# ---- display_multiplexer ----
==> config.mk <==
export PLATFORM = sky130hd
export DESIGN_NAME = display_multiplexer
export DESIGN_NICKNAME = d
export VERILOG_FILES = /design/src/rtl/display_multiplexer.sv
export SDC_FILE = /design/constraint.sdc
export NUM_CORES = 1
export LEC_CHECK = 0
export CAP_MARGIN = 20
export CORE_ASPECT_RATIO = 0.7
export CORE_MARGIN = 3
export CORE_UTILIZATION = 34
export CTS_CLUSTER_SIZE = 8
export DETAILED_ROUTE_END_ITERATION = 8
export SETUP_SLACK_MARGIN = 0.05
export SLEW_MARGIN = 10
export SYNTH_ARGS = -nofsm -noshare
export SYNTH_HDL_FRONTEND = slang
export SYNTH_SLANG_ARGS = --single-unit
==> constraint.sdc <==
create_clock -name clk -period 3.92 [get_ports clk]
set_input_delay 0.98 -clock clk [delete_from_list [all_inputs] [get_ports clk]]
set_output_delay 0.98 -clock clk [all_outputs]
set_load 0.01 [all_outputs]
==> src/rtl/display_multiplexer.sv <==
// display_multiplexer: time-multiplexed driver for a 4-digit common-anode
// 7-segment display. It scans units, tens, hundreds, thousands in turn,
// holding each digit for REFRESH_CYCLES clocks. Segments and digit enables
// are active-low.
// Optional build macro: DISPLAY_MUX_BLANK_EN enables leading-zero blanking.
module display_multiplexer #(
    parameter int REFRESH_CYCLES = 50000
) (
    input  logic        clk,
    input  logic        reset,
    input  logic [27:0] BCD_code,
    output logic [6:0]  segments,
    output logic [3:0]  display_select
);

    // Width chosen so the counter can hold REFRESH_CYCLES-1 (minimum 1 bit).
    localparam int CW = (REFRESH_CYCLES > 1) ? $clog2(REFRESH_CYCLES) : 1;
    localparam logic [CW-1:0] LAST = CW'(REFRESH_CYCLES - 1);

    logic [3:0]    thousands, hundreds, tens, units;
    logic [CW-1:0] refresh_count;
    logic [1:0]    current_display;
    logic [3:0]    digit;
    logic          blank;
    logic          unused_bits;

    assign thousands   = BCD_code[27:24];
    assign hundreds    = BCD_code[23:20];
    assign tens        = BCD_code[19:16];
    assign units       = BCD_code[15:12];
    assign unused_bits = ^BCD_code[11:0];

    // Dwell counter; the digit index steps on the same edge the counter wraps.
    // Reset wins over the terminal count.
    always_ff @(posedge clk) begin
        if (reset) begin
            refresh_count   <= '0;
            current_display <= 2'd0;
        end else if (refresh_count == LAST) begin
            refresh_count   <= '0;
            current_display <= current_display + 2'd1;
        end else begin
            refresh_count   <= refresh_count + CW'(1);
        end
    end

    // One-hot-low digit enable straight from the digit index.
    always_comb begin
        case (current_display)
            2'd0:    display_select = 4'b1110;
            2'd1:    display_select = 4'b1101;
            2'd2:    display_select = 4'b1011;
            default: display_select = 4'b0111;
        endcase
    end

    // Pick the nibble for the active digit and decide whether it is blanked.
    always_comb begin
        case (current_display)
            2'd0:    digit = units;
            2'd1:    digit = tens;
            2'd2:    digit = hundreds;
            default: digit = thousands;
        endcase
`ifdef DISPLAY_MUX_BLANK_EN
        // A digit is a leading zero when it and every digit above it are 0;
        // the units digit always shows.
        case (current_display)
            2'd1:    blank = (tens == 4'd0) && (hundreds == 4'd0) && (thousands == 4'd0);
            2'd2:    blank = (hundreds == 4'd0) && (thousands == 4'd0);
            2'd3:    blank = (thousands == 4'd0);
            default: blank = 1'b0;
        endcase
`else
        blank = 1'b0;
`endif
    end

    // Active-low 7-segment decode {g,f,e,d,c,b,a}; non-BCD nibbles show a dash.
    always_comb begin
        if (blank) begin
            segments = 7'b1111111;
        end else begin
            case (digit)
                4'd0:    segments = 7'b1000000;
                4'd1:    segments = 7'b1111001;
                4'd2:    segments = 7'b0100100;
                4'd3:    segments = 7'b0110000;
                4'd4:    segments = 7'b0011001;
                4'd5:    segments = 7'b0010010;
                4'd6:    segments = 7'b0000010;
                4'd7:    segments = 7'b1111000;
                4'd8:    segments = 7'b0000000;
                4'd9:    segments = 7'b0010000;
                default: segments = 7'b0111111;
            endcase
        end
    end

endmodule

# ---- led_request_arbiter ----
## src/rtl/led_request_arbiter.sv

```systemverilog
// LED ownership arbiter: three requesters (fault has priority) share four LEDs.
// Break-before-make hand-over through a one-cycle GAP, with tick-based fairness hold.
module led_request_arbiter #(
    parameter int unsigned TICK_DIV   = 16_666_666,
    parameter int unsigned HOLD_TICKS = 3
) (
    input  logic       clk,
    input  logic       rst_n,
    input  logic [2:0] req,
    input  logic [3:0] pat0,
    input  logic [3:0] pat1,
    input  logic [3:0] pat2,
    output logic [2:0] gnt,
    output logic [3:0] leds,
    output logic       tick,
    output logic       busy
);

    // state | meaning
    // IDLE  | no owner, LEDs dark, arbitrate on any request
    // OWN   | one requester drives the LEDs
    // GAP   | single dark cycle between owners, then arbitrate
    typedef enum logic [1:0] {IDLE, OWN, GAP} state_t;

    localparam int CW = (TICK_DIV > 1) ? $clog2(TICK_DIV) : 1;
    localparam logic [CW-1:0] CNT_MAX = CW'(TICK_DIV - 1);
    localparam logic [3:0] HOLD_MAX = 4'(HOLD_TICKS);

    state_t        state, state_n;
    logic [CW-1:0] cnt;
    logic [3:0]    hold;
    logic          rr_ptr, rr_n;
    logic [2:0]    gnt_n, sel;
    logic [3:0]    leds_n, sel_pat, owner_pat;
    logic          owner_req, other_req, hold_done;

    always_comb begin
        sel = 3'b000;
        if (req[2])
            sel = 3'b100;
        else if (req[1] && req[0])
            sel = rr_ptr ? 3'b010 : 3'b001;
        else if (req[1])
            sel = 3'b010;
        else if (req[0])
            sel = 3'b001;
    end

    always_comb begin
        sel_pat = pat0;
        if (sel[2])
            sel_pat = pat2;
        else if (sel[1])
            sel_pat = pat1;
    end

    always_comb begin
        owner_pat = pat0;
        if (gnt[2])
            owner_pat = pat2;
        else if (gnt[1])
            owner_pat = pat1;
    end

    assign owner_req = |(gnt & req);
    assign other_req = |(req & ~gnt);
    assign hold_done = (hold == HOLD_MAX);
    assign busy      = (state != IDLE);

    always_comb begin
        state_n = state;
        gnt_n   = 3'b000;
        leds_n  = 4'b0000;
        rr_n    = rr_ptr;
        case (state)
            IDLE, GAP: begin
                if (|req) begin
                    state_n = OWN;
                    gnt_n   = sel;
                    leds_n  = sel_pat;
                    if (sel[0]) rr_n = 1'b1;
                    if (sel[1]) rr_n = 1'b0;
                end else begin
                    state_n = IDLE;
                end
            end
            OWN: begin
                // Fault owner is never preempted; normal owners yield to fault at once
                // and to the other normal requester once the hold has expired.
                if (!owner_req || (!gnt[2] && (req[2] || (other_req && hold_done)))) begin
                    state_n = GAP;
                end else begin
                    gnt_n  = gnt;
                    leds_n = owner_pat;
                end
            end
            default: state_n = IDLE;
        endcase
    end

    always_ff @(posedge clk or negedge rst_n) begin
        if (!rst_n) begin
            cnt  <= '0;
            tick <= 1'b0;
        end else begin
            cnt  <= (cnt == CNT_MAX) ? '0 : cnt + 1'b1;
            tick <= (cnt == CNT_MAX);
        end
    end

    always_ff @(posedge clk or negedge rst_n) begin
        if (!rst_n) begin
            state  <= IDLE;
            gnt    <= 3'b000;
            leds   <= 4'b0000;
            rr_ptr <= 1'b0;
            hold   <= 4'd0;
        end else begin
            state  <= state_n;
            gnt    <= gnt_n;
            leds   <= leds_n;
            rr_ptr <= rr_n;
            if (state != OWN && state_n == OWN)
                hold <= 4'd0;
            else if (state == OWN && tick && !hold_done)
                hold <= hold + 4'd1;
        end
    end

endmodule

```

## config.mk

```make
export PLATFORM = sky130hd
export DESIGN_NAME = led_request_arbiter
export DESIGN_NICKNAME = d
export VERILOG_FILES = /design/src/rtl/led_request_arbiter.sv
export SDC_FILE = /design/constraint.sdc
export NUM_CORES = 1
export LEC_CHECK = 0
export CAP_MARGIN = 5
export CORE_MARGIN = 3
export CORE_UTILIZATION = 44
export DETAILED_ROUTE_END_ITERATION = 7
export PLACE_DENSITY_LB_ADDON = 0.15
export SLEW_MARGIN = 20
export SYNTH_ARGS = -nofsm -noshare
export SYNTH_HDL_FRONTEND = slang
export SYNTH_SLANG_ARGS = --single-unit
```

## constraint.sdc

```tcl
create_clock -name clk -period 4.31 [get_ports clk]
set_clock_uncertainty 0.15 [all_clocks]
set_input_delay 0.431 -clock clk [delete_from_list [all_inputs] [get_ports clk]]
set_output_delay 0.431 -clock clk [all_outputs]
set_load 0.02 [all_outputs]
```

# ---- duty_cycle_controller ----
[src/rtl/duty_cycle_controller.sv]
// rtl/duty_cycle_controller.sv - pushbutton-driven saturating duty-cycle register with debounce and auto-repeat

// Per-button 2-FF synchroniser plus stable-sample debouncer; level_next is the value level takes next cycle
module duty_cycle_debounce #(
    parameter int CYCLES = 100000
) (
    input  logic clock,
    input  logic reset_n,
    input  logic raw,
    output logic level,
    output logic level_next
);
    localparam int CW = (CYCLES > 1) ? $clog2(CYCLES + 1) : 1;
    localparam logic [CW-1:0] LAST = CW'(CYCLES - 1);

    logic          sync1_q, sync1_d;
    logic          sync2_q, sync2_d;
    logic          level_q, level_d;
    logic [CW-1:0] cnt_q, cnt_d;

    // Count consecutive samples disagreeing with the accepted level; flip after CYCLES of them
    always_comb begin
        sync1_d = raw;
        sync2_d = sync1_q;
        level_d = level_q;
        cnt_d   = '0;
        if (sync2_q != level_q) begin
            if (cnt_q == LAST) begin
                level_d = ~level_q;
            end else begin
                cnt_d = cnt_q + CW'(1);
            end
        end
    end

    // Synchroniser, counter and debounced level registers
    always_ff @(posedge clock or negedge reset_n) begin
        if (!reset_n) begin
            sync1_q <= 1'b0;
            sync2_q <= 1'b0;
            level_q <= 1'b0;
            cnt_q   <= '0;
        end else begin
            sync1_q <= sync1_d;
            sync2_q <= sync2_d;
            level_q <= level_d;
            cnt_q   <= cnt_d;
        end
    end

    assign level      = level_q;
    assign level_next = level_d;
endmodule

module duty_cycle_controller #(
    parameter int DEBOUNCE_CYCLES = 100000,
    parameter int HOLD_CYCLES     = 50000000,
    parameter int REPEAT_CYCLES   = 25000000,
    parameter int DUTY_INIT       = 50,
    parameter int DUTY_MIN        = 0,
    parameter int DUTY_MAX        = 99,
    parameter int COARSE_STEP     = 10
) (
    input  logic       clock,
    input  logic       reset_n,
    input  logic       btn_up,
    input  logic       btn_down,
    input  logic       coarse,
    input  logic       load,
    input  logic [6:0] load_value,
    output logic [6:0] duty_cycle,
    output logic       changed,
    output logic       at_limit
);
    localparam int TMR_SPAN = (HOLD_CYCLES > REPEAT_CYCLES) ? HOLD_CYCLES : REPEAT_CYCLES;
    localparam int TW       = (TMR_SPAN > 1) ? $clog2(TMR_SPAN) : 1;
    localparam logic [TW-1:0] HOLD_LAST   = TW'(HOLD_CYCLES - 1);
    localparam logic [TW-1:0] REPEAT_LAST = TW'(REPEAT_CYCLES - 1);
    localparam logic [7:0] MIN8    = 8'(DUTY_MIN);
    localparam logic [7:0] MAX8    = 8'(DUTY_MAX);
    localparam logic [7:0] COARSE8 = 8'(COARSE_STEP);
    localparam logic [6:0] INIT7   = 7'(DUTY_INIT);
    localparam logic       INIT_AT_LIMIT = (DUTY_INIT == DUTY_MIN) || (DUTY_INIT == DUTY_MAX);

    typedef enum logic [2:0] {
        S_IDLE,
        S_PRESS,
        S_HOLD,
        S_REPEAT,
        S_WAIT_REL
    } state_t;

    state_t        state_q, state_d;
    logic          dir_up_q, dir_up_d;
    logic [TW-1:0] timer_q, timer_d;
    logic [6:0]    duty_q, duty_d;
    logic          changed_q, changed_d;
    logic          at_limit_q, at_limit_d;

    logic up_db, down_db;
    logic up_lvl, down_lvl;
    logic held, other;
    logic do_step;
    logic [7:0] step8, duty8, up_sum, up_val, down_val, step_val, load8, load_val;

    duty_cycle_debounce #(.CYCLES(DEBOUNCE_CYCLES)) u_db_up (
        .clock      (clock),
        .reset_n    (reset_n),
        .raw        (btn_up),
        .level      (up_db),
        .level_next (up_lvl)
    );

    duty_cycle_debounce #(.CYCLES(DEBOUNCE_CYCLES)) u_db_down (
        .clock      (clock),
        .reset_n    (reset_n),
        .raw        (btn_down),
        .level      (down_db),
        .level_next (down_lvl)
    );

    // Saturating step and load clamp, computed 8 bits wide so nothing can wrap
    always_comb begin
        step8    = coarse ? COARSE8 : 8'd1;
        duty8    = {1'b0, duty_q};
        up_sum   = duty8 + step8;
        up_val   = (up_sum > MAX8) ? MAX8 : up_sum;
        down_val = (duty8 < MIN8 + step8) ? MIN8 : duty8 - step8;
        step_val = dir_up_q ? up_val : down_val;
        load8    = {1'b0, load_value};
        if (load8 > MAX8) begin
            load_val = MAX8;
        end else if (load8 < MIN8) begin
            load_val = MIN8;
        end else begin
            load_val = load8;
        end
    end

    // Press / hold / repeat sequencing; decisions use the debounced level about to be registered
    always_comb begin
        state_d  = state_q;
        dir_up_d = dir_up_q;
        timer_d  = timer_q;
        do_step  = 1'b0;
        held     = dir_up_q ? up_lvl : down_lvl;
        other    = dir_up_q ? down_lvl : up_lvl;
        case (state_q)
            S_IDLE: begin
                timer_d = '0;
                if (up_lvl && down_lvl) begin
                    state_d = S_WAIT_REL;
                end else if (up_lvl ^ down_lvl) begin
                    state_d  = S_PRESS;
                    dir_up_d = up_lvl;
                end
            end
            S_PRESS: begin
                do_step = 1'b1;
                timer_d = '0;
                state_d = S_HOLD;
            end
            S_HOLD: begin
                if (!held) begin
                    state_d = S_IDLE;
                    timer_d = '0;
                end else if (other) begin
                    state_d = S_WAIT_REL;
                    timer_d = '0;
                end else if (timer_q == HOLD_LAST) begin
                    state_d = S_REPEAT;
                    timer_d = '0;
                end else begin
                    timer_d = timer_q + TW'(1);
                end
            end
            S_REPEAT: begin
                if (!held) begin
                    state_d = S_IDLE;
                    timer_d = '0;
                end else if (other) begin
                    state_d = S_WAIT_REL;
                    timer_d = '0;
                end else if (timer_q == REPEAT_LAST) begin
                    do_step = 1'b1;
                    timer_d = '0;
                end else begin
                    timer_d = timer_q + TW'(1);
                end
            end
            S_WAIT_REL: begin
                timer_d = '0;
                if (!up_lvl && !down_lvl) begin
                    state_d = S_IDLE;
                end
            end
            default: begin
                state_d = S_IDLE;
                timer_d = '0;
            end
        endcase
    end

    // Next duty value: load wins over a step; flags derive from the value being written
    always_comb begin
        duty_d = duty_q;
        if (load) begin
            duty_d = 7'(load_val);
        end else if (do_step) begin
            duty_d = 7'(step_val);
        end
        changed_d  = (duty_d != duty_q);
        at_limit_d = ({1'b0, duty_d} == MIN8) || ({1'b0, duty_d} == MAX8);
    end

    // State, timer and registered outputs
    always_ff @(posedge clock or negedge reset_n) begin
        if (!reset_n) begin
            state_q    <= S_IDLE;
            dir_up_q   <= 1'b0;
            timer_q    <= '0;
            duty_q     <= INIT7;
            changed_q  <= 1'b0;
            at_limit_q <= INIT_AT_LIMIT;
        end else begin
            state_q    <= state_d;
            dir_up_q   <= dir_up_d;
            timer_q    <= timer_d;
            duty_q     <= duty_d;
            changed_q  <= changed_d;
            at_limit_q <= at_limit_d;
        end
    end

    assign duty_cycle = duty_q;
    assign changed    = changed_q;
    assign at_limit   = at_limit_q;

    logic unused_db;
    assign unused_db = up_db ^ down_db;
endmodule

[config.mk]
export PLATFORM = sky130hd
export DESIGN_NAME = duty_cycle_controller
export DESIGN_NICKNAME = d
export VERILOG_FILES = /design/src/rtl/duty_cycle_controller.sv
export SDC_FILE = /design/constraint.sdc
export NUM_CORES = 1
export LEC_CHECK = 0
export CORE_MARGIN = 3
export CORE_UTILIZATION = 60
export CTS_CLUSTER_DIAMETER = 60
export DETAILED_ROUTE_END_ITERATION = 12
export GPL_TIMING_DRIVEN = 0
export MAX_ROUTING_LAYER = met4
export PLACE_DENSITY = 0.79
export SLEW_MARGIN = 10
export SYNTH_ARGS = -nofsm -noshare
export SYNTH_HDL_FRONTEND = slang
export SYNTH_SLANG_ARGS = --single-unit
[constraint.sdc]
create_clock -name clock -period 4.2 [get_ports clock]
set_input_delay 0.63 -clock clock [delete_from_list [all_inputs] [get_ports clock]]
set_output_delay 0.63 -clock clock [all_outputs]
set_load 0.02 [all_outputs]
# ---- uart_song_loader ----
<file path="config.mk">
export PLATFORM = sky130hd
export DESIGN_NAME = uart_song_loader
export DESIGN_NICKNAME = d
export VERILOG_FILES = /design/src/rtl/song_loader_pkg.sv /design/src/rtl/rx_gap_timer.sv /design/src/rtl/uart_song_loader.sv
export SDC_FILE = /design/constraint.sdc
export NUM_CORES = 1
export LEC_CHECK = 0
export ABC_AREA = 1
export CORE_MARGIN = 3
export CORE_UTILIZATION = 39
export DETAILED_ROUTE_END_ITERATION = 8
export GPL_ROUTABILITY_DRIVEN = 0
export HOLD_SLACK_MARGIN = 0.05
export PLACE_DENSITY_LB_ADDON = 0.15
export SLEW_MARGIN = 15
export SYNTH_ARGS = -nofsm -noshare
export SYNTH_HDL_FRONTEND = slang
export SYNTH_HIERARCHICAL = 1
export SYNTH_SLANG_ARGS = --single-unit
</file>
<file path="constraint.sdc">
create_clock -name clk -period 4.1 [get_ports clk]
set_input_delay 0.615 -clock clk [delete_from_list [all_inputs] [get_ports clk]]
set_output_delay 0.615 -clock clk [all_outputs]
set_load 0.01 [all_outputs]
</file>
<file path="src/rtl/song_loader_pkg.sv">
// Shared types and defaults for the UART song loader.
// SONG_LOADER_CHECKSUM_EN adds the CSUM state to the FSM encoding.
package song_loader_pkg;

  localparam logic [7:0] DEF_START_BYTE = 8'hA5;
  localparam logic [7:0] DEF_ACK_BYTE   = 8'h42;
  localparam logic [7:0] DEF_NAK_BYTE   = 8'h4E;

  typedef enum logic [2:0] {
    ST_IDLE,
    ST_SLOT,
    ST_LEN,
    ST_DATA,
    ST_RESP
`ifdef SONG_LOADER_CHECKSUM_EN
    , ST_CSUM
`endif
  } state_t;

  function automatic int addr_w(input int depth);
    return (depth > 1) ? $clog2(depth) : 1;
  endfunction

endpackage

</file>
<file path="src/rtl/rx_gap_timer.sv">
// Inter-byte gap watchdog: counts while enabled, restarts on clear, flags at GAP_CYC-1.
module rx_gap_timer #(
  parameter int GAP_CYC = 120000,
  localparam int CW = (GAP_CYC > 1) ? $clog2(GAP_CYC) : 1
) (
  input  logic clk,
  input  logic rst_n,
  input  logic enable,
  input  logic clear,
  output logic expired
);

  localparam logic [CW-1:0] LAST = CW'(GAP_CYC - 1);

  logic [CW-1:0] cnt;

  always_ff @(posedge clk or negedge rst_n) begin
    if (!rst_n)                cnt <= '0;
    else if (clear || !enable) cnt <= '0;
    else if (cnt != LAST)      cnt <= cnt + CW'(1);
  end

  // A byte arriving in the expiry cycle wins over the timeout.
  assign expired = enable && !clear && (cnt == LAST);

endmodule

</file>
<file path="src/rtl/uart_song_loader.sv">
// Framed UART song upload into SLOTS note buffers with ACK/NAK replies and a player read port.
// Define SONG_LOADER_CHECKSUM_EN to require a trailing mod-256 payload checksum byte.
module uart_song_loader
  import song_loader_pkg::*;
#(
  parameter int         DATA_W     = 5,
  parameter int         DEPTH      = 128,
  parameter int         SLOTS      = 2,
  parameter logic [7:0] START_BYTE = DEF_START_BYTE,
  parameter logic [7:0] ACK_BYTE   = DEF_ACK_BYTE,
  parameter logic [7:0] NAK_BYTE   = DEF_NAK_BYTE,
  parameter int         GAP_CYC    = 120000,
  localparam int        SW         = $clog2(SLOTS),
  localparam int        AW         = addr_w(DEPTH)
) (
  input  logic                clk,
  input  logic                rst_n,
  input  logic                rx_valid,
  input  logic [7:0]          rx_data,
  output logic                tx_valid,
  output logic [7:0]          tx_data,
  input  logic                tx_ready,
  input  logic                host_req,
  input  logic [SW-1:0]       rd_slot,
  input  logic [AW-1:0]       rd_addr,
  output logic [DATA_W-1:0]   rd_data,
  output logic [SLOTS*8-1:0]  slot_len,
  output logic [SLOTS-1:0]    slot_valid,
  output logic                load_busy,
  output logic                load_done
);

  localparam int MW = $clog2(SLOTS * DEPTH);

  state_t                 state;
  logic [SW-1:0]          cur_slot;
  logic [7:0]             len;
  logic [7:0]             cnt;
  logic [SLOTS-1:0][7:0]  len_q;
  logic                   host_pend;
  logic                   gap_en, gap_exp;
  logic                   last_byte, fin_ok, fin_err;
  logic                   wr_en;
  logic [MW-1:0]          wr_idx, rd_idx;
  logic [DATA_W-1:0]      mem [SLOTS*DEPTH];
`ifdef SONG_LOADER_CHECKSUM_EN
  logic [7:0]             csum;
`endif

  assign slot_len  = len_q;
  assign last_byte = (cnt == len - 8'd1);

`ifdef SONG_LOADER_CHECKSUM_EN
  assign gap_en = (state == ST_SLOT) || (state == ST_LEN) || (state == ST_DATA) || (state == ST_CSUM);
`else
  assign gap_en = (state == ST_SLOT) || (state == ST_LEN) || (state == ST_DATA);
`endif

  rx_gap_timer #(.GAP_CYC(GAP_CYC)) u_gap (
    .clk     (clk),
    .rst_n   (rst_n),
    .enable  (gap_en),
    .clear   (rx_valid),
    .expired (gap_exp)
  );

  // Frame termination decode: every exit to RESP goes through fin_ok or fin_err.
  always_comb begin
    fin_ok  = 1'b0;
    fin_err = 1'b0;
    case (state)
      ST_SLOT: fin_err = rx_valid ? (rx_data >= 8'(SLOTS)) : gap_exp;
      ST_LEN:  fin_err = rx_valid ? ((rx_data == 8'd0) || (rx_data > 8'(DEPTH))) : gap_exp;
`ifdef SONG_LOADER_CHECKSUM_EN
      ST_DATA: fin_err = !rx_valid && gap_exp;
      ST_CSUM: begin
        fin_ok  = rx_valid && (rx_data == csum);
        fin_err = rx_valid ? (rx_data != csum) : gap_exp;
      end
`else
      ST_DATA: begin
        fin_ok  = rx_valid && last_byte;
        fin_err = !rx_valid && gap_exp;
      end
`endif
      default: ;
    endcase
  end

  always_ff @(posedge clk or negedge rst_n) begin
    if (!rst_n) begin
      state      <= ST_IDLE;
      cur_slot   <= '0;
      len        <= '0;
      cnt        <= '0;
      len_q      <= '0;
      slot_valid <= '0;
      host_pend  <= 1'b0;
      tx_valid   <= 1'b0;
      tx_data    <= '0;
      load_busy  <= 1'b0;
      load_done  <= 1'b0;
`ifdef SONG_LOADER_CHECKSUM_EN
      csum       <= '0;
`endif
    end else begin
      load_done <= 1'b0;
      // One-deep latch; IDLE/RESP clear it below when the ACK is actually issued.
      if (host_req) host_pend <= 1'b1;
      if (fin_ok) begin
        slot_valid[cur_slot] <= 1'b1;
        len_q[cur_slot]      <= len;
        load_done            <= 1'b1;
      end
      if (fin_ok || fin_err) begin
        tx_valid  <= 1'b1;
        tx_data   <= fin_ok ? ACK_BYTE : NAK_BYTE;
        load_busy <= 1'b0;
        state     <= ST_RESP;
      end else begin
        case (state)
          ST_IDLE: begin
            if (rx_valid && rx_data == START_BYTE) begin
              load_busy <= 1'b1;
              state     <= ST_SLOT;
            end else if (host_req || host_pend) begin
              host_pend <= 1'b0;
              tx_valid  <= 1'b1;
              tx_data   <= ACK_BYTE;
              state     <= ST_RESP;
            end
          end
          ST_SLOT: if (rx_valid) begin
            cur_slot                    <= rx_data[SW-1:0];
            slot_valid[rx_data[SW-1:0]] <= 1'b0;
            len_q[rx_data[SW-1:0]]      <= '0;
            state                       <= ST_LEN;
          end
          ST_LEN: if (rx_valid) begin
            len   <= rx_data;
            cnt   <= '0;
`ifdef SONG_LOADER_CHECKSUM_EN
            csum  <= '0;
`endif
            state <= ST_DATA;
          end
          ST_DATA: if (rx_valid) begin
            cnt <= cnt + 8'd1;
`ifdef SONG_LOADER_CHECKSUM_EN
            csum <= csum + rx_data;
            if (last_byte) state <= ST_CSUM;
`endif
          end
          ST_RESP: if (tx_ready) begin
            if (host_pend || host_req) begin
              host_pend <= 1'b0;
              tx_data   <= ACK_BYTE;
            end else begin
              tx_valid <= 1'b0;
              state    <= ST_IDLE;
            end
          end
          default: state <= ST_IDLE;
        endcase
      end
    end
  end

  // Flat RAM: slot-major, DEPTH words per slot.
  assign wr_en  = (state == ST_DATA) && rx_valid;
  assign wr_idx = MW'(cur_slot) * MW'(DEPTH) + MW'(cnt[AW-1:0]);
  assign rd_idx = MW'(rd_slot) * MW'(DEPTH) + MW'(rd_addr);

  always_ff @(posedge clk) begin
    if (wr_en) mem[wr_idx] <= rx_data[DATA_W-1:0];
  end

  always_ff @(posedge clk or negedge rst_n) begin
    if (!rst_n) rd_data <= '0;
    else        rd_data <= mem[rd_idx];
  end

endmodule

</file>
Fig. 1: uart_song_loader, met2 routing
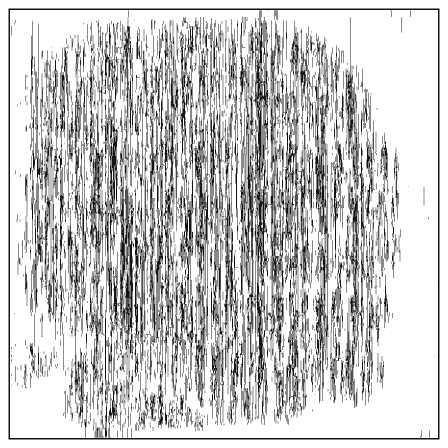
main direction: vertical
longest straight run: 134 um
nets with wire on the layer: 3603
share of all routed wire: 48%
wire length on this layer: 75.4 mm

==> out/metrics.yaml, uart_song_loader <==
sta:
  min_period_over_period: 0.7860
  setup_viol: 0
  slew_violations: 0
  holdWs_ns: 0.2260
placement:
  placedCellCount: 6714
  port_buffers: 50
synthesis:
  ys_sh_aoi: 0.005044
route:
  wl_met3_um: 8481
  vias: 36940
  wl_met1_um: 70220
  drt_iter0_drc: 3336
hold_path:
  hold_start: "rx_data[0]"
finish:
  regMostFlops: "mem"
run_status:
  status: "completed"
critical_path:
  crit_type: "flop to flop"
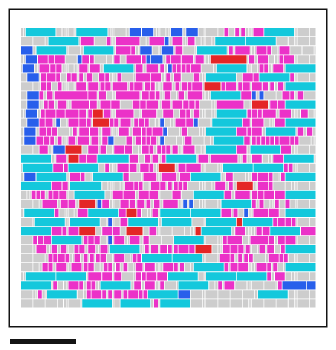
Fig. 2. Cells colored by class (duty_cycle_controller).
Bar = 20 um. Fill, decap, tap and diode cells in gray.
| class | color | cells |
|---|---|---|
| registers | cyan | 79 |
| clock drivers and dummy loads | red | 16 |
| remaining logic cells | magenta | 430 |
| remaining buffers and delay cells | blue | 40 |

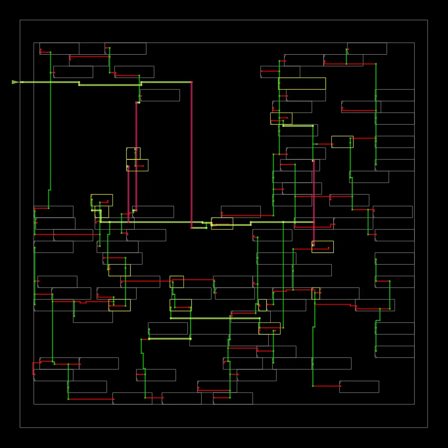
Fig. 3. The clock network (duty_cycle_controller).
Seq cells: 79
Clk power: 0.584 mW
skew final: 0.01478 ns
TritonCTS Sinks: 79

==> out/metrics.yaml, duty_cycle_controller <==
finish:
  fin_nets: 587
  n_fill_cell: 587
global_route:
  grt.met1_usage: 0.3233
sta:
  setup_viol: 0
  slew_headroom: 0.3378
  holdWs_ns: 0.2366
critical_path:
  crit_path_top_delay_cell: "clkdlybuf4s50_1"
  reg2regPathDepth: 12
route:
  drc: 0
  drt_iter0_drc: 275
  drt_pass1_iterations: 4
synthesis:
  yosys.area.top_type_share: 0.3995
  ys_sh_adder: 0.03995
  synthMuxAreaShare: 0.01156
  syn_area_sq_um: 4761
clock_tree:
  post_cts_buffers: 0
die:
  ios: 22
run_status:
  status: "completed"
power_and_ir_drop:
  sequentialPowerShare: 0.489
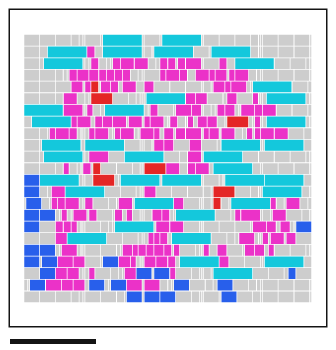
Fig. 4. Cells colored by class (led_request_arbiter).
Bar = 20 um. Fill, decap, tap and diode cells in gray.
| class | color | cells |
|---|---|---|
| clock drivers and dummy loads | red | 8 |
| registers | cyan | 39 |
| remaining buffers and delay cells | blue | 25 |
| remaining logic cells | magenta | 158 |

==> out/metrics.yaml, led_request_arbiter <==
finish:
  regArea_sq_um: 975.9
  top_regs: "cnt (24), hold (4), leds (4)"
  seq_share: 0.4090
clock_tree:
  clock_path_buffers: 2
  cts_resized: 0
  clock_latency_ns: 0.28
  cts_tree: "built"
  htree_levels: 2
  clock-root-buffer: "clkbuf_8"
flow_run:
  max_cap_viol_count: 0
placement:
  dp_hpwl_um: 3031
  place_area_sq_um: 2302
synthesis:
  yosysSeqAreaShare: 0.4839
  edf_count: 0
global_route:
  use_met2: 0.2549
  grt_use_total: 0.1683
  grt.met1_usage: 0.2334
power_and_ir_drop:
  swShare: 0.3133
  irDropWorstVdd_mv: 0.2825
  p_int_mw: 0.6203
critical_path:
  endpoint: "cnt[12]$_DFF_PN0_"
  required_ns: 4.29
  crit_family: "simple AND/OR/NAND/NOR gates"
  path_cells: "nor4b_1 -> nand4_1 -> nor3_2 -> nor2_1"
sta:
  fin_ws_ns: 2.023
route:
  wl_per_cell_um: 14.83
run_status:
  status: "completed"
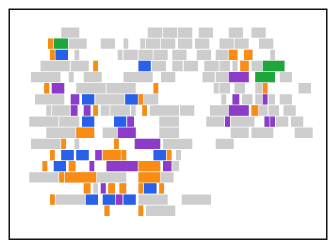
Fig. 5. Gate-type map (display_multiplexer).
| family | color | cells |
|---|---|---|
| nand cells | purple | 20 |
| xor and xnor cells | blue | 14 |
| nor cells | orange | 34 |
| mux cells | green | 3 |

==> out/metrics.yaml, display_multiplexer <==
route:
  drt_iter0_drc: 38
clock_tree:
  cts_tree: "built"
  htree_levels: 1
hold_path:
  hold-path-endpoint: "refresh_count[0]$_SDFF_PP0_"
  hold_path.class: "flop to flop"
run_status:
  status: "completed"
power_and_ir_drop:
  p_comb_frac: 0.163
  seq_cell_power_mw: 0.188
  top_power_group: "registers"
placement:
  dp_hpwl_um: 2198
  place_ws_ns: -0.07694
synthesis:
  yosysWarnings: 0
  ys_sh_aoi: 0.1266
  yosysTopAreaCell: "dfxtp_1"
global_route:
  grt.met1_usage: 0.1784
die:
  n_tap_cell: 47
finish:
  seq_share: 0.2212

# ---- serial_host_bridge ----
Fig. 6: serial_host_bridge, cells colored by class
Bar = 20 um. Fill, decap, tap and diode cells in gray.
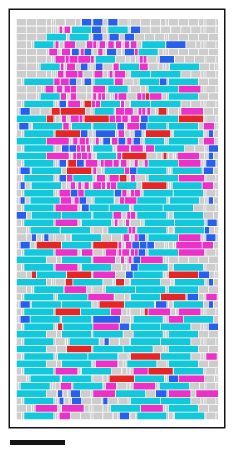

`config.mk`:
```
export PLATFORM = sky130hd
export DESIGN_NAME = serial_host_bridge
export DESIGN_NICKNAME = d
export VERILOG_FILES = /design/src/rtl/serial_host_bridge.sv
export SDC_FILE = /design/constraint.sdc
export NUM_CORES = 1
export LEC_CHECK = 0
export CORE_ASPECT_RATIO = 2
export CORE_MARGIN = 2
export CORE_UTILIZATION = 58
export CTS_CLUSTER_SIZE = 12
export DETAILED_ROUTE_END_ITERATION = 7
export PLACE_DENSITY = 0.77
export SYNTH_ARGS = -nofsm -noshare
export SYNTH_HDL_FRONTEND = slang
export SYNTH_SLANG_ARGS = --single-unit
export TNS_END_PERCENT = 50
```
`constraint.sdc`:
```
create_clock -name clock -period 2.8 [get_ports clock]
set_input_delay 0.84 -clock clock [delete_from_list [all_inputs] [get_ports clock]]
set_output_delay 0.84 -clock clock [all_outputs]
set_load 0.01 [all_outputs]
```
`src/rtl/serial_host_bridge.sv`:
```
// Buffered far end of the processor byte-serial port: a host-to-CPU FIFO, a
// CPU-to-host FIFO, and sticky flags for processor protocol misuse.

module shbFifo #(
  parameter int DEPTH_LOG2 = 3
) (
  input  logic       clock,
  input  logic       reset,
  input  logic [7:0] pushData,
  input  logic       pushReq,
  output logic       pushReady,
  input  logic       popReq,
  output logic       popValid,
  output logic [7:0] popData
);

  localparam int unsigned DEPTH = 1 << DEPTH_LOG2;
  localparam logic [DEPTH_LOG2-1:0] PTR_ONE    = DEPTH_LOG2'(1'b1);
  localparam logic [DEPTH_LOG2:0]   CNT_ONE    = (DEPTH_LOG2 + 1)'(1'b1);
  localparam logic [DEPTH_LOG2:0]   CNT_ZERO   = (DEPTH_LOG2 + 1)'(1'b0);
  localparam logic [DEPTH_LOG2:0]   FULL_COUNT = {1'b1, {DEPTH_LOG2{1'b0}}};

  logic [7:0]            storage_r [DEPTH];
  logic [DEPTH_LOG2-1:0] rdPtr_r;
  logic [DEPTH_LOG2-1:0] wrPtr_r;
  logic [DEPTH_LOG2:0]   count_r;
  logic [DEPTH_LOG2:0]   countNext_s;
  logic                  valid_r;
  logic                  ready_r;
  logic                  push_s;
  logic                  pop_s;

  // Handshake qualification and next occupancy.
  always_comb begin
    push_s      = pushReq && ready_r;
    pop_s       = popReq && valid_r;
    countNext_s = count_r;
    case ({push_s, pop_s})
      2'b10:   countNext_s = count_r + CNT_ONE;
      2'b01:   countNext_s = count_r - CNT_ONE;
      default: countNext_s = count_r;
    endcase
  end

  // Pointers, count and status flags; valid/ready are registered from the next count.
  always_ff @(posedge clock) begin
    if (reset) begin
      rdPtr_r <= '0;
      wrPtr_r <= '0;
      count_r <= CNT_ZERO;
      valid_r <= 1'b0;
      ready_r <= 1'b1;
    end else begin
      if (push_s) begin
        wrPtr_r <= wrPtr_r + PTR_ONE;
      end
      if (pop_s) begin
        rdPtr_r <= rdPtr_r + PTR_ONE;
      end
      count_r <= countNext_s;
      valid_r <= (countNext_s != CNT_ZERO);
      ready_r <= (countNext_s != FULL_COUNT);
    end
  end

  // Byte storage; not reset, and no write lands during reset.
  always_ff @(posedge clock) begin
    if (push_s && !reset) begin
      storage_r[wrPtr_r] <= pushData;
    end
  end

  assign pushReady = ready_r;
  assign popValid  = valid_r;
  assign popData   = storage_r[rdPtr_r];

endmodule

module serial_host_bridge #(
  parameter int DEPTH_LOG2 = 3
) (
  input  logic       clock,
  input  logic       reset,
  output logic [7:0] cpu_rdata,
  output logic       cpu_rvalid,
  input  logic       cpu_ren,
  output logic       cpu_wready,
  input  logic [7:0] cpu_wdata,
  input  logic       cpu_wen,
  input  logic [7:0] host_in_data,
  input  logic       host_in_valid,
  output logic       host_in_ready,
  output logic [7:0] host_out_data,
  output logic       host_out_valid,
  input  logic       host_out_ready,
  output logic       overflow,
  output logic       underflow,
  input  logic       clear_flags
);

  logic overflow_r;
  logic underflow_r;
  logic overflowSet_s;
  logic underflowSet_s;

  shbFifo #(.DEPTH_LOG2(DEPTH_LOG2)) toCpuFifo (
    .clock     (clock),
    .reset     (reset),
    .pushData  (host_in_data),
    .pushReq   (host_in_valid),
    .pushReady (host_in_ready),
    .popReq    (cpu_ren),
    .popValid  (cpu_rvalid),
    .popData   (cpu_rdata)
  );

  shbFifo #(.DEPTH_LOG2(DEPTH_LOG2)) fromCpuFifo (
    .clock     (clock),
    .reset     (reset),
    .pushData  (cpu_wdata),
    .pushReq   (cpu_wen),
    .pushReady (cpu_wready),
    .popReq    (host_out_ready),
    .popValid  (host_out_valid),
    .popData   (host_out_data)
  );

  // Misuse detection: requests issued against a blocked FIFO side.
  always_comb begin
    overflowSet_s  = cpu_wen && !cpu_wready;
    underflowSet_s = cpu_ren && !cpu_rvalid;
  end

  // Sticky flags; a fresh error outranks a simultaneous clear.
  always_ff @(posedge clock) begin
    if (reset) begin
      overflow_r  <= 1'b0;
      underflow_r <= 1'b0;
    end else begin
      if (overflowSet_s) begin
        overflow_r <= 1'b1;
      end else if (clear_flags) begin
        overflow_r <= 1'b0;
      end
      if (underflowSet_s) begin
        underflow_r <= 1'b1;
      end else if (clear_flags) begin
        underflow_r <= 1'b0;
      end
    end
  end

  assign overflow  = overflow_r;
  assign underflow = underflow_r;

endmodule

```
# ---- fp_mul_cpa_round ----
--- src/rtl/fp_mul_pkg.sv ---
// Shared widths, FP32 constants and operand classes for the FP32 multiplier datapath.
package fp_mul_pkg;

  localparam int MANT_W = 24;
  localparam int PROD_W = 2 * MANT_W;
  localparam int EXP_W  = 10;

  localparam int          EXP_MAX = 255;
  localparam logic [7:0]  EXP_INF = 8'hFF;
  localparam logic [31:0] QNAN    = 32'h7FC0_0000;

  typedef enum logic [1:0] {
    CLS_NORM = 2'b00,
    CLS_ZERO = 2'b01,
    CLS_INF  = 2'b10,
    CLS_NAN  = 2'b11
  } class_t;

endpackage

--- src/rtl/fp_mul_cpa_round_round_pack.sv ---
// Combinational normalize, round-to-nearest-even, exponent range check and FP32 packing.
module fp_round_pack
  import fp_mul_pkg::*;
#(
  parameter int MANT_W = 24,
  parameter int EXP_W  = 10
) (
  input  logic [2*MANT_W-1:0]      p,
  input  logic signed [EXP_W-1:0]  exp_val,
  input  logic                     sign,
  input  class_t                   cls,
  output logic [31:0]              result,
  output logic                     ovf,
  output logic                     unf,
  output logic                     inx
);

  localparam int PW = 2 * MANT_W;
  localparam int FW = MANT_W - 1;
  localparam logic signed [EXP_W:0] E_MAX  = (EXP_W + 1)'(EXP_MAX);
  localparam logic signed [EXP_W:0] E_ZERO = '0;
  localparam logic signed [EXP_W:0] E_ONE  = (EXP_W + 1)'(1);

  logic [FW-1:0]            frac;
  logic [FW:0]              frac_r;
  logic                     g;
  logic                     st;
  logic                     up;
  logic signed [EXP_W:0]    e;

  always_comb begin
    e = {exp_val[EXP_W-1], exp_val};
    if (p[PW-1]) begin
      frac = p[PW-2 -: FW];
      g    = p[PW-MANT_W-1];
      st   = |p[PW-MANT_W-2:0];
      e    = e + E_ONE;
    end else begin
      frac = p[PW-3 -: FW];
      g    = p[PW-MANT_W-2];
      st   = |p[PW-MANT_W-3:0];
    end

    up     = g & (st | frac[0]);
    frac_r = {1'b0, frac} + {{FW{1'b0}}, up};
    // A carry out of the fraction means 1.111..1 rounded to 2.0
    if (frac_r[FW]) e = e + E_ONE;

    result = '0;
    ovf    = 1'b0;
    unf    = 1'b0;
    inx    = 1'b0;
    case (cls)
      CLS_ZERO: result = {sign, 31'h0};
      CLS_INF:  result = {sign, EXP_INF, 23'h0};
      CLS_NAN:  result = QNAN;
      default: begin
        if (e >= E_MAX) begin
          result = {sign, EXP_INF, 23'h0};
          ovf    = 1'b1;
          inx    = 1'b1;
        end else if (e <= E_ZERO) begin
          result = {sign, 31'h0};
          unf    = 1'b1;
          inx    = 1'b1;
        end else begin
          result = {sign, e[7:0], frac_r[FW-1:0]};
          inx    = g | st;
        end
      end
    endcase
  end

endmodule

--- src/rtl/fp_mul_cpa_round.sv ---
// Two-stage split carry-propagate adder feeding FP32 round/pack, with valid/ready backpressure.
module fp_mul_cpa_round
  import fp_mul_pkg::*;
#(
  parameter int MANT_W = 24,
  parameter int EXP_W  = 10,
  parameter int HALF_W = 24
) (
  input  logic                     clk,
  input  logic                     reset,
  input  logic                     in_valid,
  output logic                     in_ready,
  input  logic [2*MANT_W-1:0]      s_vec,
  input  logic [2*MANT_W-1:0]      c_vec,
  input  logic signed [EXP_W-1:0]  exp_in,
  input  logic                     sign_in,
  input  logic [1:0]               class_in,
  output logic                     out_valid,
  input  logic                     out_ready,
  output logic [31:0]              result,
  output logic                     flag_ovf,
  output logic                     flag_unf,
  output logic                     flag_inx
);

  localparam int PW   = 2 * MANT_W;
  localparam int HI_W = PW - HALF_W;

  logic                     va;
  logic                     vb;
  logic                     en_a;
  logic                     en_b;
  logic [HALF_W:0]          lo_add;
  logic [HALF_W-1:0]        a_lo;
  logic                     a_cy;
  logic [HI_W-1:0]          a_hs;
  logic [HI_W-1:0]          a_hc;
  logic [HI_W-1:0]          hi_sum;
  logic signed [EXP_W-1:0]  a_exp;
  logic                     a_sign;
  class_t                   a_cls;
  logic [31:0]              rp_result;
  logic                     rp_ovf;
  logic                     rp_unf;
  logic                     rp_inx;

  assign en_b      = !vb || out_ready;
  assign en_a      = !va || en_b;
  assign in_ready  = en_a && !reset;
  assign out_valid = vb;

  assign lo_add = {1'b0, s_vec[HALF_W-1:0]} + {1'b0, c_vec[HALF_W-1:0]};
  assign hi_sum = a_hs + a_hc + HI_W'(a_cy);

  always_ff @(posedge clk) begin
    if (reset) begin
      va     <= 1'b0;
      a_lo   <= '0;
      a_cy   <= 1'b0;
      a_hs   <= '0;
      a_hc   <= '0;
      a_exp  <= '0;
      a_sign <= 1'b0;
      a_cls  <= CLS_NORM;
    end else if (en_a) begin
      va     <= in_valid;
      a_lo   <= lo_add[HALF_W-1:0];
      a_cy   <= lo_add[HALF_W];
      a_hs   <= s_vec[PW-1:HALF_W];
      a_hc   <= c_vec[PW-1:HALF_W];
      a_exp  <= exp_in;
      a_sign <= sign_in;
      a_cls  <= class_t'(class_in);
    end
  end

  fp_round_pack #(
    .MANT_W (MANT_W),
    .EXP_W  (EXP_W)
  ) u_round_pack (
    .p       ({hi_sum, a_lo}),
    .exp_val (a_exp),
    .sign    (a_sign),
    .cls     (a_cls),
    .result  (rp_result),
    .ovf     (rp_ovf),
    .unf     (rp_unf),
    .inx     (rp_inx)
  );

  // Outputs only change when a real entry moves in, so they hold through stalls and bubbles
  always_ff @(posedge clk) begin
    if (reset) begin
      vb       <= 1'b0;
      result   <= '0;
      flag_ovf <= 1'b0;
      flag_unf <= 1'b0;
      flag_inx <= 1'b0;
    end else if (en_b) begin
      vb <= va;
      if (va) begin
        result   <= rp_result;
        flag_ovf <= rp_ovf;
        flag_unf <= rp_unf;
        flag_inx <= rp_inx;
      end
    end
  end

endmodule

--- config.mk ---
export PLATFORM = sky130hd
export DESIGN_NAME = fp_mul_cpa_round
export DESIGN_NICKNAME = d
export VERILOG_FILES = /design/src/rtl/fp_mul_pkg.sv /design/src/rtl/fp_mul_cpa_round_round_pack.sv /design/src/rtl/fp_mul_cpa_round.sv
export SDC_FILE = /design/constraint.sdc
export NUM_CORES = 1
export LEC_CHECK = 0
export CAP_MARGIN = 20
export CELL_PAD_IN_SITES_DETAIL_PLACEMENT = 1
export CELL_PAD_IN_SITES_GLOBAL_PLACEMENT = 1
export CORE_ASPECT_RATIO = 2
export CORE_UTILIZATION = 40
export DETAILED_ROUTE_END_ITERATION = 6
export HOLD_SLACK_MARGIN = 0.1
export PLACE_DENSITY = 0.79
export SYNTH_ARGS = -nofsm -noshare
export SYNTH_HDL_FRONTEND = slang
export SYNTH_SLANG_ARGS = --single-unit
--- constraint.sdc ---
create_clock -name clk -period 6.88 [get_ports clk]
set_input_delay 1.032 -clock clk [delete_from_list [all_inputs] [get_ports clk]]
set_output_delay 1.032 -clock clk [all_outputs]
set_load 0.01 [all_outputs]
# ---- hazard_scoreboard_unit ----
`src/rtl/hazard_scoreboard_unit.sv`:
```
// Purpose: EX-stage operand forwarding select, ID-stage stall generation and a busy scoreboard for multi-cycle ops.
// Latency: fwd_sel and stall are combinational from the current inputs and scoreboard; busy and stall_cnt update on the next clk edge.
// Backpressure: stall holds PC/IF/ID and injects a bubble into EX; there is no other flow control.
//
// Ports:
//   clk, rst                  rising-edge clock, synchronous active-high reset
//   id_valid, id_rs, id_rs_used, id_rd, id_is_mc
//                             instruction in ID (sources packed REG_AW bits per slot)
//   ex_rd, ex_is_load, ex_rs  instruction in EX (load-use check and forwarding sources)
//   rdexmem, rwriteexmem      EX/MEM destination and write enable
//   rdmemwb, rwritememwb      MEM/WB destination and write enable
//   mc_done, mc_done_rd       multi-cycle unit result on its writeback bus
//   fwd_sel                   2 bits per EX slot: 00 RF, 01 EX/MEM, 10 MEM/WB, 11 mc bus
//   stall                     hazard detected in ID
//   busy                      per-register in-flight multi-cycle scoreboard
//   stall_cnt                 saturating count of stalled cycles
module hazard_scoreboard_unit #(
    parameter int NUM_SRC = 2,
    parameter int REG_AW  = 5,
    parameter int CNT_W   = 32
) (
    input  logic                        clk,
    input  logic                        rst,
    input  logic                        id_valid,
    input  logic [NUM_SRC*REG_AW-1:0]   id_rs,
    input  logic [NUM_SRC-1:0]          id_rs_used,
    input  logic [REG_AW-1:0]           id_rd,
    input  logic                        id_is_mc,
    input  logic [REG_AW-1:0]           ex_rd,
    input  logic                        ex_is_load,
    input  logic [NUM_SRC*REG_AW-1:0]   ex_rs,
    input  logic [REG_AW-1:0]           rdexmem,
    input  logic                        rwriteexmem,
    input  logic [REG_AW-1:0]           rdmemwb,
    input  logic                        rwritememwb,
    input  logic                        mc_done,
    input  logic [REG_AW-1:0]           mc_done_rd,
    output logic [NUM_SRC*2-1:0]        fwd_sel,
    output logic                        stall,
    output logic [(1<<REG_AW)-1:0]      busy,
    output logic [CNT_W-1:0]            stall_cnt
);

    localparam int NREG = 1 << REG_AW;
    localparam logic [REG_AW-1:0] REG_ZERO = '0;
    localparam logic [CNT_W-1:0]  CNT_ONE  = CNT_W'(1);
    localparam logic [CNT_W-1:0]  CNT_MAX  = '1;

    logic [NREG-1:0] busy_nxt;
    logic            loaduse;
    logic            raw;
    logic            waw;

    // A result on the mc bus this cycle frees its register for the reader
    // in ID: by the time that instruction reaches EX the value is either
    // forwarded from the mc bus or already written through the regfile.
    function automatic logic mc_release(input logic [REG_AW-1:0] r);
        return mc_done && (mc_done_rd == r);
    endfunction

    // Forwarding select per EX slot; the youngest producer wins.
    always_comb begin
        logic [REG_AW-1:0] s;
        s       = REG_ZERO;
        fwd_sel = '0;
        for (int i = 0; i < NUM_SRC; i++) begin
            s = ex_rs[i*REG_AW +: REG_AW];
            if (s != REG_ZERO) begin
                if (rwriteexmem && (rdexmem == s)) begin
                    fwd_sel[i*2 +: 2] = 2'b01;
                end else if (rwritememwb && (rdmemwb == s)) begin
                    fwd_sel[i*2 +: 2] = 2'b10;
                end else if (mc_done && (mc_done_rd == s)) begin
                    fwd_sel[i*2 +: 2] = 2'b11;
                end
            end
        end
    end

    // ID-stage hazards. Unused source slots never contribute, and x0 can
    // never be a hazard because it is never written.
    always_comb begin
        logic [REG_AW-1:0] s;
        s       = REG_ZERO;
        loaduse = 1'b0;
        raw     = 1'b0;
        for (int i = 0; i < NUM_SRC; i++) begin
            s = id_rs[i*REG_AW +: REG_AW];
            if (id_rs_used[i]) begin
                if (ex_is_load && (ex_rd != REG_ZERO) && (ex_rd == s)) begin
                    loaduse = 1'b1;
                end
                if ((s != REG_ZERO) && busy[s] && !mc_release(s)) begin
                    raw = 1'b1;
                end
            end
        end
        waw   = (id_rd != REG_ZERO) && busy[id_rd] && !mc_release(id_rd);
        stall = id_valid && (loaduse || raw || waw);
    end

    // Clear is applied before set so a new op issued to the register whose
    // previous result completes in the same cycle keeps it marked busy.
    always_comb begin
        busy_nxt = busy;
        if (mc_done && (mc_done_rd != REG_ZERO)) begin
            busy_nxt[mc_done_rd] = 1'b0;
        end
        if (id_valid && id_is_mc && !stall && (id_rd != REG_ZERO)) begin
            busy_nxt[id_rd] = 1'b1;
        end
        busy_nxt[0] = 1'b0;
    end

    always_ff @(posedge clk) begin
        if (rst) begin
            busy <= '0;
        end else begin
            busy <= busy_nxt;
        end
    end

    // Performance counter saturates rather than wrapping.
    always_ff @(posedge clk) begin
        if (rst) begin
            stall_cnt <= '0;
        end else if (stall && (stall_cnt != CNT_MAX)) begin
            stall_cnt <= stall_cnt + CNT_ONE;
        end
    end

endmodule
```
`config.mk`:
```
export PLATFORM = sky130hd
export DESIGN_NAME = hazard_scoreboard_unit
export DESIGN_NICKNAME = d
export VERILOG_FILES = /design/src/rtl/hazard_scoreboard_unit.sv
export SDC_FILE = /design/constraint.sdc
export NUM_CORES = 1
export LEC_CHECK = 0
export ABC_AREA = 1
export CAP_MARGIN = 20
export CORE_ASPECT_RATIO = 1.1
export CORE_UTILIZATION = 40
export DETAILED_ROUTE_END_ITERATION = 7
export PLACE_DENSITY = 0.65
export SYNTH_ARGS = -nofsm -noshare
export SYNTH_HDL_FRONTEND = slang
export SYNTH_SLANG_ARGS = --single-unit
```
`constraint.sdc`:
```
create_clock -name clk -period 2.1 [get_ports clk]
set_input_delay 0.315 -clock clk [delete_from_list [all_inputs] [get_ports clk]]
set_output_delay 0.315 -clock clk [all_outputs]
set_load 0.005 [all_outputs]
```
# ---- div_unit ----
===== config.mk =====
export PLATFORM = sky130hd
export DESIGN_NAME = div_unit
export DESIGN_NICKNAME = d
export VERILOG_FILES = /design/src/rtl/rv32m_pkg.sv /design/src/rtl/div_abs.sv /design/src/rtl/div_unit.sv
export SDC_FILE = /design/constraint.sdc
export NUM_CORES = 1
export LEC_CHECK = 0
export ABC_AREA = 1
export ABC_CLOCK_PERIOD_IN_PS = 2560
export CORE_MARGIN = 3
export CORE_UTILIZATION = 60
export CTS_BUF_LIST = sky130_fd_sc_hd__clkbuf_16
export CTS_CLUSTER_SIZE = 14
export DETAILED_ROUTE_END_ITERATION = 12
export PLACE_DENSITY = 0.84
export SLEW_MARGIN = 20
export SYNTH_ARGS = -nofsm -noshare
export SYNTH_HDL_FRONTEND = slang
export SYNTH_HIERARCHICAL = 1
export SYNTH_SLANG_ARGS = --single-unit

===== constraint.sdc =====
create_clock -name clk_i -period 2.56 [get_ports clk_i]
set_input_delay 0.768 -clock clk_i [delete_from_list [all_inputs] [get_ports clk_i]]
set_output_delay 0.768 -clock clk_i [all_outputs]
set_load 0.1 [all_outputs]

===== src/rtl/rv32m_pkg.sv =====
// Shared RV32M definitions.
// Provides the operand width, the divider FSM state encoding and the
// RISC-V divide special-case result constants. The decoder and multiplier
// import the same XLEN so the whole M-extension agrees on operand width.
package rv32m_pkg;

   localparam int XLEN  = 32;
   localparam int CNT_W = $clog2(XLEN) + 1;

   // Quotient returned for a divide by zero.
   localparam logic [XLEN-1:0] DIV_ZERO_Q = '1;
   // Most negative signed value; the only dividend that can overflow.
   localparam logic [XLEN-1:0] INT_MIN    = {1'b1, {(XLEN-1){1'b0}}};

   typedef enum logic [1:0] {
      IDLE = 2'd0,
      CALC = 2'd1,
      FIX  = 2'd2,
      DONE = 2'd3
   } div_state_e;

endpackage


===== src/rtl/div_abs.sv =====
// Conditional two's-complement negate.
// Used to take magnitudes of signed operands and to restore the sign of
// the quotient or remainder once the unsigned iteration has finished.
// Ports:
//   value   in   XLEN  operand
//   negate  in   1     1: return -value (mod 2^XLEN), 0: pass value through
//   result  out  XLEN  conditioned value
module div_abs
   import rv32m_pkg::*;
(
   input  logic [XLEN-1:0] value,
   input  logic            negate,
   output logic [XLEN-1:0] result
);

   // -INT_MIN wraps back to INT_MIN, which read as unsigned is its magnitude.
   assign result = negate ? -value : value;

endmodule


===== src/rtl/div_unit.sv =====
// Iterative radix-2 restoring divider for RV32M DIV/DIVU/REM/REMU.
// One quotient or remainder per accepted start. Divide-by-zero and signed
// overflow resolve in one cycle; all other requests take XLEN+2 cycles.
// Ports:
//   clk_i        in   1     clock, rising edge
//   rst_i        in   1     synchronous active-high reset
//   start_i      in   1     request strobe, accepted only in IDLE
//   signed_A_i   in   1     dividend is signed
//   signed_B_i   in   1     divisor is signed
//   upper_rem_i  in   1     0: quotient, 1: remainder
//   dividend_i   in   XLEN  rs1
//   divisor_i    in   XLEN  rs2
//   busy_o       out  1     high from the cycle after accept through done
//   done_o       out  1     one-cycle pulse, result_o valid
//   result_o     out  XLEN  result, held until overwritten by a later request
module div_unit
   import rv32m_pkg::*;
(
   input  logic            clk_i,
   input  logic            rst_i,
   input  logic            start_i,
   input  logic            signed_A_i,
   input  logic            signed_B_i,
   input  logic            upper_rem_i,
   input  logic [XLEN-1:0] dividend_i,
   input  logic [XLEN-1:0] divisor_i,
   output logic            busy_o,
   output logic            done_o,
   output logic [XLEN-1:0] result_o
);

   div_state_e       state, next_state;

   logic [XLEN-1:0]  rem_r, quo_r, div_r, result_r;
   logic [CNT_W-1:0] count_r;
   logic             neg_quo_r, neg_rem_r, want_rem_r;

   logic             s_a, s_b, div_zero, overflow;
   logic [XLEN-1:0]  abs_a, abs_b, fix_sel, fix_val;
   logic             fix_neg;
   logic [XLEN:0]    shifted, trial;

   // Effective operand signs: only a signed operand with its MSB set is negative.
   assign s_a      = signed_A_i & dividend_i[XLEN-1];
   assign s_b      = signed_B_i & divisor_i[XLEN-1];
   assign div_zero = (divisor_i == '0);
   assign overflow = signed_A_i & signed_B_i & (dividend_i == INT_MIN) & (divisor_i == '1);

   div_abs u_abs_a (.value(dividend_i), .negate(s_a), .result(abs_a));
   div_abs u_abs_b (.value(divisor_i),  .negate(s_b), .result(abs_b));

   // Remainder takes the dividend's sign; quotient is negative when signs differ.
   assign fix_sel = want_rem_r ? rem_r     : quo_r;
   assign fix_neg = want_rem_r ? neg_rem_r : neg_quo_r;
   div_abs u_fix (.value(fix_sel), .negate(fix_neg), .result(fix_val));

   // rem < |B| is invariant, so the shifted partial remainder fits XLEN+1 bits
   // and the trial MSB is a clean borrow flag.
   assign shifted = {rem_r, quo_r[XLEN-1]};
   assign trial   = shifted - {1'b0, div_r};

   // NOTE: sequential state uses non-blocking assignments so every register
   // samples pre-edge values regardless of process ordering.
   always_ff @(posedge clk_i) begin
      if (rst_i) state <= IDLE;
      else       state <= next_state;
   end

   // NOTE: every output of this block gets a default first so no path can
   // leave a value unassigned and infer a latch.
   always_comb begin
      next_state = state;
      busy_o     = 1'b0;
      done_o     = 1'b0;
      case (state)
         IDLE: if (start_i) next_state = (div_zero || overflow) ? DONE : CALC;
         CALC: begin
            busy_o = 1'b1;
            if (count_r == CNT_W'(1)) next_state = FIX;
         end
         FIX: begin
            busy_o     = 1'b1;
            next_state = DONE;
         end
         DONE: begin
            busy_o     = 1'b1;
            done_o     = 1'b1;
            next_state = IDLE;
         end
         default: next_state = IDLE;
      endcase
   end

   always_ff @(posedge clk_i) begin
      if (rst_i) begin
         rem_r      <= '0;
         quo_r      <= '0;
         div_r      <= '0;
         result_r   <= '0;
         count_r    <= '0;
         neg_quo_r  <= 1'b0;
         neg_rem_r  <= 1'b0;
         want_rem_r <= 1'b0;
      end else begin
         case (state)
            IDLE: if (start_i) begin
               want_rem_r <= upper_rem_i;
               if (div_zero) begin
                  result_r <= upper_rem_i ? dividend_i : DIV_ZERO_Q;
               end else if (overflow) begin
                  result_r <= upper_rem_i ? '0 : INT_MIN;
               end else begin
                  rem_r     <= '0;
                  quo_r     <= abs_a;
                  div_r     <= abs_b;
                  neg_quo_r <= s_a ^ s_b;
                  neg_rem_r <= s_a;
                  count_r   <= CNT_W'(XLEN);
               end
            end
            CALC: begin
               count_r <= count_r - CNT_W'(1);
               if (!trial[XLEN]) begin
                  rem_r <= trial[XLEN-1:0];
                  quo_r <= {quo_r[XLEN-2:0], 1'b1};
               end else begin
                  rem_r <= shifted[XLEN-1:0];
                  quo_r <= {quo_r[XLEN-2:0], 1'b0};
               end
            end
            FIX:     result_r <= fix_val;
            default: ;
         endcase
      end
   end

   assign result_o = result_r;

endmodule

Fig. 7: hazard_scoreboard_unit, the clock network
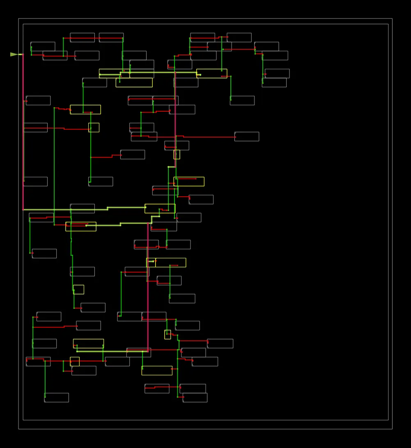
skew final: 0.008802 ns
clock latency on the worst-skew pair: 0.34 ns
CTS buffer count: 9
clock buffers: 9

==> out/metrics.yaml, hazard_scoreboard_unit <==
run_status:
  status: "finished, violations left"
  violations: "negative setup slack"
finish:
  regMostFlops: "stall_cnt"
  inverters_excl_clock: 93
  clockNetworkAreaShare: 0.03564
  final_util: 0.6324
sta:
  fin_ws_ns: -0.009308
  setup_viol: 1
  holdWs_ns: 0.4775
route:
  routed.top_layer: "met4"
  ant_nets: 0
die:
  n_tap_cell: 161
power_and_ir_drop:
  swShare: 0.2959
  irDropWorstVdd_mv: 0.4078
synthesis:
  synth_cell_types: 34
  synthMuxAreaShare: 0
  async_flop_share: 0
  synthTopCellsByCount: "296 x nand2_1, 96 x nor2_1, 89 x inv_1"
  ff_type: "dfxtp_1"
  yosysTopAreaCell: "dfxtp_1"
  top_logic_kind: "simple AND/OR/NAND/NOR gates"
critical_path:
  arrival_ns: 1.79
  end_kind: "output pin"
  crit_buf_inv: 3
  crit_path_start: "ex_rd[0]"
global_route:
  grt_pass1_wl_um: 34780
clock_tree:
  cts_tree: "built"
hold_path:
  hold-path-endpoint: "stall_cnt[13]$_SDFFE_PP0P_"
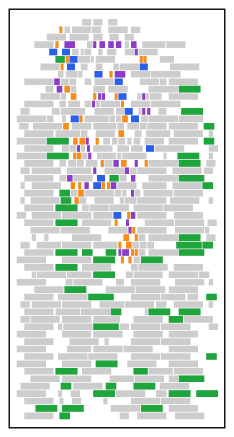
Fig. 8. Gate-type map (serial_host_bridge).
| family | color | cells |
|---|---|---|
| nor cells | orange | 41 |
| mux cells | green | 50 |
| nand cells | purple | 34 |
| xor and xnor cells | blue | 15 |

Notes on Fig. 6 above:
| class | color | cells |
|---|---|---|
| remaining buffers and delay cells | blue | 84 |
| remaining logic cells | magenta | 179 |
| clock drivers and dummy loads | red | 32 |
| registers | cyan | 160 |

==> out/metrics.yaml, serial_host_bridge <==
synthesis:
  yosysWarnings: 0
  ys_sh_aoi: 0.01716
  yosysSeqAreaShare: 0.6989
  yosys.area.top_type_share: 0.5991
  ys_cells: 355
  syn_area_per_cell_sq_um: 18.07
critical_path:
  endpoint: "host_out_data[3]"
  path_cells: "buf_12 -> mux4_1 -> mux2_2 -> buf_2"
  r2r_start: "toCpuFifo.pushReady$_SDFF_PP1_"
  cpPeakStageDelay_ns: 0.54
  arrival_ns: 1.94
finish:
  flop-count: 160
  stdcell_area_sq_um: 7707
  fin_nets: 475
route:
  routed.top_layer: "met4"
  wl_met3_um: 413
global_route:
  antenna_found_initial: 0
  use_met2: 0.4122
sta:
  max_freq_mhz: 360.0
  finalHoldViolCount: 0
  slew_headroom: 0.6797
  setup_viol: 0
  tightest_slew_ns: 0.4798
  fin_ws_ns: 0.02214
power_and_ir_drop:
  p_sw_mw: 1.377
clock_tree:
  clk_pin_slew_ns: 0.06
run_status:
  status: "completed"
hold_path:
  hold_start: "overflow$_SDFFE_PP0P_"
die:
  n_tap_cell: 140
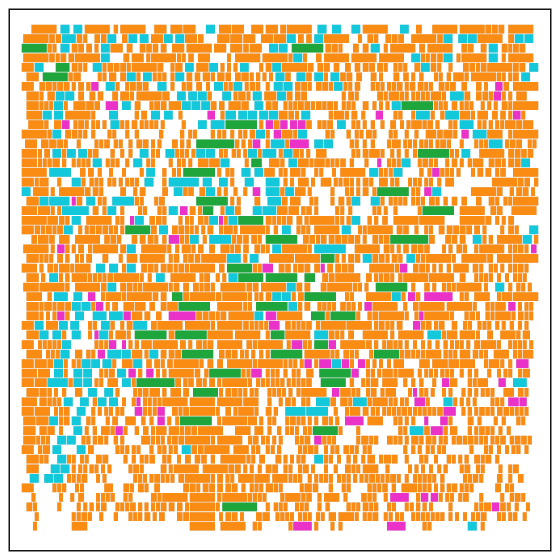
Fig. 9. Sizing map (div_unit).
| size | color | cells | share | most used |
|---|---|---|---|---|
| x1 and smaller | orange | 2221 | 86% | nand2_1 |
| x3 and x4 | cyan | 247 | 9.5% | buf_4 |
| x2 | magenta | 82 | 3.2% | nand2_2 |
| x6 and larger | green | 45 | 1.7% | clkbuf_16 |

==> out/metrics.yaml, div_unit <==
run_status:
  status: "finished, violations left"
  violations: "negative setup slack"
power_and_ir_drop:
  p_int_mw: 6.754
  swShare: 0.4970
sta:
  setup_viol: 1
  fin_ws_ns: -0.09947
die:
  rows: 53
route:
  wirelength_um: 48730
  drt_iter0_drc: 2307
  wl_met2_um: 21900
finish:
  stdcell_area_sq_um: 16400
  flop-count: 139
  n_all_buffers: 292
critical_path:
  crit_fanout: 9
  crit_type: "input port to flop"
  endpoint: "quo_r[25]$_SDFFE_PP0P_"
placement:
  dp_hpwl_um: 36280
clock_tree:
  clock-sinks: 139
global_route:
  grt.met1_usage: 0.5111
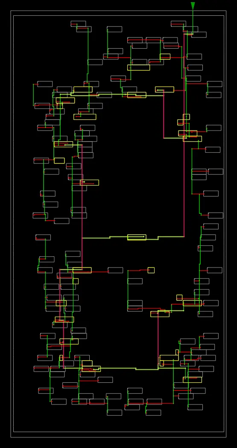
Fig. 10. The clock network (fp_mul_cpa_round).
Clk power: 0.907 mW
CTS buffer count: 17
TritonCTS Sinks: 123
clock latency on the worst-skew pair: 0.43 ns
Seq cells: 123

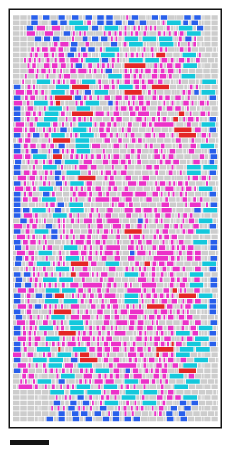
Fig. 11. Cells colored by class (fp_mul_cpa_round).
Bar = 20 um. Fill, decap, tap and diode cells in gray.
| class | color | cells |
|---|---|---|
| remaining buffers and delay cells | blue | 158 |
| clock drivers and dummy loads | red | 32 |
| registers | cyan | 123 |
| remaining logic cells | magenta | 962 |

==> out/metrics.yaml, fp_mul_cpa_round <==
finish:
  logic_area_sq_um: 6045
  clkbuf_count: 23
  inverters_excl_clock: 23
  dominant_cells: "combinational gates"
clock_tree:
  cts_resized: 0
  clk_pin_slew_ns: 0.06
power_and_ir_drop:
  finalPower_mw: 2.341
  leakagePower_nw: 4.406
sta:
  tns_ns: 0
  setup_viol: 0
  max_freq_mhz: 160.9
die:
  rows: 76
synthesis:
  syn_nets: 1305
  syn_area_sq_um: 8808
  ys_sh_aoi: 0.2551
placement:
  place.gp.congestion: 0.9435
  port_buffers: 149
global_route:
  use_met3: 0.04495
  grt_use_total: 0.2566
route:
  wl_per_cell_um: 18.15
  wl_met2_um: 16100
run_status:
  status: "completed"
critical_path:
  cp-start-kind: "flop"
  crit_type: "flop to flop"

# ---- instr_stream_loader ----
Fig. 12: instr_stream_loader, sizing map
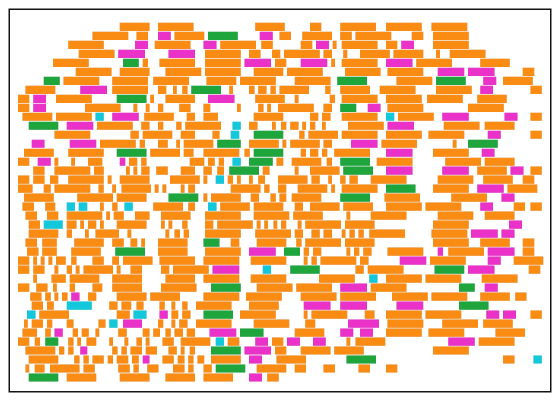

### config.mk
export PLATFORM = sky130hd
export DESIGN_NAME = instr_stream_loader
export DESIGN_NICKNAME = d
export VERILOG_FILES = /design/src/rtl/instr_stream_loader.sv
export SDC_FILE = /design/constraint.sdc
export NUM_CORES = 1
export LEC_CHECK = 0
export CELL_PAD_IN_SITES_DETAIL_PLACEMENT = 1
export CELL_PAD_IN_SITES_GLOBAL_PLACEMENT = 1
export CORE_ASPECT_RATIO = 0.7
export CORE_MARGIN = 1.5
export CORE_UTILIZATION = 49
export DETAILED_ROUTE_END_ITERATION = 6
export PLACE_DENSITY = 0.79
export SETUP_SLACK_MARGIN = 0.1
export SLEW_MARGIN = 15
export SYNTH_ARGS = -nofsm -noshare
export SYNTH_HDL_FRONTEND = slang
export SYNTH_SLANG_ARGS = --single-unit
### constraint.sdc
create_clock -name clkHI -period 3.2 [get_ports clkHI]
set_input_delay 0.8 -clock clkHI [delete_from_list [all_inputs] [get_ports clkHI]]
set_output_delay 0.8 -clock clkHI [all_outputs]
set_load 0.05 [all_outputs]
### src/rtl/instr_stream_loader.sv
// instr_stream_loader
// Upstream feeder for the instruction FIFO. Packs a valid/ready byte stream
// big-endian into 32-bit words, buffers them in a small skid queue and writes
// them one per pulse into the FIFO, throttled by the FIFO's AFULL/FULL flags.
//
// Ports:
//   clkHI       single clock, rising edge
//   rst         asynchronous active-low reset
//   start       arms a load (honoured only in IDLE or DONE)
//   in_valid    byte stream valid
//   in_ready    byte stream ready (ASSEMBLE and queue not full)
//   in_data     byte payload
//   in_last     final byte of the program
//   fifo_afull  FIFO almost full
//   fifo_full   FIFO full
//   valid_out   one-cycle write strobe into the FIFO
//   wr_data     word written into the FIFO, held between strobes
//   busy        high in ASSEMBLE and DRAIN
//   done        high in DONE
//   word_count  words delivered since the last accepted start (saturating)
//   checksum    XOR of issued words since start (only with LOADER_CHECKSUM_EN)
//
// Optional feature macro: LOADER_CHECKSUM_EN

module instr_stream_loader #(
    parameter int DEPTH   = 4,
    parameter int COUNT_W = 16
) (
    input  logic               clkHI,
    input  logic               rst,
    input  logic               start,
    input  logic               in_valid,
    output logic               in_ready,
    input  logic [7:0]         in_data,
    input  logic               in_last,
    input  logic               fifo_afull,
    input  logic               fifo_full,
    output logic               valid_out,
    output logic [31:0]        wr_data,
    output logic               busy,
    output logic               done,
`ifdef LOADER_CHECKSUM_EN
    output logic [31:0]        checksum,
`endif
    output logic [COUNT_W-1:0] word_count
);

    localparam int PTR_W = $clog2(DEPTH);
    localparam int CNT_W = PTR_W + 1;

    typedef enum logic [1:0] {
        IDLE,
        ASSEMBLE,
        DRAIN,
        DONE
    } state_t;

    state_t state, state_nxt;

    logic [31:0]      queue_mem [DEPTH];
    logic [PTR_W-1:0] wr_ptr, rd_ptr;
    logic [CNT_W-1:0] q_count;
    logic [1:0]       byte_idx;
    logic [31:0]      asm_word;
    logic [31:0]      merged_word;

    logic accept, push, pop, start_ok;

    // Handshake and queue control. The incoming byte is dropped into its
    // big-endian lane: index 0 lands in [31:24], so the shift is (3-idx)*8.
    always_comb begin
        in_ready    = (state == ASSEMBLE) && (q_count < CNT_W'(DEPTH));
        accept      = in_valid && in_ready;
        push        = accept && ((byte_idx == 2'd3) || in_last);
        pop         = (q_count != '0) && !fifo_afull && !fifo_full;
        start_ok    = start && ((state == IDLE) || (state == DONE));
        merged_word = asm_word | ({24'd0, in_data} << {~byte_idx, 3'b000});
    end

    // Next-state logic; busy/done decode straight from the registered state.
    always_comb begin
        state_nxt = state;
        busy      = (state == ASSEMBLE) || (state == DRAIN);
        done      = (state == DONE);
        case (state)
            IDLE:     if (start) state_nxt = ASSEMBLE;
            ASSEMBLE: if (accept && in_last) state_nxt = DRAIN;
            DRAIN:    if ((q_count == '0) && !valid_out) state_nxt = DONE;
            DONE:     if (start) state_nxt = ASSEMBLE;
            default:  state_nxt = IDLE;
        endcase
    end

    always_ff @(posedge clkHI or negedge rst) begin
        if (!rst) state <= IDLE;
        else      state <= state_nxt;
    end

    // Partial word assembly. Low bytes stay zero, which gives the zero pad
    // when in_last arrives before the word is full.
    always_ff @(posedge clkHI or negedge rst) begin
        if (!rst) begin
            asm_word <= '0;
            byte_idx <= '0;
        end else if (start_ok || push) begin
            asm_word <= '0;
            byte_idx <= '0;
        end else if (accept) begin
            asm_word <= merged_word;
            byte_idx <= byte_idx + 2'd1;
        end
    end

    // Queue storage needs no reset; the pointers and count define validity.
    always_ff @(posedge clkHI) begin
        if (push) queue_mem[wr_ptr] <= merged_word;
    end

    // Pointers wrap naturally because DEPTH is a power of two.
    always_ff @(posedge clkHI or negedge rst) begin
        if (!rst) begin
            wr_ptr  <= '0;
            rd_ptr  <= '0;
            q_count <= '0;
        end else begin
            if (push) wr_ptr <= wr_ptr + PTR_W'(1);
            if (pop)  rd_ptr <= rd_ptr + PTR_W'(1);
            case ({push, pop})
                2'b10:   q_count <= q_count + CNT_W'(1);
                2'b01:   q_count <= q_count - CNT_W'(1);
                default: q_count <= q_count;
            endcase
        end
    end

    // FIFO write port: a pop this cycle becomes a one-cycle strobe next cycle.
    always_ff @(posedge clkHI or negedge rst) begin
        if (!rst) begin
            valid_out <= 1'b0;
            wr_data   <= '0;
        end else begin
            valid_out <= pop;
            if (pop) wr_data <= queue_mem[rd_ptr];
        end
    end

    // Delivered-word counter, saturating at all ones.
    always_ff @(posedge clkHI or negedge rst) begin
        if (!rst)                                 word_count <= '0;
        else if (start_ok)                        word_count <= '0;
        else if (valid_out && (word_count != '1)) word_count <= word_count + COUNT_W'(1);
    end

`ifdef LOADER_CHECKSUM_EN
    // Running XOR of every word actually strobed into the FIFO.
    always_ff @(posedge clkHI or negedge rst) begin
        if (!rst)           checksum <= '0;
        else if (start_ok)  checksum <= '0;
        else if (valid_out) checksum <= checksum ^ wr_data;
    end
`endif

endmodule

# ---- keypad_debouncer_flat ----
<file path="src/rtl/car_sim_pkg.sv">
// Shared definitions for the car simulator front end.
// Key index constants map keypad legends to bit positions in every
// N_KEYS-wide key vector. The package also provides the key code width
// and the priority encoder used to derive key_code from the key levels.
package car_sim_pkg;

    localparam int N_KEYS     = 12;
    localparam int KEY_CODE_W = 4;

    localparam int KEY_IDX_1     = 0;
    localparam int KEY_IDX_2     = 1;
    localparam int KEY_IDX_3     = 2;
    localparam int KEY_IDX_4     = 3;
    localparam int KEY_IDX_5     = 4;
    localparam int KEY_IDX_6     = 5;
    localparam int KEY_IDX_7     = 6;
    localparam int KEY_IDX_8     = 7;
    localparam int KEY_IDX_9     = 8;
    localparam int KEY_IDX_STAR  = 9;
    localparam int KEY_IDX_0     = 10;
    localparam int KEY_IDX_SHARP = 11;

    typedef logic [N_KEYS-1:0]     key_vec_t;
    typedef logic [KEY_CODE_W-1:0] key_code_t;

    // Index of the lowest set bit; 0 when no bit is set (the caller
    // separates "key 1" from "none" with the valid flag).
    function automatic key_code_t prio_encode(input key_vec_t lv);
        key_code_t code;
        code = '0;
        for (int i = N_KEYS - 1; i >= 0; i--) begin
            if (lv[i]) code = KEY_CODE_W'(i);
        end
        return code;
    endfunction

endpackage

</file>
<file path="src/rtl/keypad_debouncer_if.sv">
// Keypad conditioning bus.
// slave  : the debouncer side (takes tick_sample and key_raw, drives the
//          conditioned key outputs).
// master : the consumer/driver side (drives tick_sample and key_raw,
//          reads the conditioned outputs).
interface keypad_debouncer_if;
    import car_sim_pkg::*;

    logic      tick_sample;
    key_vec_t  key_raw;
    key_vec_t  key_level;
    key_vec_t  key_press;
    key_vec_t  key_release;
    key_vec_t  key_hold;
    logic      any_key;
    key_code_t key_code;
    logic      key_code_valid;

    modport slave (
        input  tick_sample, key_raw,
        output key_level, key_press, key_release, key_hold,
               any_key, key_code, key_code_valid
    );

    modport master (
        output tick_sample, key_raw,
        input  key_level, key_press, key_release, key_hold,
               any_key, key_code, key_code_valid
    );

endinterface

</file>
<file path="src/rtl/key_debounce_cell.sv">
// One key's conditioning chain: 2-flop synchroniser, tick-based debounce
// counter, hold counter and the registered level/press/release/hold
// outputs. key_level_nxt exposes the level the next clock edge will load,
// so the parent can register a key code in the same cycle as key_level.
// Optional macro KEYPAD_REPEAT_EN adds an auto-repeat counter that
// re-pulses key_press every REPEAT_TICKS ticks while key_hold is high.
// Ports:
//   clk, rst        clock, synchronous active-high reset
//   tick_sample     one-clk sampling strobe
//   key_raw         raw asynchronous key input
//   key_level       debounced level
//   key_level_nxt   combinational next value of key_level
//   key_press       one-clk pulse on debounced rise (and repeats)
//   key_release     one-clk pulse on debounced fall
//   key_hold        high while pressed for at least HOLD_TICKS ticks
module key_debounce_cell #(
    parameter int DEB_SAMPLES = 4,
    parameter int HOLD_TICKS  = 500
`ifdef KEYPAD_REPEAT_EN
    , parameter int REPEAT_TICKS = 100
`endif
) (
    input  logic clk,
    input  logic rst,
    input  logic tick_sample,
    input  logic key_raw,
    output logic key_level,
    output logic key_level_nxt,
    output logic key_press,
    output logic key_release,
    output logic key_hold
);

    localparam int DEB_W  = $clog2(DEB_SAMPLES + 1);
    localparam int HOLD_W = $clog2(HOLD_TICKS + 1);

    logic              sync_p0, sync_p1;
    logic [DEB_W-1:0]  deb_cnt, deb_cnt_nxt;
    logic [HOLD_W-1:0] hold_cnt, hold_cnt_nxt;
    logic              press_nxt, release_nxt, hold_nxt;

`ifdef KEYPAD_REPEAT_EN
    localparam int RPT_W = $clog2(REPEAT_TICKS + 1);
    logic [RPT_W-1:0]  rpt_cnt, rpt_cnt_nxt;
`endif

    // Stage p0/p1: two-flop synchroniser, runs every clock
    always_ff @(posedge clk) begin
        if (rst) begin
            sync_p0 <= 1'b0;
            sync_p1 <= 1'b0;
        end else begin
            sync_p0 <= key_raw;
            sync_p1 <= sync_p0;
        end
    end

    // Debounce, hold and repeat next-state on the synchronised level
    always_comb begin
        deb_cnt_nxt   = deb_cnt;
        key_level_nxt = key_level;
        if (tick_sample) begin
            if (sync_p1 != key_level) begin
                if (deb_cnt == DEB_W'(DEB_SAMPLES - 1)) begin
                    key_level_nxt = sync_p1;
                    deb_cnt_nxt   = '0;
                end else begin
                    deb_cnt_nxt = deb_cnt + 1'b1;
                end
            end else begin
                deb_cnt_nxt = '0;
            end
        end

        press_nxt   = key_level_nxt & ~key_level;
        release_nxt = key_level & ~key_level_nxt;

        // Counting starts on the tick after the rise; the rise tick itself
        // sees key_level=0 and does not count.
        hold_cnt_nxt = hold_cnt;
        if (!key_level_nxt) begin
            hold_cnt_nxt = '0;
        end else if (tick_sample && key_level && hold_cnt != HOLD_W'(HOLD_TICKS)) begin
            hold_cnt_nxt = hold_cnt + 1'b1;
        end
        hold_nxt = key_level_nxt && (hold_cnt_nxt == HOLD_W'(HOLD_TICKS));

`ifdef KEYPAD_REPEAT_EN
        rpt_cnt_nxt = rpt_cnt;
        if (!key_level_nxt) begin
            rpt_cnt_nxt = '0;
        end else if (tick_sample && key_hold) begin
            if (rpt_cnt == RPT_W'(REPEAT_TICKS - 1)) begin
                rpt_cnt_nxt = '0;
                press_nxt   = 1'b1;
            end else begin
                rpt_cnt_nxt = rpt_cnt + 1'b1;
            end
        end
`endif
    end

    // Stage p2: registered level, counters and pulses
    always_ff @(posedge clk) begin
        if (rst) begin
            deb_cnt     <= '0;
            hold_cnt    <= '0;
            key_level   <= 1'b0;
            key_press   <= 1'b0;
            key_release <= 1'b0;
            key_hold    <= 1'b0;
`ifdef KEYPAD_REPEAT_EN
            rpt_cnt     <= '0;
`endif
        end else begin
            deb_cnt     <= deb_cnt_nxt;
            hold_cnt    <= hold_cnt_nxt;
            key_level   <= key_level_nxt;
            key_press   <= press_nxt;
            key_release <= release_nxt;
            key_hold    <= hold_nxt;
`ifdef KEYPAD_REPEAT_EN
            rpt_cnt     <= rpt_cnt_nxt;
`endif
        end
    end

endmodule

</file>
<file path="src/rtl/keypad_debouncer.sv">
// 12-key keypad front end: one key_debounce_cell per key plus a registered
// priority encoder producing key_code / key_code_valid / any_key in the
// same clock as the key_level update.
// Optional macro KEYPAD_REPEAT_EN enables per-key auto-repeat on key_press.
// Ports:
//   clk, rst  clock, synchronous active-high reset
//   bus       keypad_debouncer_if.slave: tick_sample, key_raw in;
//             key_level, key_press, key_release, key_hold, any_key,
//             key_code, key_code_valid out
module keypad_debouncer
    import car_sim_pkg::*;
#(
    parameter int DEB_SAMPLES = 4,
    parameter int HOLD_TICKS  = 500
`ifdef KEYPAD_REPEAT_EN
    , parameter int REPEAT_TICKS = 100
`endif
) (
    input  logic               clk,
    input  logic               rst,
    keypad_debouncer_if.slave  bus
);

    key_vec_t  level_v, level_nxt_v, press_v, release_v, hold_v;
    key_code_t code_p2;
    logic      valid_p2;

    for (genvar i = 0; i < N_KEYS; i++) begin : g_cell
        key_debounce_cell #(
            .DEB_SAMPLES  (DEB_SAMPLES),
            .HOLD_TICKS   (HOLD_TICKS)
`ifdef KEYPAD_REPEAT_EN
            , .REPEAT_TICKS (REPEAT_TICKS)
`endif
        ) u_cell (
            .clk           (clk),
            .rst           (rst),
            .tick_sample   (bus.tick_sample),
            .key_raw       (bus.key_raw[i]),
            .key_level     (level_v[i]),
            .key_level_nxt (level_nxt_v[i]),
            .key_press     (press_v[i]),
            .key_release   (release_v[i]),
            .key_hold      (hold_v[i])
        );
    end

    // Stage p2: encode the next levels so code and level move together
    always_ff @(posedge clk) begin
        if (rst) begin
            code_p2  <= '0;
            valid_p2 <= 1'b0;
        end else begin
            code_p2  <= prio_encode(level_nxt_v);
            valid_p2 <= |level_nxt_v;
        end
    end

    assign bus.key_level      = level_v;
    assign bus.key_press      = press_v;
    assign bus.key_release    = release_v;
    assign bus.key_hold       = hold_v;
    assign bus.any_key        = valid_p2;
    assign bus.key_code       = code_p2;
    assign bus.key_code_valid = valid_p2;

endmodule

</file>
<file path="src/flat_wrapper.sv">
// flat-port wrapper written by rule: the top's interface ports become plain ports
module keypad_debouncer_flat import car_sim_pkg::*;
#(
    parameter int DEB_SAMPLES = 4,
    parameter int HOLD_TICKS  = 500

)
  (clk, rst, bus_tick_sample, bus_key_raw, bus_key_level, bus_key_press, bus_key_release, bus_key_hold, bus_any_key, bus_key_code, bus_key_code_valid);
  keypad_debouncer_if bus_i ();
  input  logic clk;
  input  logic rst;
  input wire logic [$bits(bus_i.tick_sample)-1:0] bus_tick_sample;
  input wire logic [$bits(bus_i.key_raw)-1:0] bus_key_raw;
  output wire logic [$bits(bus_i.key_level)-1:0] bus_key_level;
  output wire logic [$bits(bus_i.key_press)-1:0] bus_key_press;
  output wire logic [$bits(bus_i.key_release)-1:0] bus_key_release;
  output wire logic [$bits(bus_i.key_hold)-1:0] bus_key_hold;
  output wire logic [$bits(bus_i.any_key)-1:0] bus_any_key;
  output wire logic [$bits(bus_i.key_code)-1:0] bus_key_code;
  output wire logic [$bits(bus_i.key_code_valid)-1:0] bus_key_code_valid;
  assign bus_i.tick_sample = bus_tick_sample;
  assign bus_i.key_raw = bus_key_raw;
  assign bus_key_level = bus_i.key_level;
  assign bus_key_press = bus_i.key_press;
  assign bus_key_release = bus_i.key_release;
  assign bus_key_hold = bus_i.key_hold;
  assign bus_any_key = bus_i.any_key;
  assign bus_key_code = bus_i.key_code;
  assign bus_key_code_valid = bus_i.key_code_valid;
  keypad_debouncer #(.DEB_SAMPLES(DEB_SAMPLES), .HOLD_TICKS(HOLD_TICKS)) u_core (.clk(clk), .rst(rst), .bus(bus_i));
endmodule
</file>
<file path="config.mk">
export PLATFORM = sky130hd
export DESIGN_NAME = keypad_debouncer_flat
export DESIGN_NICKNAME = d
export VERILOG_FILES = /design/src/rtl/car_sim_pkg.sv /design/src/rtl/keypad_debouncer_if.sv /design/src/rtl/key_debounce_cell.sv /design/src/rtl/keypad_debouncer.sv /design/src/flat_wrapper.sv
export SDC_FILE = /design/constraint.sdc
export NUM_CORES = 1
export LEC_CHECK = 0
export CAP_MARGIN = 20
export CORE_MARGIN = 10
export CORE_UTILIZATION = 40
export CTS_CLUSTER_DIAMETER = 40
export CTS_CLUSTER_SIZE = 8
export DETAILED_ROUTE_END_ITERATION = 6
export GPL_TIMING_DRIVEN = 0
export PLACE_DENSITY = 0.67
export SYNTH_ARGS = -nofsm -noshare
export SYNTH_HDL_FRONTEND = slang
export SYNTH_HIERARCHICAL = 1
export SYNTH_SLANG_ARGS = --single-unit
export TNS_END_PERCENT = 50
</file>
<file path="constraint.sdc">
create_clock -name clk -period 1.9 [get_ports clk]
set_input_delay 0.38 -clock clk [delete_from_list [all_inputs] [get_ports clk]]
set_output_delay 0.38 -clock clk [all_outputs]
set_load 0.05 [all_outputs]
</file>
# ---- capture_stimulus_gen ----
### config.mk
export PLATFORM = sky130hd
export DESIGN_NAME = capture_stimulus_gen
export DESIGN_NICKNAME = d
export VERILOG_FILES = /design/src/rtl/capture_stimulus_gen.sv
export SDC_FILE = /design/constraint.sdc
export NUM_CORES = 1
export LEC_CHECK = 0
export CAP_MARGIN = 25
export CELL_PAD_IN_SITES_DETAIL_PLACEMENT = 0
export CELL_PAD_IN_SITES_GLOBAL_PLACEMENT = 2
export CORE_UTILIZATION = 31
export CTS_BUF_LIST = sky130_fd_sc_hd__clkbuf_4 sky130_fd_sc_hd__clkbuf_8
export DETAILED_ROUTE_END_ITERATION = 7
export PLACE_DENSITY_LB_ADDON = 0.1
export SLEW_MARGIN = 20
export SYNTH_ARGS = -nofsm -noshare
export SYNTH_HDL_FRONTEND = slang
export SYNTH_SLANG_ARGS = --single-unit
### constraint.sdc
create_clock -name clk -period 1.35 [get_ports clk]
set_clock_uncertainty 0.1 [all_clocks]
set_input_delay 0.135 -clock clk [delete_from_list [all_inputs] [get_ports clk]]
set_output_delay 0.135 -clock clk [all_outputs]
set_load 0.05 [all_outputs]
### src/rtl/capture_stimulus_gen.sv
// capture_stimulus_gen
//   Write-side stimulus source for the analyzer capture path. On start it
//   streams the counting pattern 0..LAST, one word per non-stalled cycle,
//   pulses trigger_out alongside the word equal to TRIGGER_VALUE, then parks
//   in DONE holding LAST on data_in. LAST leaves room for the whole
//   post-trigger window (buffer depth + holdoff + alignment delay).
//
// Ports
//   clk            in   system clock, rising edge
//   reset          in   asynchronous active-high reset
//   start          in   run request, honoured in IDLE or DONE only
//   stall          in   downstream not ready; freeze the pattern this cycle
//   data_in        out  generated sample word
//   data_in_valid  out  data_in carries a new word this cycle
//   trigger_out    out  one-cycle pulse with the TRIGGER_VALUE word
//   busy           out  high while running
//   done           out  high after a completed run until the next start
//
// state | meaning
// IDLE  | after reset, waiting for start
// RUN   | emitting words, cnt is the next word to emit
// DONE  | LAST emitted, waiting for start
module capture_stimulus_gen #(
  parameter int DATA_WIDTH      = 8,
  parameter int MEMORY_SIZE     = 16,
  parameter int USER_HOLDOFF    = 4,
  parameter int ALIGNMENT_DELAY = 2,
  parameter int TRIGGER_VALUE   = 8
) (
  input  logic                  clk,
  input  logic                  reset,
  input  logic                  start,
  input  logic                  stall,
  output logic [DATA_WIDTH-1:0] data_in,
  output logic                  data_in_valid,
  output logic                  trigger_out,
  output logic                  busy,
  output logic                  done
);

  localparam int POST_COUNT = MEMORY_SIZE + USER_HOLDOFF + ALIGNMENT_DELAY;
  localparam int LAST       = TRIGGER_VALUE + POST_COUNT;

  // The pattern must fit the word so it can never wrap inside a run.
  if (LAST >= (2 ** DATA_WIDTH)) begin : g_last_check
    $error("capture_stimulus_gen: LAST (%0d) does not fit in DATA_WIDTH bits", LAST);
  end

  localparam logic [DATA_WIDTH-1:0] LAST_W = DATA_WIDTH'(LAST);
  localparam logic [DATA_WIDTH-1:0] TRIG_W = DATA_WIDTH'(TRIGGER_VALUE);

  typedef enum logic [1:0] {IDLE, RUN, DONE} state_t;

  state_t                state, state_nxt;
  logic [DATA_WIDTH-1:0] cnt, cnt_nxt;
  logic [DATA_WIDTH-1:0] data_nxt;
  logic                  valid_nxt, trig_nxt, busy_nxt, done_nxt;

  always_ff @(posedge clk or posedge reset) begin
    if (reset) begin
      state         <= IDLE;
      cnt           <= '0;
      data_in       <= '0;
      data_in_valid <= 1'b0;
      trigger_out   <= 1'b0;
      busy          <= 1'b0;
      done          <= 1'b0;
    end else begin
      state         <= state_nxt;
      cnt           <= cnt_nxt;
      data_in       <= data_nxt;
      data_in_valid <= valid_nxt;
      trigger_out   <= trig_nxt;
      busy          <= busy_nxt;
      done          <= done_nxt;
    end
  end

  always_comb begin
    state_nxt = state;
    cnt_nxt   = cnt;
    data_nxt  = data_in;
    valid_nxt = 1'b0;
    trig_nxt  = 1'b0;
    busy_nxt  = busy;
    done_nxt  = done;
    unique case (state)
      IDLE: begin
        if (start) begin
          state_nxt = RUN;
          cnt_nxt   = '0;
          busy_nxt  = 1'b1;
        end
      end
      RUN: begin
        if (!stall) begin
          data_nxt  = cnt;
          valid_nxt = 1'b1;
          trig_nxt  = (cnt == TRIG_W);
          cnt_nxt   = cnt + 1'b1;
          // busy/done flip one edge later, in DONE, so LAST still shows busy
          if (cnt == LAST_W) state_nxt = DONE;
        end
      end
      DONE: begin
        busy_nxt = 1'b0;
        done_nxt = 1'b1;
        if (start) begin
          state_nxt = RUN;
          cnt_nxt   = '0;
          busy_nxt  = 1'b1;
          done_nxt  = 1'b0;
        end
      end
      default: state_nxt = IDLE;
    endcase
  end

endmodule

# ---- ssd_mux_driver ----
<file path="src/rtl/ssd_pkg.sv">
// Shared decode table and sizing helpers for the seven-segment mux driver.
package ssd_pkg;

    localparam logic [6:0] SEG_BLANK = 7'h00;

    function automatic int unsigned width_of(input int unsigned n);
        return (n <= 1) ? 1 : $clog2(n);
    endfunction

    // Active-high gfedcba patterns, lower-case b and d so 8/B and 0/D stay distinct.
    function automatic logic [6:0] hex_to_ssd(input logic [3:0] h);
        logic [6:0] s;
        case (h)
            4'h0: s = 7'b0111111;
            4'h1: s = 7'b0000110;
            4'h2: s = 7'b1011011;
            4'h3: s = 7'b1001111;
            4'h4: s = 7'b1100110;
            4'h5: s = 7'b1101101;
            4'h6: s = 7'b1111101;
            4'h7: s = 7'b0000111;
            4'h8: s = 7'b1111111;
            4'h9: s = 7'b1101111;
            4'hA: s = 7'b1110111;
            4'hB: s = 7'b1111100;
            4'hC: s = 7'b0111001;
            4'hD: s = 7'b1011110;
            4'hE: s = 7'b1111001;
            default: s = 7'b1110001;
        endcase
        return s;
    endfunction

endpackage

</file>
<file path="src/rtl/ssd_slot_timer.sv">
// Slot/digit scan counters, frame strobe and the brightness on-window compare.
module ssd_slot_timer
    import ssd_pkg::*;
#(
    parameter int TICK_DIV    = 8,
    parameter int DIGITS      = 2,
    parameter int GUARD       = 1,
    parameter int BRIGHT_BITS = 2,
    parameter int PHASE_W     = width_of(TICK_DIV),
    parameter int IDX_W       = width_of(DIGITS)
) (
    input  logic                   clk,
    input  logic                   rst_n,
    input  logic [BRIGHT_BITS-1:0] brightness,
    output logic [IDX_W-1:0]       idx,
    output logic                   lit,
    output logic                   boundary,
    output logic                   frame
);

    localparam logic [PHASE_W-1:0] PHASE_LAST = PHASE_W'(TICK_DIV - 1);
    localparam logic [IDX_W-1:0]   IDX_LAST   = IDX_W'(DIGITS - 1);
    localparam int                 SPAN       = TICK_DIV - GUARD;

    logic [PHASE_W-1:0]     phase;
    logic [BRIGHT_BITS-1:0] bright_q;
    logic [BRIGHT_BITS-1:0] bright_eff;
    logic [31:0]            thr;
    logic                   slot_end;

    assign slot_end = (phase == PHASE_LAST);
    assign boundary = slot_end && (idx == IDX_LAST);

    // Phase 0 sees the live input so the new level already governs this slot.
    assign bright_eff = (phase == '0) ? brightness : bright_q;
    assign thr = 32'(GUARD) + (((32'(bright_eff) + 32'd1) * 32'(SPAN)) >> BRIGHT_BITS);
    assign lit = (32'(phase) >= 32'(GUARD)) && (32'(phase) < thr);

    always_ff @(posedge clk or negedge rst_n) begin
        if (!rst_n) begin
            phase    <= '0;
            idx      <= '0;
            bright_q <= '0;
            frame    <= 1'b0;
        end else begin
            frame <= boundary;
            if (phase == '0)
                bright_q <= brightness;
            if (slot_end) begin
                phase <= '0;
                idx   <= (idx == IDX_LAST) ? '0 : idx + IDX_W'(1);
            end else begin
                phase <= phase + PHASE_W'(1);
            end
        end
    end

endmodule

</file>
<file path="src/rtl/ssd_mux_driver.sv">
// Time-multiplexed seven-segment driver with frame-synchronous value updates,
// leading-zero blanking, PWM brightness and an all-off guard between digits.
module ssd_mux_driver
    import ssd_pkg::*;
#(
    parameter int DIGITS         = 2,
    parameter int CLK_HZ         = 24000000,
    parameter int REFRESH_HZ     = 1000,
    parameter int GUARD          = 16,
    parameter int BRIGHT_BITS    = 4,
    parameter bit SEG_ACTIVE_LOW = 1,
    parameter bit DIG_ACTIVE_LOW = 0
) (
    input  logic                   clk,
    input  logic                   rst_n,
    input  logic [4*DIGITS-1:0]    value,
    input  logic [DIGITS-1:0]      dp,
    input  logic                   lz_en,
    input  logic [BRIGHT_BITS-1:0] brightness,
    input  logic                   load,
    output logic [6:0]             seg_o,
    output logic                   dp_o,
    output logic [DIGITS-1:0]      dig_o,
    output logic                   frame_o
);

    localparam int                TICK_DIV = CLK_HZ / (REFRESH_HZ * DIGITS);
    localparam int                IDX_W    = width_of(DIGITS);
    localparam logic [6:0]        SEG_OFF  = {7{SEG_ACTIVE_LOW}};
    localparam logic [DIGITS-1:0] DIG_OFF  = {DIGITS{DIG_ACTIVE_LOW}};

    if (TICK_DIV <= GUARD + 1) begin : g_bad_div
        $error("ssd_mux_driver: TICK_DIV must exceed GUARD+1");
    end
    if (DIGITS < 1 || DIGITS > 8) begin : g_bad_digits
        $error("ssd_mux_driver: DIGITS must be 1..8");
    end

    logic [IDX_W-1:0] idx;
    logic             lit;
    logic             boundary;

    ssd_slot_timer #(
        .TICK_DIV    (TICK_DIV),
        .DIGITS      (DIGITS),
        .GUARD       (GUARD),
        .BRIGHT_BITS (BRIGHT_BITS),
        .IDX_W       (IDX_W)
    ) u_timer (
        .clk        (clk),
        .rst_n      (rst_n),
        .brightness (brightness),
        .idx        (idx),
        .lit        (lit),
        .boundary   (boundary),
        .frame      (frame_o)
    );

    logic [4*DIGITS-1:0] pend_value, act_value;
    logic [DIGITS-1:0]   pend_dp, act_dp;
    logic                pend_lz, act_lz;

    // Pending shadow absorbs loads; only the frame boundary moves data to the display.
    always_ff @(posedge clk or negedge rst_n) begin
        if (!rst_n) begin
            pend_value <= '0;
            pend_dp    <= '0;
            pend_lz    <= 1'b0;
            act_value  <= '0;
            act_dp     <= '0;
            act_lz     <= 1'b0;
        end else begin
            if (load) begin
                pend_value <= value;
                pend_dp    <= dp;
                pend_lz    <= lz_en;
            end
            if (boundary) begin
                act_value <= load ? value : pend_value;
                act_dp    <= load ? dp    : pend_dp;
                act_lz    <= load ? lz_en : pend_lz;
            end
        end
    end

    logic [DIGITS-1:0] lead_zero;
    logic              all_zero;

    always_comb begin
        lead_zero = '0;
        all_zero  = 1'b1;
        for (int k = DIGITS - 1; k >= 1; k--) begin
            all_zero     = all_zero && (act_value[4*k +: 4] == 4'h0);
            lead_zero[k] = all_zero;
        end
    end

    logic [3:0]        nib;
    logic              sup;
    logic              dp_sel;
    logic [DIGITS-1:0] dig_next;
    logic [6:0]        seg_pat;

    always_comb begin
        nib      = 4'h0;
        sup      = 1'b0;
        dp_sel   = 1'b0;
        dig_next = '0;
        for (int k = 0; k < DIGITS; k++) begin
            if (idx == IDX_W'(k)) begin
                nib         = act_value[4*k +: 4];
                sup         = act_lz & lead_zero[k];
                dp_sel      = act_dp[k];
                dig_next[k] = lit;
            end
        end
    end

    assign seg_pat = sup ? SEG_BLANK : hex_to_ssd(nib);

    always_ff @(posedge clk or negedge rst_n) begin
        if (!rst_n) begin
            seg_o <= SEG_OFF;
            dp_o  <= SEG_ACTIVE_LOW;
            dig_o <= DIG_OFF;
        end else begin
            seg_o <= lit ? (seg_pat ^ SEG_OFF) : SEG_OFF;
            dp_o  <= lit ? (dp_sel ^ SEG_ACTIVE_LOW) : SEG_ACTIVE_LOW;
            dig_o <= dig_next ^ DIG_OFF;
        end
    end

endmodule

</file>
<file path="config.mk">
export PLATFORM = sky130hd
export DESIGN_NAME = ssd_mux_driver
export DESIGN_NICKNAME = d
export VERILOG_FILES = /design/src/rtl/ssd_pkg.sv /design/src/rtl/ssd_slot_timer.sv /design/src/rtl/ssd_mux_driver.sv
export SDC_FILE = /design/constraint.sdc
export NUM_CORES = 1
export LEC_CHECK = 0
export CORE_MARGIN = 5
export CORE_UTILIZATION = 62
export CTS_CLUSTER_DIAMETER = 80
export DETAILED_ROUTE_END_ITERATION = 16
export HOLD_SLACK_MARGIN = 0.1
export PLACE_DENSITY_LB_ADDON = 0.08
export SKIP_CTS_REPAIR_TIMING = 1
export SLEW_MARGIN = 20
export SYNTH_ARGS = -nofsm -noshare
export SYNTH_HDL_FRONTEND = slang
export SYNTH_HIERARCHICAL = 1
export SYNTH_SLANG_ARGS = --single-unit
</file>
<file path="constraint.sdc">
create_clock -name clk -period 10.24 [get_ports clk]
set_input_delay 1.536 -clock clk [delete_from_list [all_inputs] [get_ports clk]]
set_output_delay 1.536 -clock clk [all_outputs]
set_load 0.01 [all_outputs]
</file>

==> notes/layouts.md <==
Pictures saved along the way, in no particular order.

Cells colored by class.
image #1
Bar = 20 um. Fill, decap, tap and diode cells in gray.
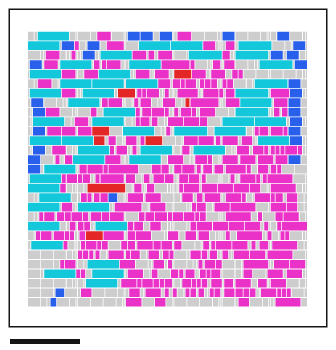
image #2
Bar = 20 um. Fill, decap, tap and diode cells in gray.
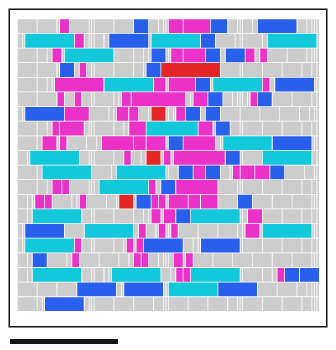
image #3
Bar = 50 um. Fill, decap, tap and diode cells in gray.
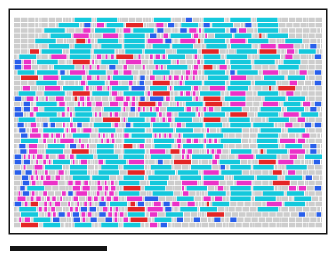
image #4
Bar = 50 um. Fill, decap, tap and diode cells in gray.
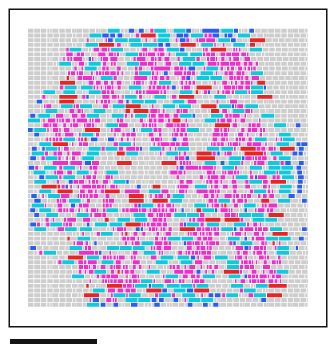
The one with the fewest cells is image #2.
keypad_debouncer_flat is image #4.
capture_stimulus_gen is image #2.
ssd_mux_driver is image #1.
instr_stream_loader is image #3.

Fig. 13: instr_stream_loader, the clock network
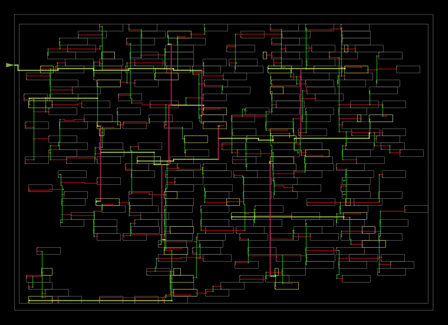
clock latency on the worst-skew pair: 0.51 ns
CTS buffer count: 22

About Fig. 12:
| size | color | cells | share |
|---|---|---|---|
| x6 and larger | green | 36 | 5.6% |
| x3 and x4 | cyan | 19 | 3.0% |
| x2 | magenta | 73 | 11% |
| x1 and smaller | orange | 516 | 80% |

==> out/metrics.yaml, instr_stream_loader <==
finish:
  layout_top_cells: "128 x edfxtp_1, 91 x dfrtp_1, 64 x clkdlybuf4s50_1, 44 x a21oi_1, 41 x nor2_1"
  largest_reg_flops: 128
  regMostFlops: "queue_mem"
  area_delta_synth_final_pct: 19.90
  final_util: 0.6091
  seq_share: 0.5811
placement:
  place_area_sq_um: 9798
  placedCellCount: 835
power_and_ir_drop:
  p_comb_frac: 0.328
  pg_comb_mw: 3.19
  p_clk_frac: 0.276
  powerDensity_nw_per_um2: 919.2
synthesis:
  ys_sh_adder: 0.01645
  edf_count: 128
  yosysSeqAreaShare: 0.6966
  yosys.area_share.simple: 0.06084
critical_path:
  cpMostUsedCell: "inv_1"
  crit_buf_inv: 3
  path_cells: "inv_1 -> ha_1 -> inv_1 -> clkdlybuf4s50_1"
  arrival_ns: 2.19
sta:
  slew_headroom: 0.4714
  slew_violations: 0
  fin_skew_ns: 0.01327
global_route:
  grt.met1_usage: 0.3150
  use_met3: 0.03571
  grt_use_total: 0.2268
  antenna_found_initial: 0
route:
  ant_nets: 0
  wl_per_cell_um: 22.97
  drt_pass1_iterations: 4
  drc: 0
clock_tree:
  post_cts_buffers: 0
  htree_levels: 1
hold_path:
  hold_path.class: "input port to async pin"
run_status:
  status: "completed"
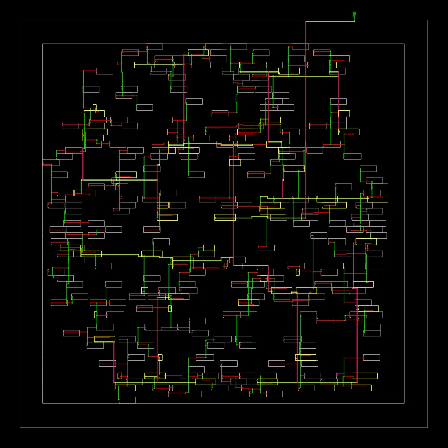
Fig. 14. The clock network (keypad_debouncer_flat).
CTS buffer count: 40
skew final: 0.01337 ns
Clk power: 6.87 mW

==> out/metrics.yaml, keypad_debouncer_flat <==
run_status:
  status: "finished, violations left"
  violations: "negative setup slack"
power_and_ir_drop:
  p_comb_frac: 0.017
  finalPower_mw: 11.76
  top_power_group: "clock"
  p_clk_frac: 0.584
finish:
  regArea_sq_um: 4459
  inverters_excl_clock: 62
  n_fill_cell: 2424
synthesis:
  ys.flops: 221
  ys_sh_adder: 0.04294
  syn_area_per_cell_sq_um: 8.972
  ys_sh_xor: 0.06012
  top_cells_by_area: "dfxtp_1 42%, nor2_1 5.5%, ha_1 4.3%"
  synthTopCellsByCount: "221 x dfxtp_1, 153 x nor2_1, 62 x inv_1"
  synth_top_cell_by_count: "dfxtp_1"
sta:
  setup_viol: 1
  fin_ws_ns: -0.04988
  fin_crit_ns: 1.950
  min_period_over_period: 1.026
die:
  n_tap_cell: 335
global_route:
  grt.met1_usage: 0.1642
critical_path:
  crit_path_start: "u_core/g_cell[3].u_cell/deb_cnt[0]$_SDFFE_PP0P_"
  reg2regPathDepth: 5
clock_tree:
  clock_latency_ns: 0.51
  clk_pin_slew_ns: 0.05
flow_run:
  max_cap_viol_count: 0
route:
  wl_met3_um: 1052
placement:
  place_area_sq_um: 11600
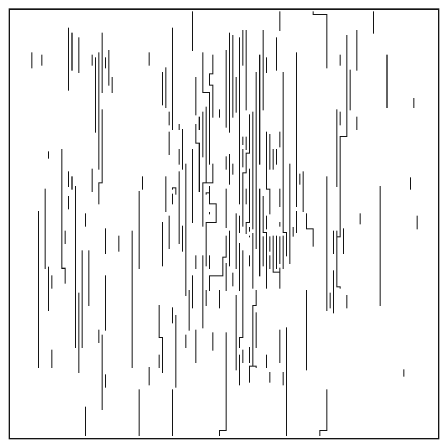
Fig. 15. Met2 routing (capture_stimulus_gen).
nets with wire on the layer: 117
wire length on this layer: 1180 um

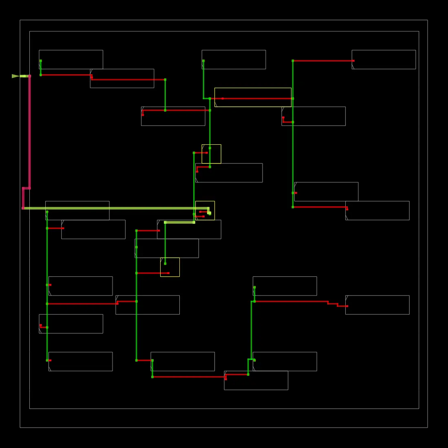
Fig. 16. The clock network (capture_stimulus_gen).
Seq cells: 22
clock latency on the worst-skew pair: 0.31 ns
CTS buffer count: 3

==> out/metrics.yaml, capture_stimulus_gen <==
power_and_ir_drop:
  p_sw_mw: 0.8561
  p_clk_frac: 0.208
  pg_comb_mw: 1.03
  top_power_group: "combinational logic"
  seq_cell_power_mw: 0.907
  irDropWorstVdd_mv: 0.8007
flow_run:
  tool_warnings: 31
run_status:
  status: "finished, violations left"
  violations: "negative setup slack"
synthesis:
  edf_count: 0
  syn_nets: 103
  ys_sh_aoi: 0.1090
  synthTopCellsByCount: "23 x nand2_1, 22 x dfrtp_1, 5 x inv_1, 5 x nand2b_1"
  yosys.area_share.simple: 0.2406
critical_path:
  cpPeakStageDelay_ns: 0.46
route:
  drt_pass1_iterations: 4
  routed.top_layer: "met4"
  wl_per_cell_um: 13.66
global_route:
  grt_overflow: 0
finish:
  seq_share: 0.3435
  dominant_cells: "flip-flops and latches"
  clkbuf_count: 3
sta:
  fin_ws_ns: -0.07602
  setup_viol: 10
  holdWs_ns: 0.05548
hold_path:
  hold_path.class: "input port to async pin"
die:
  n_tap_cell: 44
clock_tree:
  post_cts_buffers: 5
  cts_resized: 9
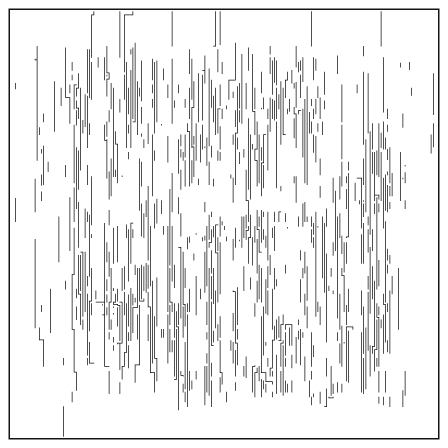
Fig. 17. Met2 routing (ssd_mux_driver).
wire length on this layer: 3620 um
main direction: vertical

==> out/metrics.yaml, ssd_mux_driver <==
power_and_ir_drop:
  clock_net_power_mw: 0.139
  sequentialPowerShare: 0.313
synthesis:
  ys_cells: 389
  yosys.area.top_type_share: 0.2744
  yosysTopAreaCell: "dfrtp_1"
  syn_inst: 389
  top_cells_by_area: "dfrtp_1 27%, ha_1 15%, mux2_2 6.2%"
  yosysSeqAreaShare: 0.3268
finish:
  sh_comb_area: 0.5677
  lay_top_count: "ha_1"
  clkbuf_count: 6
  layout_top_cells: "49 x ha_1, 44 x dfrtp_1, 33 x inv_1, 28 x nand2_1, 28 x nor2_1"
  n_all_buffers: 30
  fin_nets: 496
  comb_cells: 297
route:
  wl_met3_um: 282
  ant_nets: 0
global_route:
  use_met2: 0.3152
  grt_pass1_wl_um: 14000
  antenna_found_initial: 0
sta:
  rsz0062_at_grt: "no"
  slew_violations: 0
  max_freq_mhz: 123.0
critical_path:
  r2r_setup_slack_ns: 2.54
  crit_path_start: "brightness[0]"
  crit_buf_inv: 4
  cpPeakStageDelay_ns: 0.55
  arrival_ns: 8.37
  rr_endpoint: "seg_o[1]$_DFF_PN1_"
placement:
  placedCellCount: 489
  place.gp.congestion: 0.8415
clock_tree:
  cts_buffers: 5
  clock-root-buffer: "clkbuf_8"
  clock_latency_ns: 0.31
die:
  dieWidth_um: 90.45
  rows: 29
  n_tap_cell: 77
  ios: 29
run_status:
  status: "completed"
hold_path:
  hold-path-endpoint: "pend_lz$_DFF_PN0_"

# ---- ctrl_regfseq ----
Fig. 18: ctrl_regfseq, gate-type map
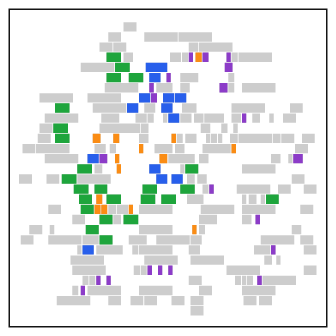

$ cat src/rtl/ctrl_pkg.sv
// ctrl_pkg: opcode and state encodings shared by the register-file sequencer
package ctrl_pkg;
  localparam logic [2:0] OP_RD_PAIR   = 3'd0;
  localparam logic [2:0] OP_RD_RESULT = 3'd1;
  localparam logic [2:0] OP_WR_RESULT = 3'd2;
  localparam logic [2:0] OP_WR_ERROR  = 3'd3;
  localparam logic [2:0] OP_RD_BURST  = 3'd4;
  typedef enum logic [1:0] {IDLE, ISSUE, BURST} state_t;
endpackage

$ cat src/rtl/ctrl_regf_addrgen.sv
// ctrl_regf_addrgen: builds {ch, base +/- off} with the index wrapping inside the channel window
module ctrl_regf_addrgen #(
  parameter int AW = 3,
  parameter int CW = 1
) (
  input  logic [CW-1:0]    ch,
  input  logic [AW-1:0]    base,
  input  logic [AW-1:0]    off,
  input  logic             sub,
  output logic [CW+AW-1:0] addr
);
  always_comb addr = {ch, sub ? base - off : base + off};
endmodule

$ cat src/rtl/ctrl_regfseq.sv
// ctrl_regfseq: register-file address sequencer; one valid/ready command in, registered ar1/ar2 read and ard write beats out
module ctrl_regfseq
  import ctrl_pkg::*;
#(
  parameter int AW = 3,
  parameter int NCH = 2,
  parameter int LENW = 4,
  localparam int CW = (NCH > 1) ? $clog2(NCH) : 1
) (
  input  logic             clk,
  input  logic             rst,
  input  logic             en,
  input  logic             cmd_valid,
  output logic             cmd_ready,
  input  logic [2:0]       cmd_op,
  input  logic [CW-1:0]    cmd_ch,
  input  logic [LENW-1:0]  cmd_len,
  input  logic [AW-1:0]    result_reg,
  input  logic [AW-1:0]    error_reg,
  output logic [CW+AW-1:0] ar1,
  output logic             ar1_vld,
  output logic [CW+AW-1:0] ar2,
  output logic             ar2_vld,
  output logic [CW+AW-1:0] ard,
  output logic             ard_we,
  output logic             busy,
  output logic             done
);
  state_t state, state_d;
  logic [LENW-1:0] k, k_d, len_q, len_d, len_s, k_s;
  logic [2:0] op_q, op_d, op_s;
  logic [CW-1:0] ch_q, ch_d, ch_s, ch_in;
  logic [AW-1:0] rr_q, rr_d, rr_s, er_q, er_d, er_s;
  logic [CW+AW-1:0] a1, a2, ar1_d, ar2_d, ard_d;
  logic ar1_vld_d, ar2_vld_d, ard_we_d, done_d;
  logic last_beat, acc, beat, rd1, rd2, wr;
  // Beat sources: a freshly accepted command starts at k=0, otherwise the captured burst advances
  always_comb begin
    last_beat = (state == ISSUE) | (state == BURST & k == len_q);
    cmd_ready = en & ~rst & (state == IDLE | last_beat);
    acc = cmd_valid & cmd_ready;
    busy = state != IDLE;
    ch_in = ({1'b0, cmd_ch} >= (CW+1)'(NCH)) ? CW'(NCH - 1) : cmd_ch;
    op_s = acc ? cmd_op : op_q;
    ch_s = acc ? ch_in : ch_q;
    rr_s = acc ? result_reg : rr_q;
    er_s = acc ? error_reg : er_q;
    len_s = acc ? cmd_len : len_q;
    k_s = acc ? '0 : k + 1'b1;
    beat = acc | (state == BURST & ~last_beat);
    rd1 = beat & (op_s == OP_RD_PAIR | op_s == OP_RD_RESULT | op_s == OP_RD_BURST);
    rd2 = beat & (op_s == OP_RD_PAIR | op_s == OP_RD_BURST);
    wr = beat & (op_s == OP_WR_RESULT | op_s == OP_WR_ERROR);
    state_d = acc ? (cmd_op == OP_RD_BURST ? BURST : ISSUE) : (beat ? BURST : IDLE);
    k_d = beat ? k_s : k;
    op_d = op_s;
    ch_d = ch_s;
    rr_d = rr_s;
    er_d = er_s;
    len_d = len_s;
    ar1_d = beat ? (rd1 ? a1 : '0) : ar1;
    ar2_d = beat ? (rd2 ? a2 : '0) : ar2;
    ard_d = beat ? (wr ? {ch_s, op_s == OP_WR_RESULT ? rr_s : er_s} : '0) : ard;
    ar1_vld_d = rd1;
    ar2_vld_d = rd2;
    ard_we_d = wr;
    done_d = beat & (op_s != OP_RD_BURST | k_s == len_s);
  end
  ctrl_regf_addrgen #(.AW(AW), .CW(CW)) u_ar1 (
    .ch(ch_s), .base(rr_s), .off(op_s == OP_RD_PAIR ? AW'(1) : AW'(k_s)), .sub(1'b1), .addr(a1)
  );
  ctrl_regf_addrgen #(.AW(AW), .CW(CW)) u_ar2 (
    .ch(ch_s), .base(er_s), .off(AW'(k_s)), .sub(1'b0), .addr(a2)
  );
  always_ff @(posedge clk or posedge rst) begin
    if (rst) begin
      state <= IDLE;
      k <= '0;
      len_q <= '0;
      op_q <= '0;
      ch_q <= '0;
      rr_q <= '0;
      er_q <= '0;
      ar1 <= '0;
      ar2 <= '0;
      ard <= '0;
      ar1_vld <= 1'b0;
      ar2_vld <= 1'b0;
      ard_we <= 1'b0;
      done <= 1'b0;
    end else if (en) begin
      state <= state_d;
      k <= k_d;
      len_q <= len_d;
      op_q <= op_d;
      ch_q <= ch_d;
      rr_q <= rr_d;
      er_q <= er_d;
      ar1 <= ar1_d;
      ar2 <= ar2_d;
      ard <= ard_d;
      ar1_vld <= ar1_vld_d;
      ar2_vld <= ar2_vld_d;
      ard_we <= ard_we_d;
      done <= done_d;
    end
  end
endmodule
$ cat config.mk
export PLATFORM = sky130hd
export DESIGN_NAME = ctrl_regfseq
export DESIGN_NICKNAME = d
export VERILOG_FILES = /design/src/rtl/ctrl_pkg.sv /design/src/rtl/ctrl_regf_addrgen.sv /design/src/rtl/ctrl_regfseq.sv
export SDC_FILE = /design/constraint.sdc
export NUM_CORES = 1
export LEC_CHECK = 0
export CAP_MARGIN = 20
export CELL_PAD_IN_SITES_DETAIL_PLACEMENT = 0
export CELL_PAD_IN_SITES_GLOBAL_PLACEMENT = 1
export CORE_MARGIN = 2
export CORE_UTILIZATION = 30
export CTS_BUF_LIST = sky130_fd_sc_hd__clkbuf_8
export DETAILED_ROUTE_END_ITERATION = 8
export MAX_ROUTING_LAYER = met4
export PLACE_DENSITY_LB_ADDON = 0.1
export SLEW_MARGIN = 20
export SYNTH_ARGS = -nofsm -noshare
export SYNTH_HDL_FRONTEND = slang
export SYNTH_SLANG_ARGS = --single-unit
$ cat constraint.sdc
create_clock -name clk -period 4.2 [get_ports clk]
set_input_delay 0.84 -clock clk [delete_from_list [all_inputs] [get_ports clk]]
set_output_delay 0.84 -clock clk [all_outputs]
set_load 0.03 [all_outputs]
# ---- if_fetch_redirect ----
`src/rtl/if_fetch_redirect.sv`:
```
// rtl/if_fetch_redirect.sv - fetch stage: PC owner, single-outstanding imem reads, one-entry decode buffer, redirect/squash
module if_fetch_redirect #(
    parameter logic [15:0] RESET_PC = 16'h0000
) (
    input  logic        clk,
    input  logic        rst_n,
    input  logic [1:0]  pcmux_sel,
    input  logic [15:0] br_addr,
    input  logic        id_stall,
    input  logic        imem_resp,
    input  logic [15:0] imem_rdata,
    output logic        imem_read,
    output logic [15:0] imem_address,
    output logic        if_valid,
    output logic [15:0] if_instr,
    output logic [15:0] if_pc,
    output logic        flush_id,
    output logic        flush_ex
);

    typedef enum logic [1:0] {
        IDLE   = 2'd0,
        REQ    = 2'd1,
        SQUASH = 2'd2
    } state_t;

    state_t      state_q, state_d;
    logic [15:0] pc_q, pc_d;
    logic [15:0] addr_q, addr_d;
    logic        valid_q, valid_d;
    logic [15:0] instr_q, instr_d;
    logic [15:0] ifpc_q, ifpc_d;

    logic redir;
    logic room;

    assign redir = (pcmux_sel != 2'b00);
    // A new read may only issue when the buffer is empty or draining this cycle,
    // so a response can never land on an undrained entry.
    assign room  = !valid_q || !id_stall;

    assign flush_id     = redir;
    assign flush_ex     = redir;
    assign imem_read    = (state_q != IDLE);
    assign imem_address = addr_q;
    assign if_valid     = valid_q;
    assign if_instr     = instr_q;
    assign if_pc        = ifpc_q;

    always_comb begin
        state_d = state_q;
        pc_d    = pc_q;
        addr_d  = addr_q;
        valid_d = valid_q;
        instr_d = instr_q;
        ifpc_d  = ifpc_q;

        if (valid_q && !id_stall) begin
            valid_d = 1'b0;
        end

        case (state_q)
            IDLE: begin
                if (!redir && room) begin
                    state_d = REQ;
                    addr_d  = pc_q;
                end
            end
            REQ: begin
                if (redir) begin
                    state_d = imem_resp ? IDLE : SQUASH;
                end else if (imem_resp) begin
                    instr_d = imem_rdata;
                    ifpc_d  = addr_q;
                    valid_d = 1'b1;
                    pc_d    = pc_q + 16'd2;
                    state_d = IDLE;
                end
            end
            SQUASH: begin
                // The stale read must still complete; its data is thrown away.
                if (imem_resp) begin
                    state_d = IDLE;
                end
            end
            default: state_d = IDLE;
        endcase

        if (redir) begin
            pc_d    = br_addr & 16'hFFFE;
            valid_d = 1'b0;
        end
    end

    always_ff @(posedge clk or negedge rst_n) begin
        if (!rst_n) begin
            state_q <= IDLE;
            pc_q    <= RESET_PC;
            addr_q  <= 16'h0000;
            valid_q <= 1'b0;
            instr_q <= 16'h0000;
            ifpc_q  <= 16'h0000;
        end else begin
            state_q <= state_d;
            pc_q    <= pc_d;
            addr_q  <= addr_d;
            valid_q <= valid_d;
            instr_q <= instr_d;
            ifpc_q  <= ifpc_d;
        end
    end

endmodule

```
`config.mk`:
```
export PLATFORM = sky130hd
export DESIGN_NAME = if_fetch_redirect
export DESIGN_NICKNAME = d
export VERILOG_FILES = /design/src/rtl/if_fetch_redirect.sv
export SDC_FILE = /design/constraint.sdc
export NUM_CORES = 1
export LEC_CHECK = 0
export ABC_CLOCK_PERIOD_IN_PS = 1800
export CAP_MARGIN = 20
export CORE_MARGIN = 5
export CORE_UTILIZATION = 33
export DETAILED_ROUTE_END_ITERATION = 8
export DONT_BUFFER_PORTS = 1
export GPL_TIMING_DRIVEN = 0
export PLACE_DENSITY = 0.58
export SLEW_MARGIN = 25
export SYNTH_ARGS = -nofsm -noshare
export SYNTH_HDL_FRONTEND = slang
export SYNTH_SLANG_ARGS = --single-unit
```
`constraint.sdc`:
```
create_clock -name clk -period 1.8 [get_ports clk]
set_input_delay 0.36 -clock clk [delete_from_list [all_inputs] [get_ports clk]]
set_output_delay 0.36 -clock clk [all_outputs]
set_load 0.05 [all_outputs]
```

==> gallery <==
Cells colored by class.
Bar = 20 um. Fill, decap, tap and diode cells in gray.
shot_01.png
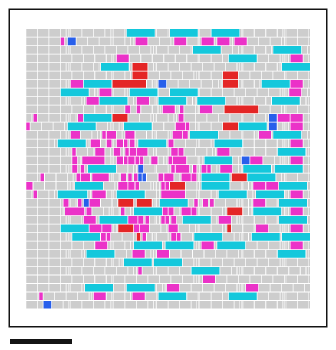
shot_02.png
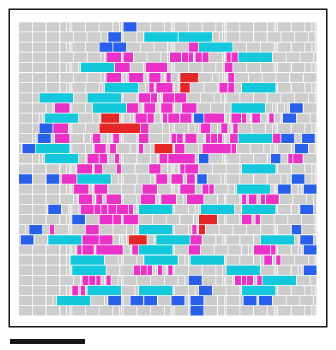
Of these, most sequential cells: shot_01.png
Of these, largest die: shot_01.png
| picture | from |
|---|---|
| shot_01.png | if_fetch_redirect |
| shot_02.png | ctrl_regfseq |

Fig. 19: ctrl_regfseq, the clock network
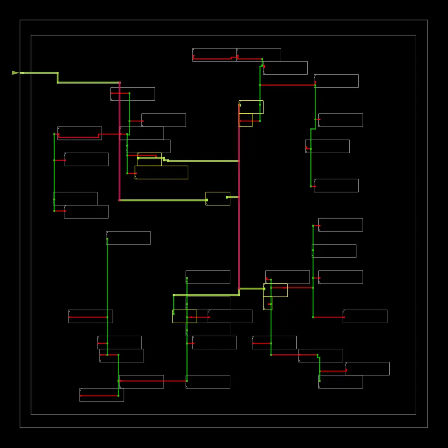
Seq cells: 36
skew final: 0.004831 ns

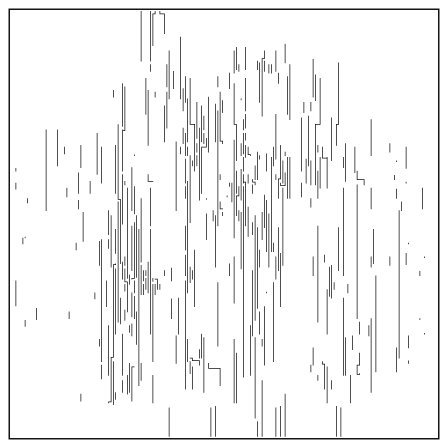
Fig. 20. Met2 routing (ctrl_regfseq).
share of all routed wire: 45%
nets with wire on the layer: 211
wire length on this layer: 2010 um
main direction: vertical
longest straight run: 37.7 um

About Fig. 18:
| family | color | cells |
|---|---|---|
| mux cells | green | 24 |
| xor and xnor cells | blue | 13 |
| nor cells | orange | 14 |
| nand cells | purple | 21 |

==> out/metrics.yaml, ctrl_regfseq <==
run_status:
  status: "completed"
power_and_ir_drop:
  irDropWorstVdd_mv: 0.2591
  sequentialPowerShare: 0.336
hold_path:
  hold_path.class: "flop to flop"
critical_path:
  required_ns: 4.37
  crit_family: "buffers and inverters"
finish:
  clockNetworkAreaShare: 0.04446
  clkbuf_count: 5
  comb_cells: 125
flow_run:
  tool_warnings: 26
global_route:
  grt.met1_usage: 0.1952
  grt_max_degree: 37
  grt_use_total: 0.1419
  busiest_layer: "met2"
synthesis:
  syn_area_sq_um: 1957
route:
  wl_met1_um: 2239
  wirelength_um: 4507
clock_tree:
  clock_latency_ns: 0.29
  post_cts_buffers: 0
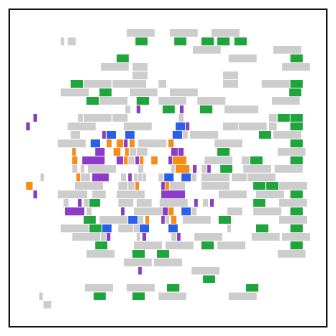
Fig. 21. Gate-type map (if_fetch_redirect).
| family | color | cells |
|---|---|---|
| mux cells | green | 45 |
| xor and xnor cells | blue | 12 |
| nor cells | orange | 20 |
| nand cells | purple | 32 |

==> out/metrics.yaml, if_fetch_redirect <==
run_status:
  status: "finished, violations left"
  violations: "negative hold slack"
route:
  wl_met1_um: 2521
  vias: 1673
  ant_nets: 0
  wl_met2_um: 2699
sta:
  finalHoldViolCount: 64
  holdWs_ns: -0.2809
global_route:
  grt_use_total: 0.1204
  grt_max_degree: 65
  grt_pass1_wl_um: 9404
  grt_overflow: 0
  use_met2: 0.1806
critical_path:
  reg2regPathDepth: 5
  required_ns: 1.44
  arrival_ns: 1.34
  endpoint: "imem_read"
  crit_buf_inv: 1
  end_kind: "output pin"
  cp-start-kind: "flop"
  crit_path_start: "state_q[0]$_DFFE_PN0P_"
  cp.depth: 2
  path_cells: "nor2_1 -> inv_1"
  cpPeakStageDelay_ns: 0.46
finish:
  dominant_cells: "flip-flops and latches"
  sh_comb_area: 0.3436
  final_util: 0.3817
  regArea_sq_um: 1603
  flop-count: 64
  finalNonFillerCells: 336
  buffer_area_frac: 0.02005
synthesis:
  yosysTopAreaCell: "dfrtp_1"
  ys_sh_adder: 0.004562
  yosys.area_share.simple: 0.1118
  syn_inst: 214
  edf_count: 0
clock_tree:
  cts_tree: "built"
  clock-root-buffer: "clkbuf_8"
placement:
  port_buffers: 0
  placedCellCount: 320
hold_path:
  hold_path.class: "input port to async pin"
die:
  die_h_um: 101.2
  fp-utilization: 0.3355
power_and_ir_drop:
  sequentialPowerShare: 0.631


==> notes/layouts.md <==
Pictures saved along the way, in no particular order.

Sizing map.
(a)
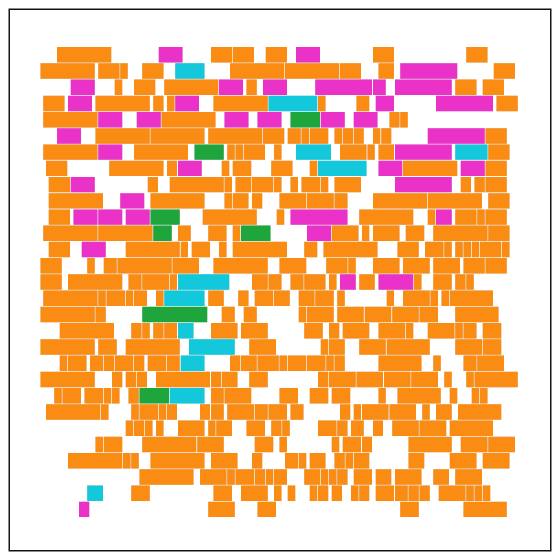
(b)
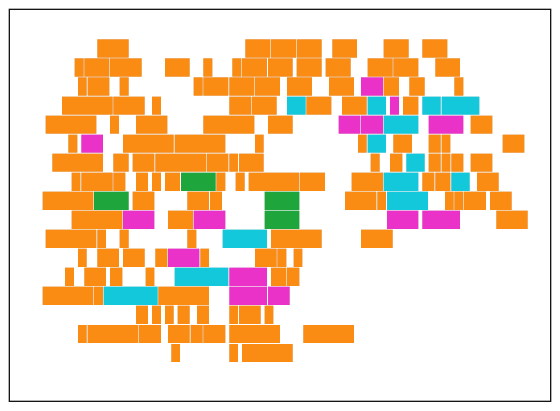
(c)
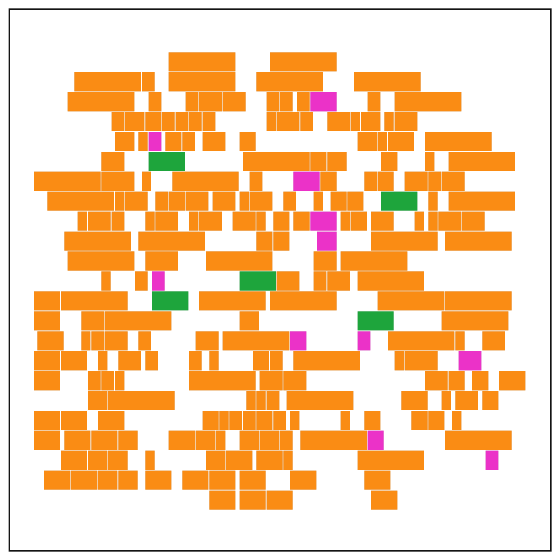
(d)
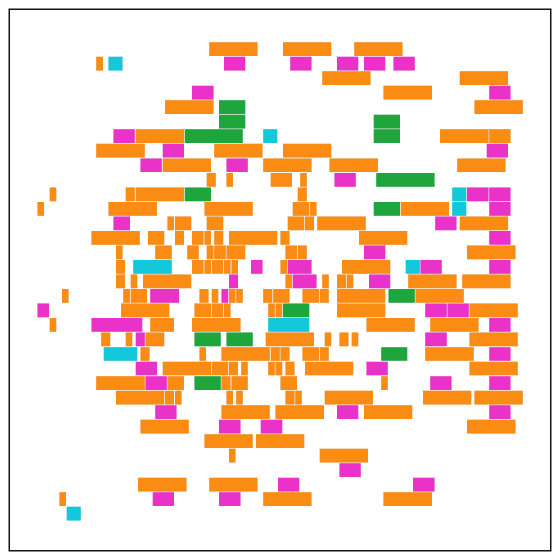
(e)
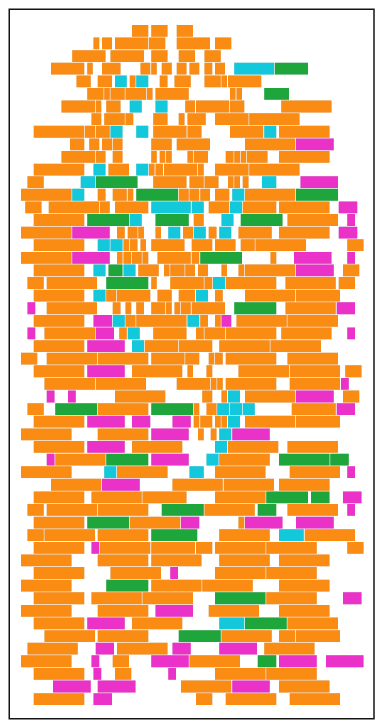
(f)
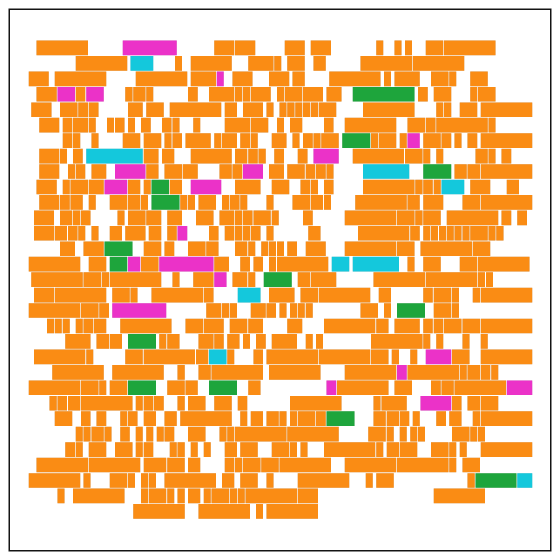
- (d) = if_fetch_redirect
- (c) = led_request_arbiter
- (e) = serial_host_bridge
- (b) = display_multiplexer
- (f) = duty_cycle_controller
- (a) = ssd_mux_driver
The one with the fewest cells is (b).


==> gallery <==
Met2 routing.
picture 1
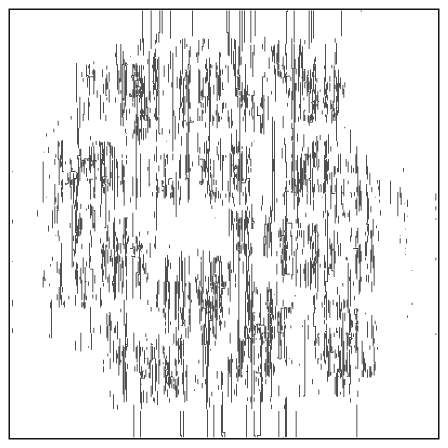
picture 2
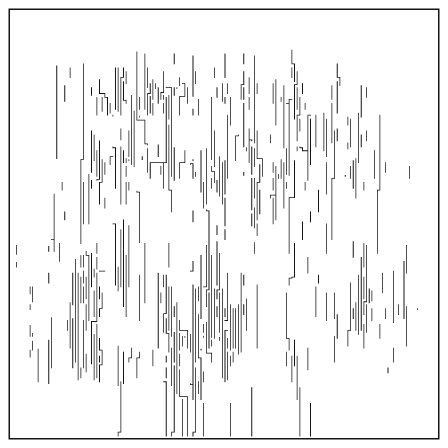
picture 3
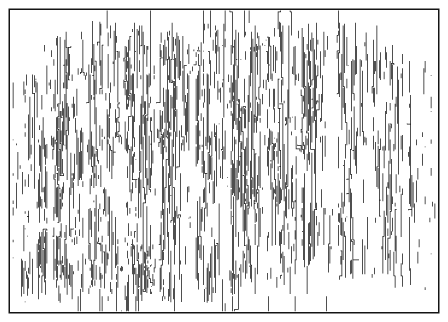
picture 4
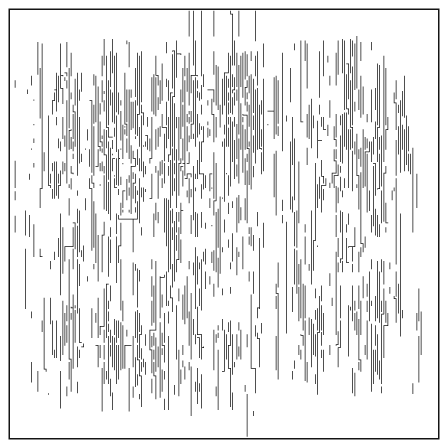
picture 5
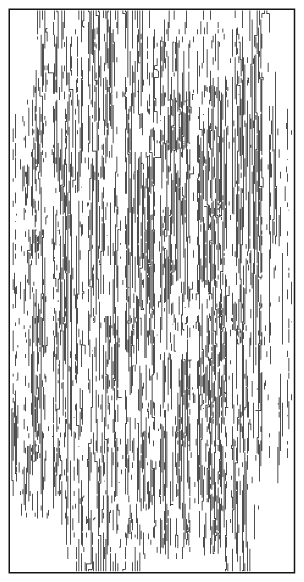
picture 6
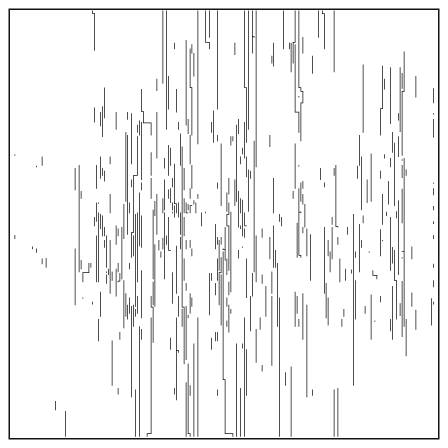
picture 6 -> if_fetch_redirect
picture 5 -> fp_mul_cpa_round
picture 3 -> instr_stream_loader
picture 2 -> led_request_arbiter
picture 4 -> duty_cycle_controller
picture 1 -> keypad_debouncer_flat

Power is estimated from default activity; no workload was simulated.
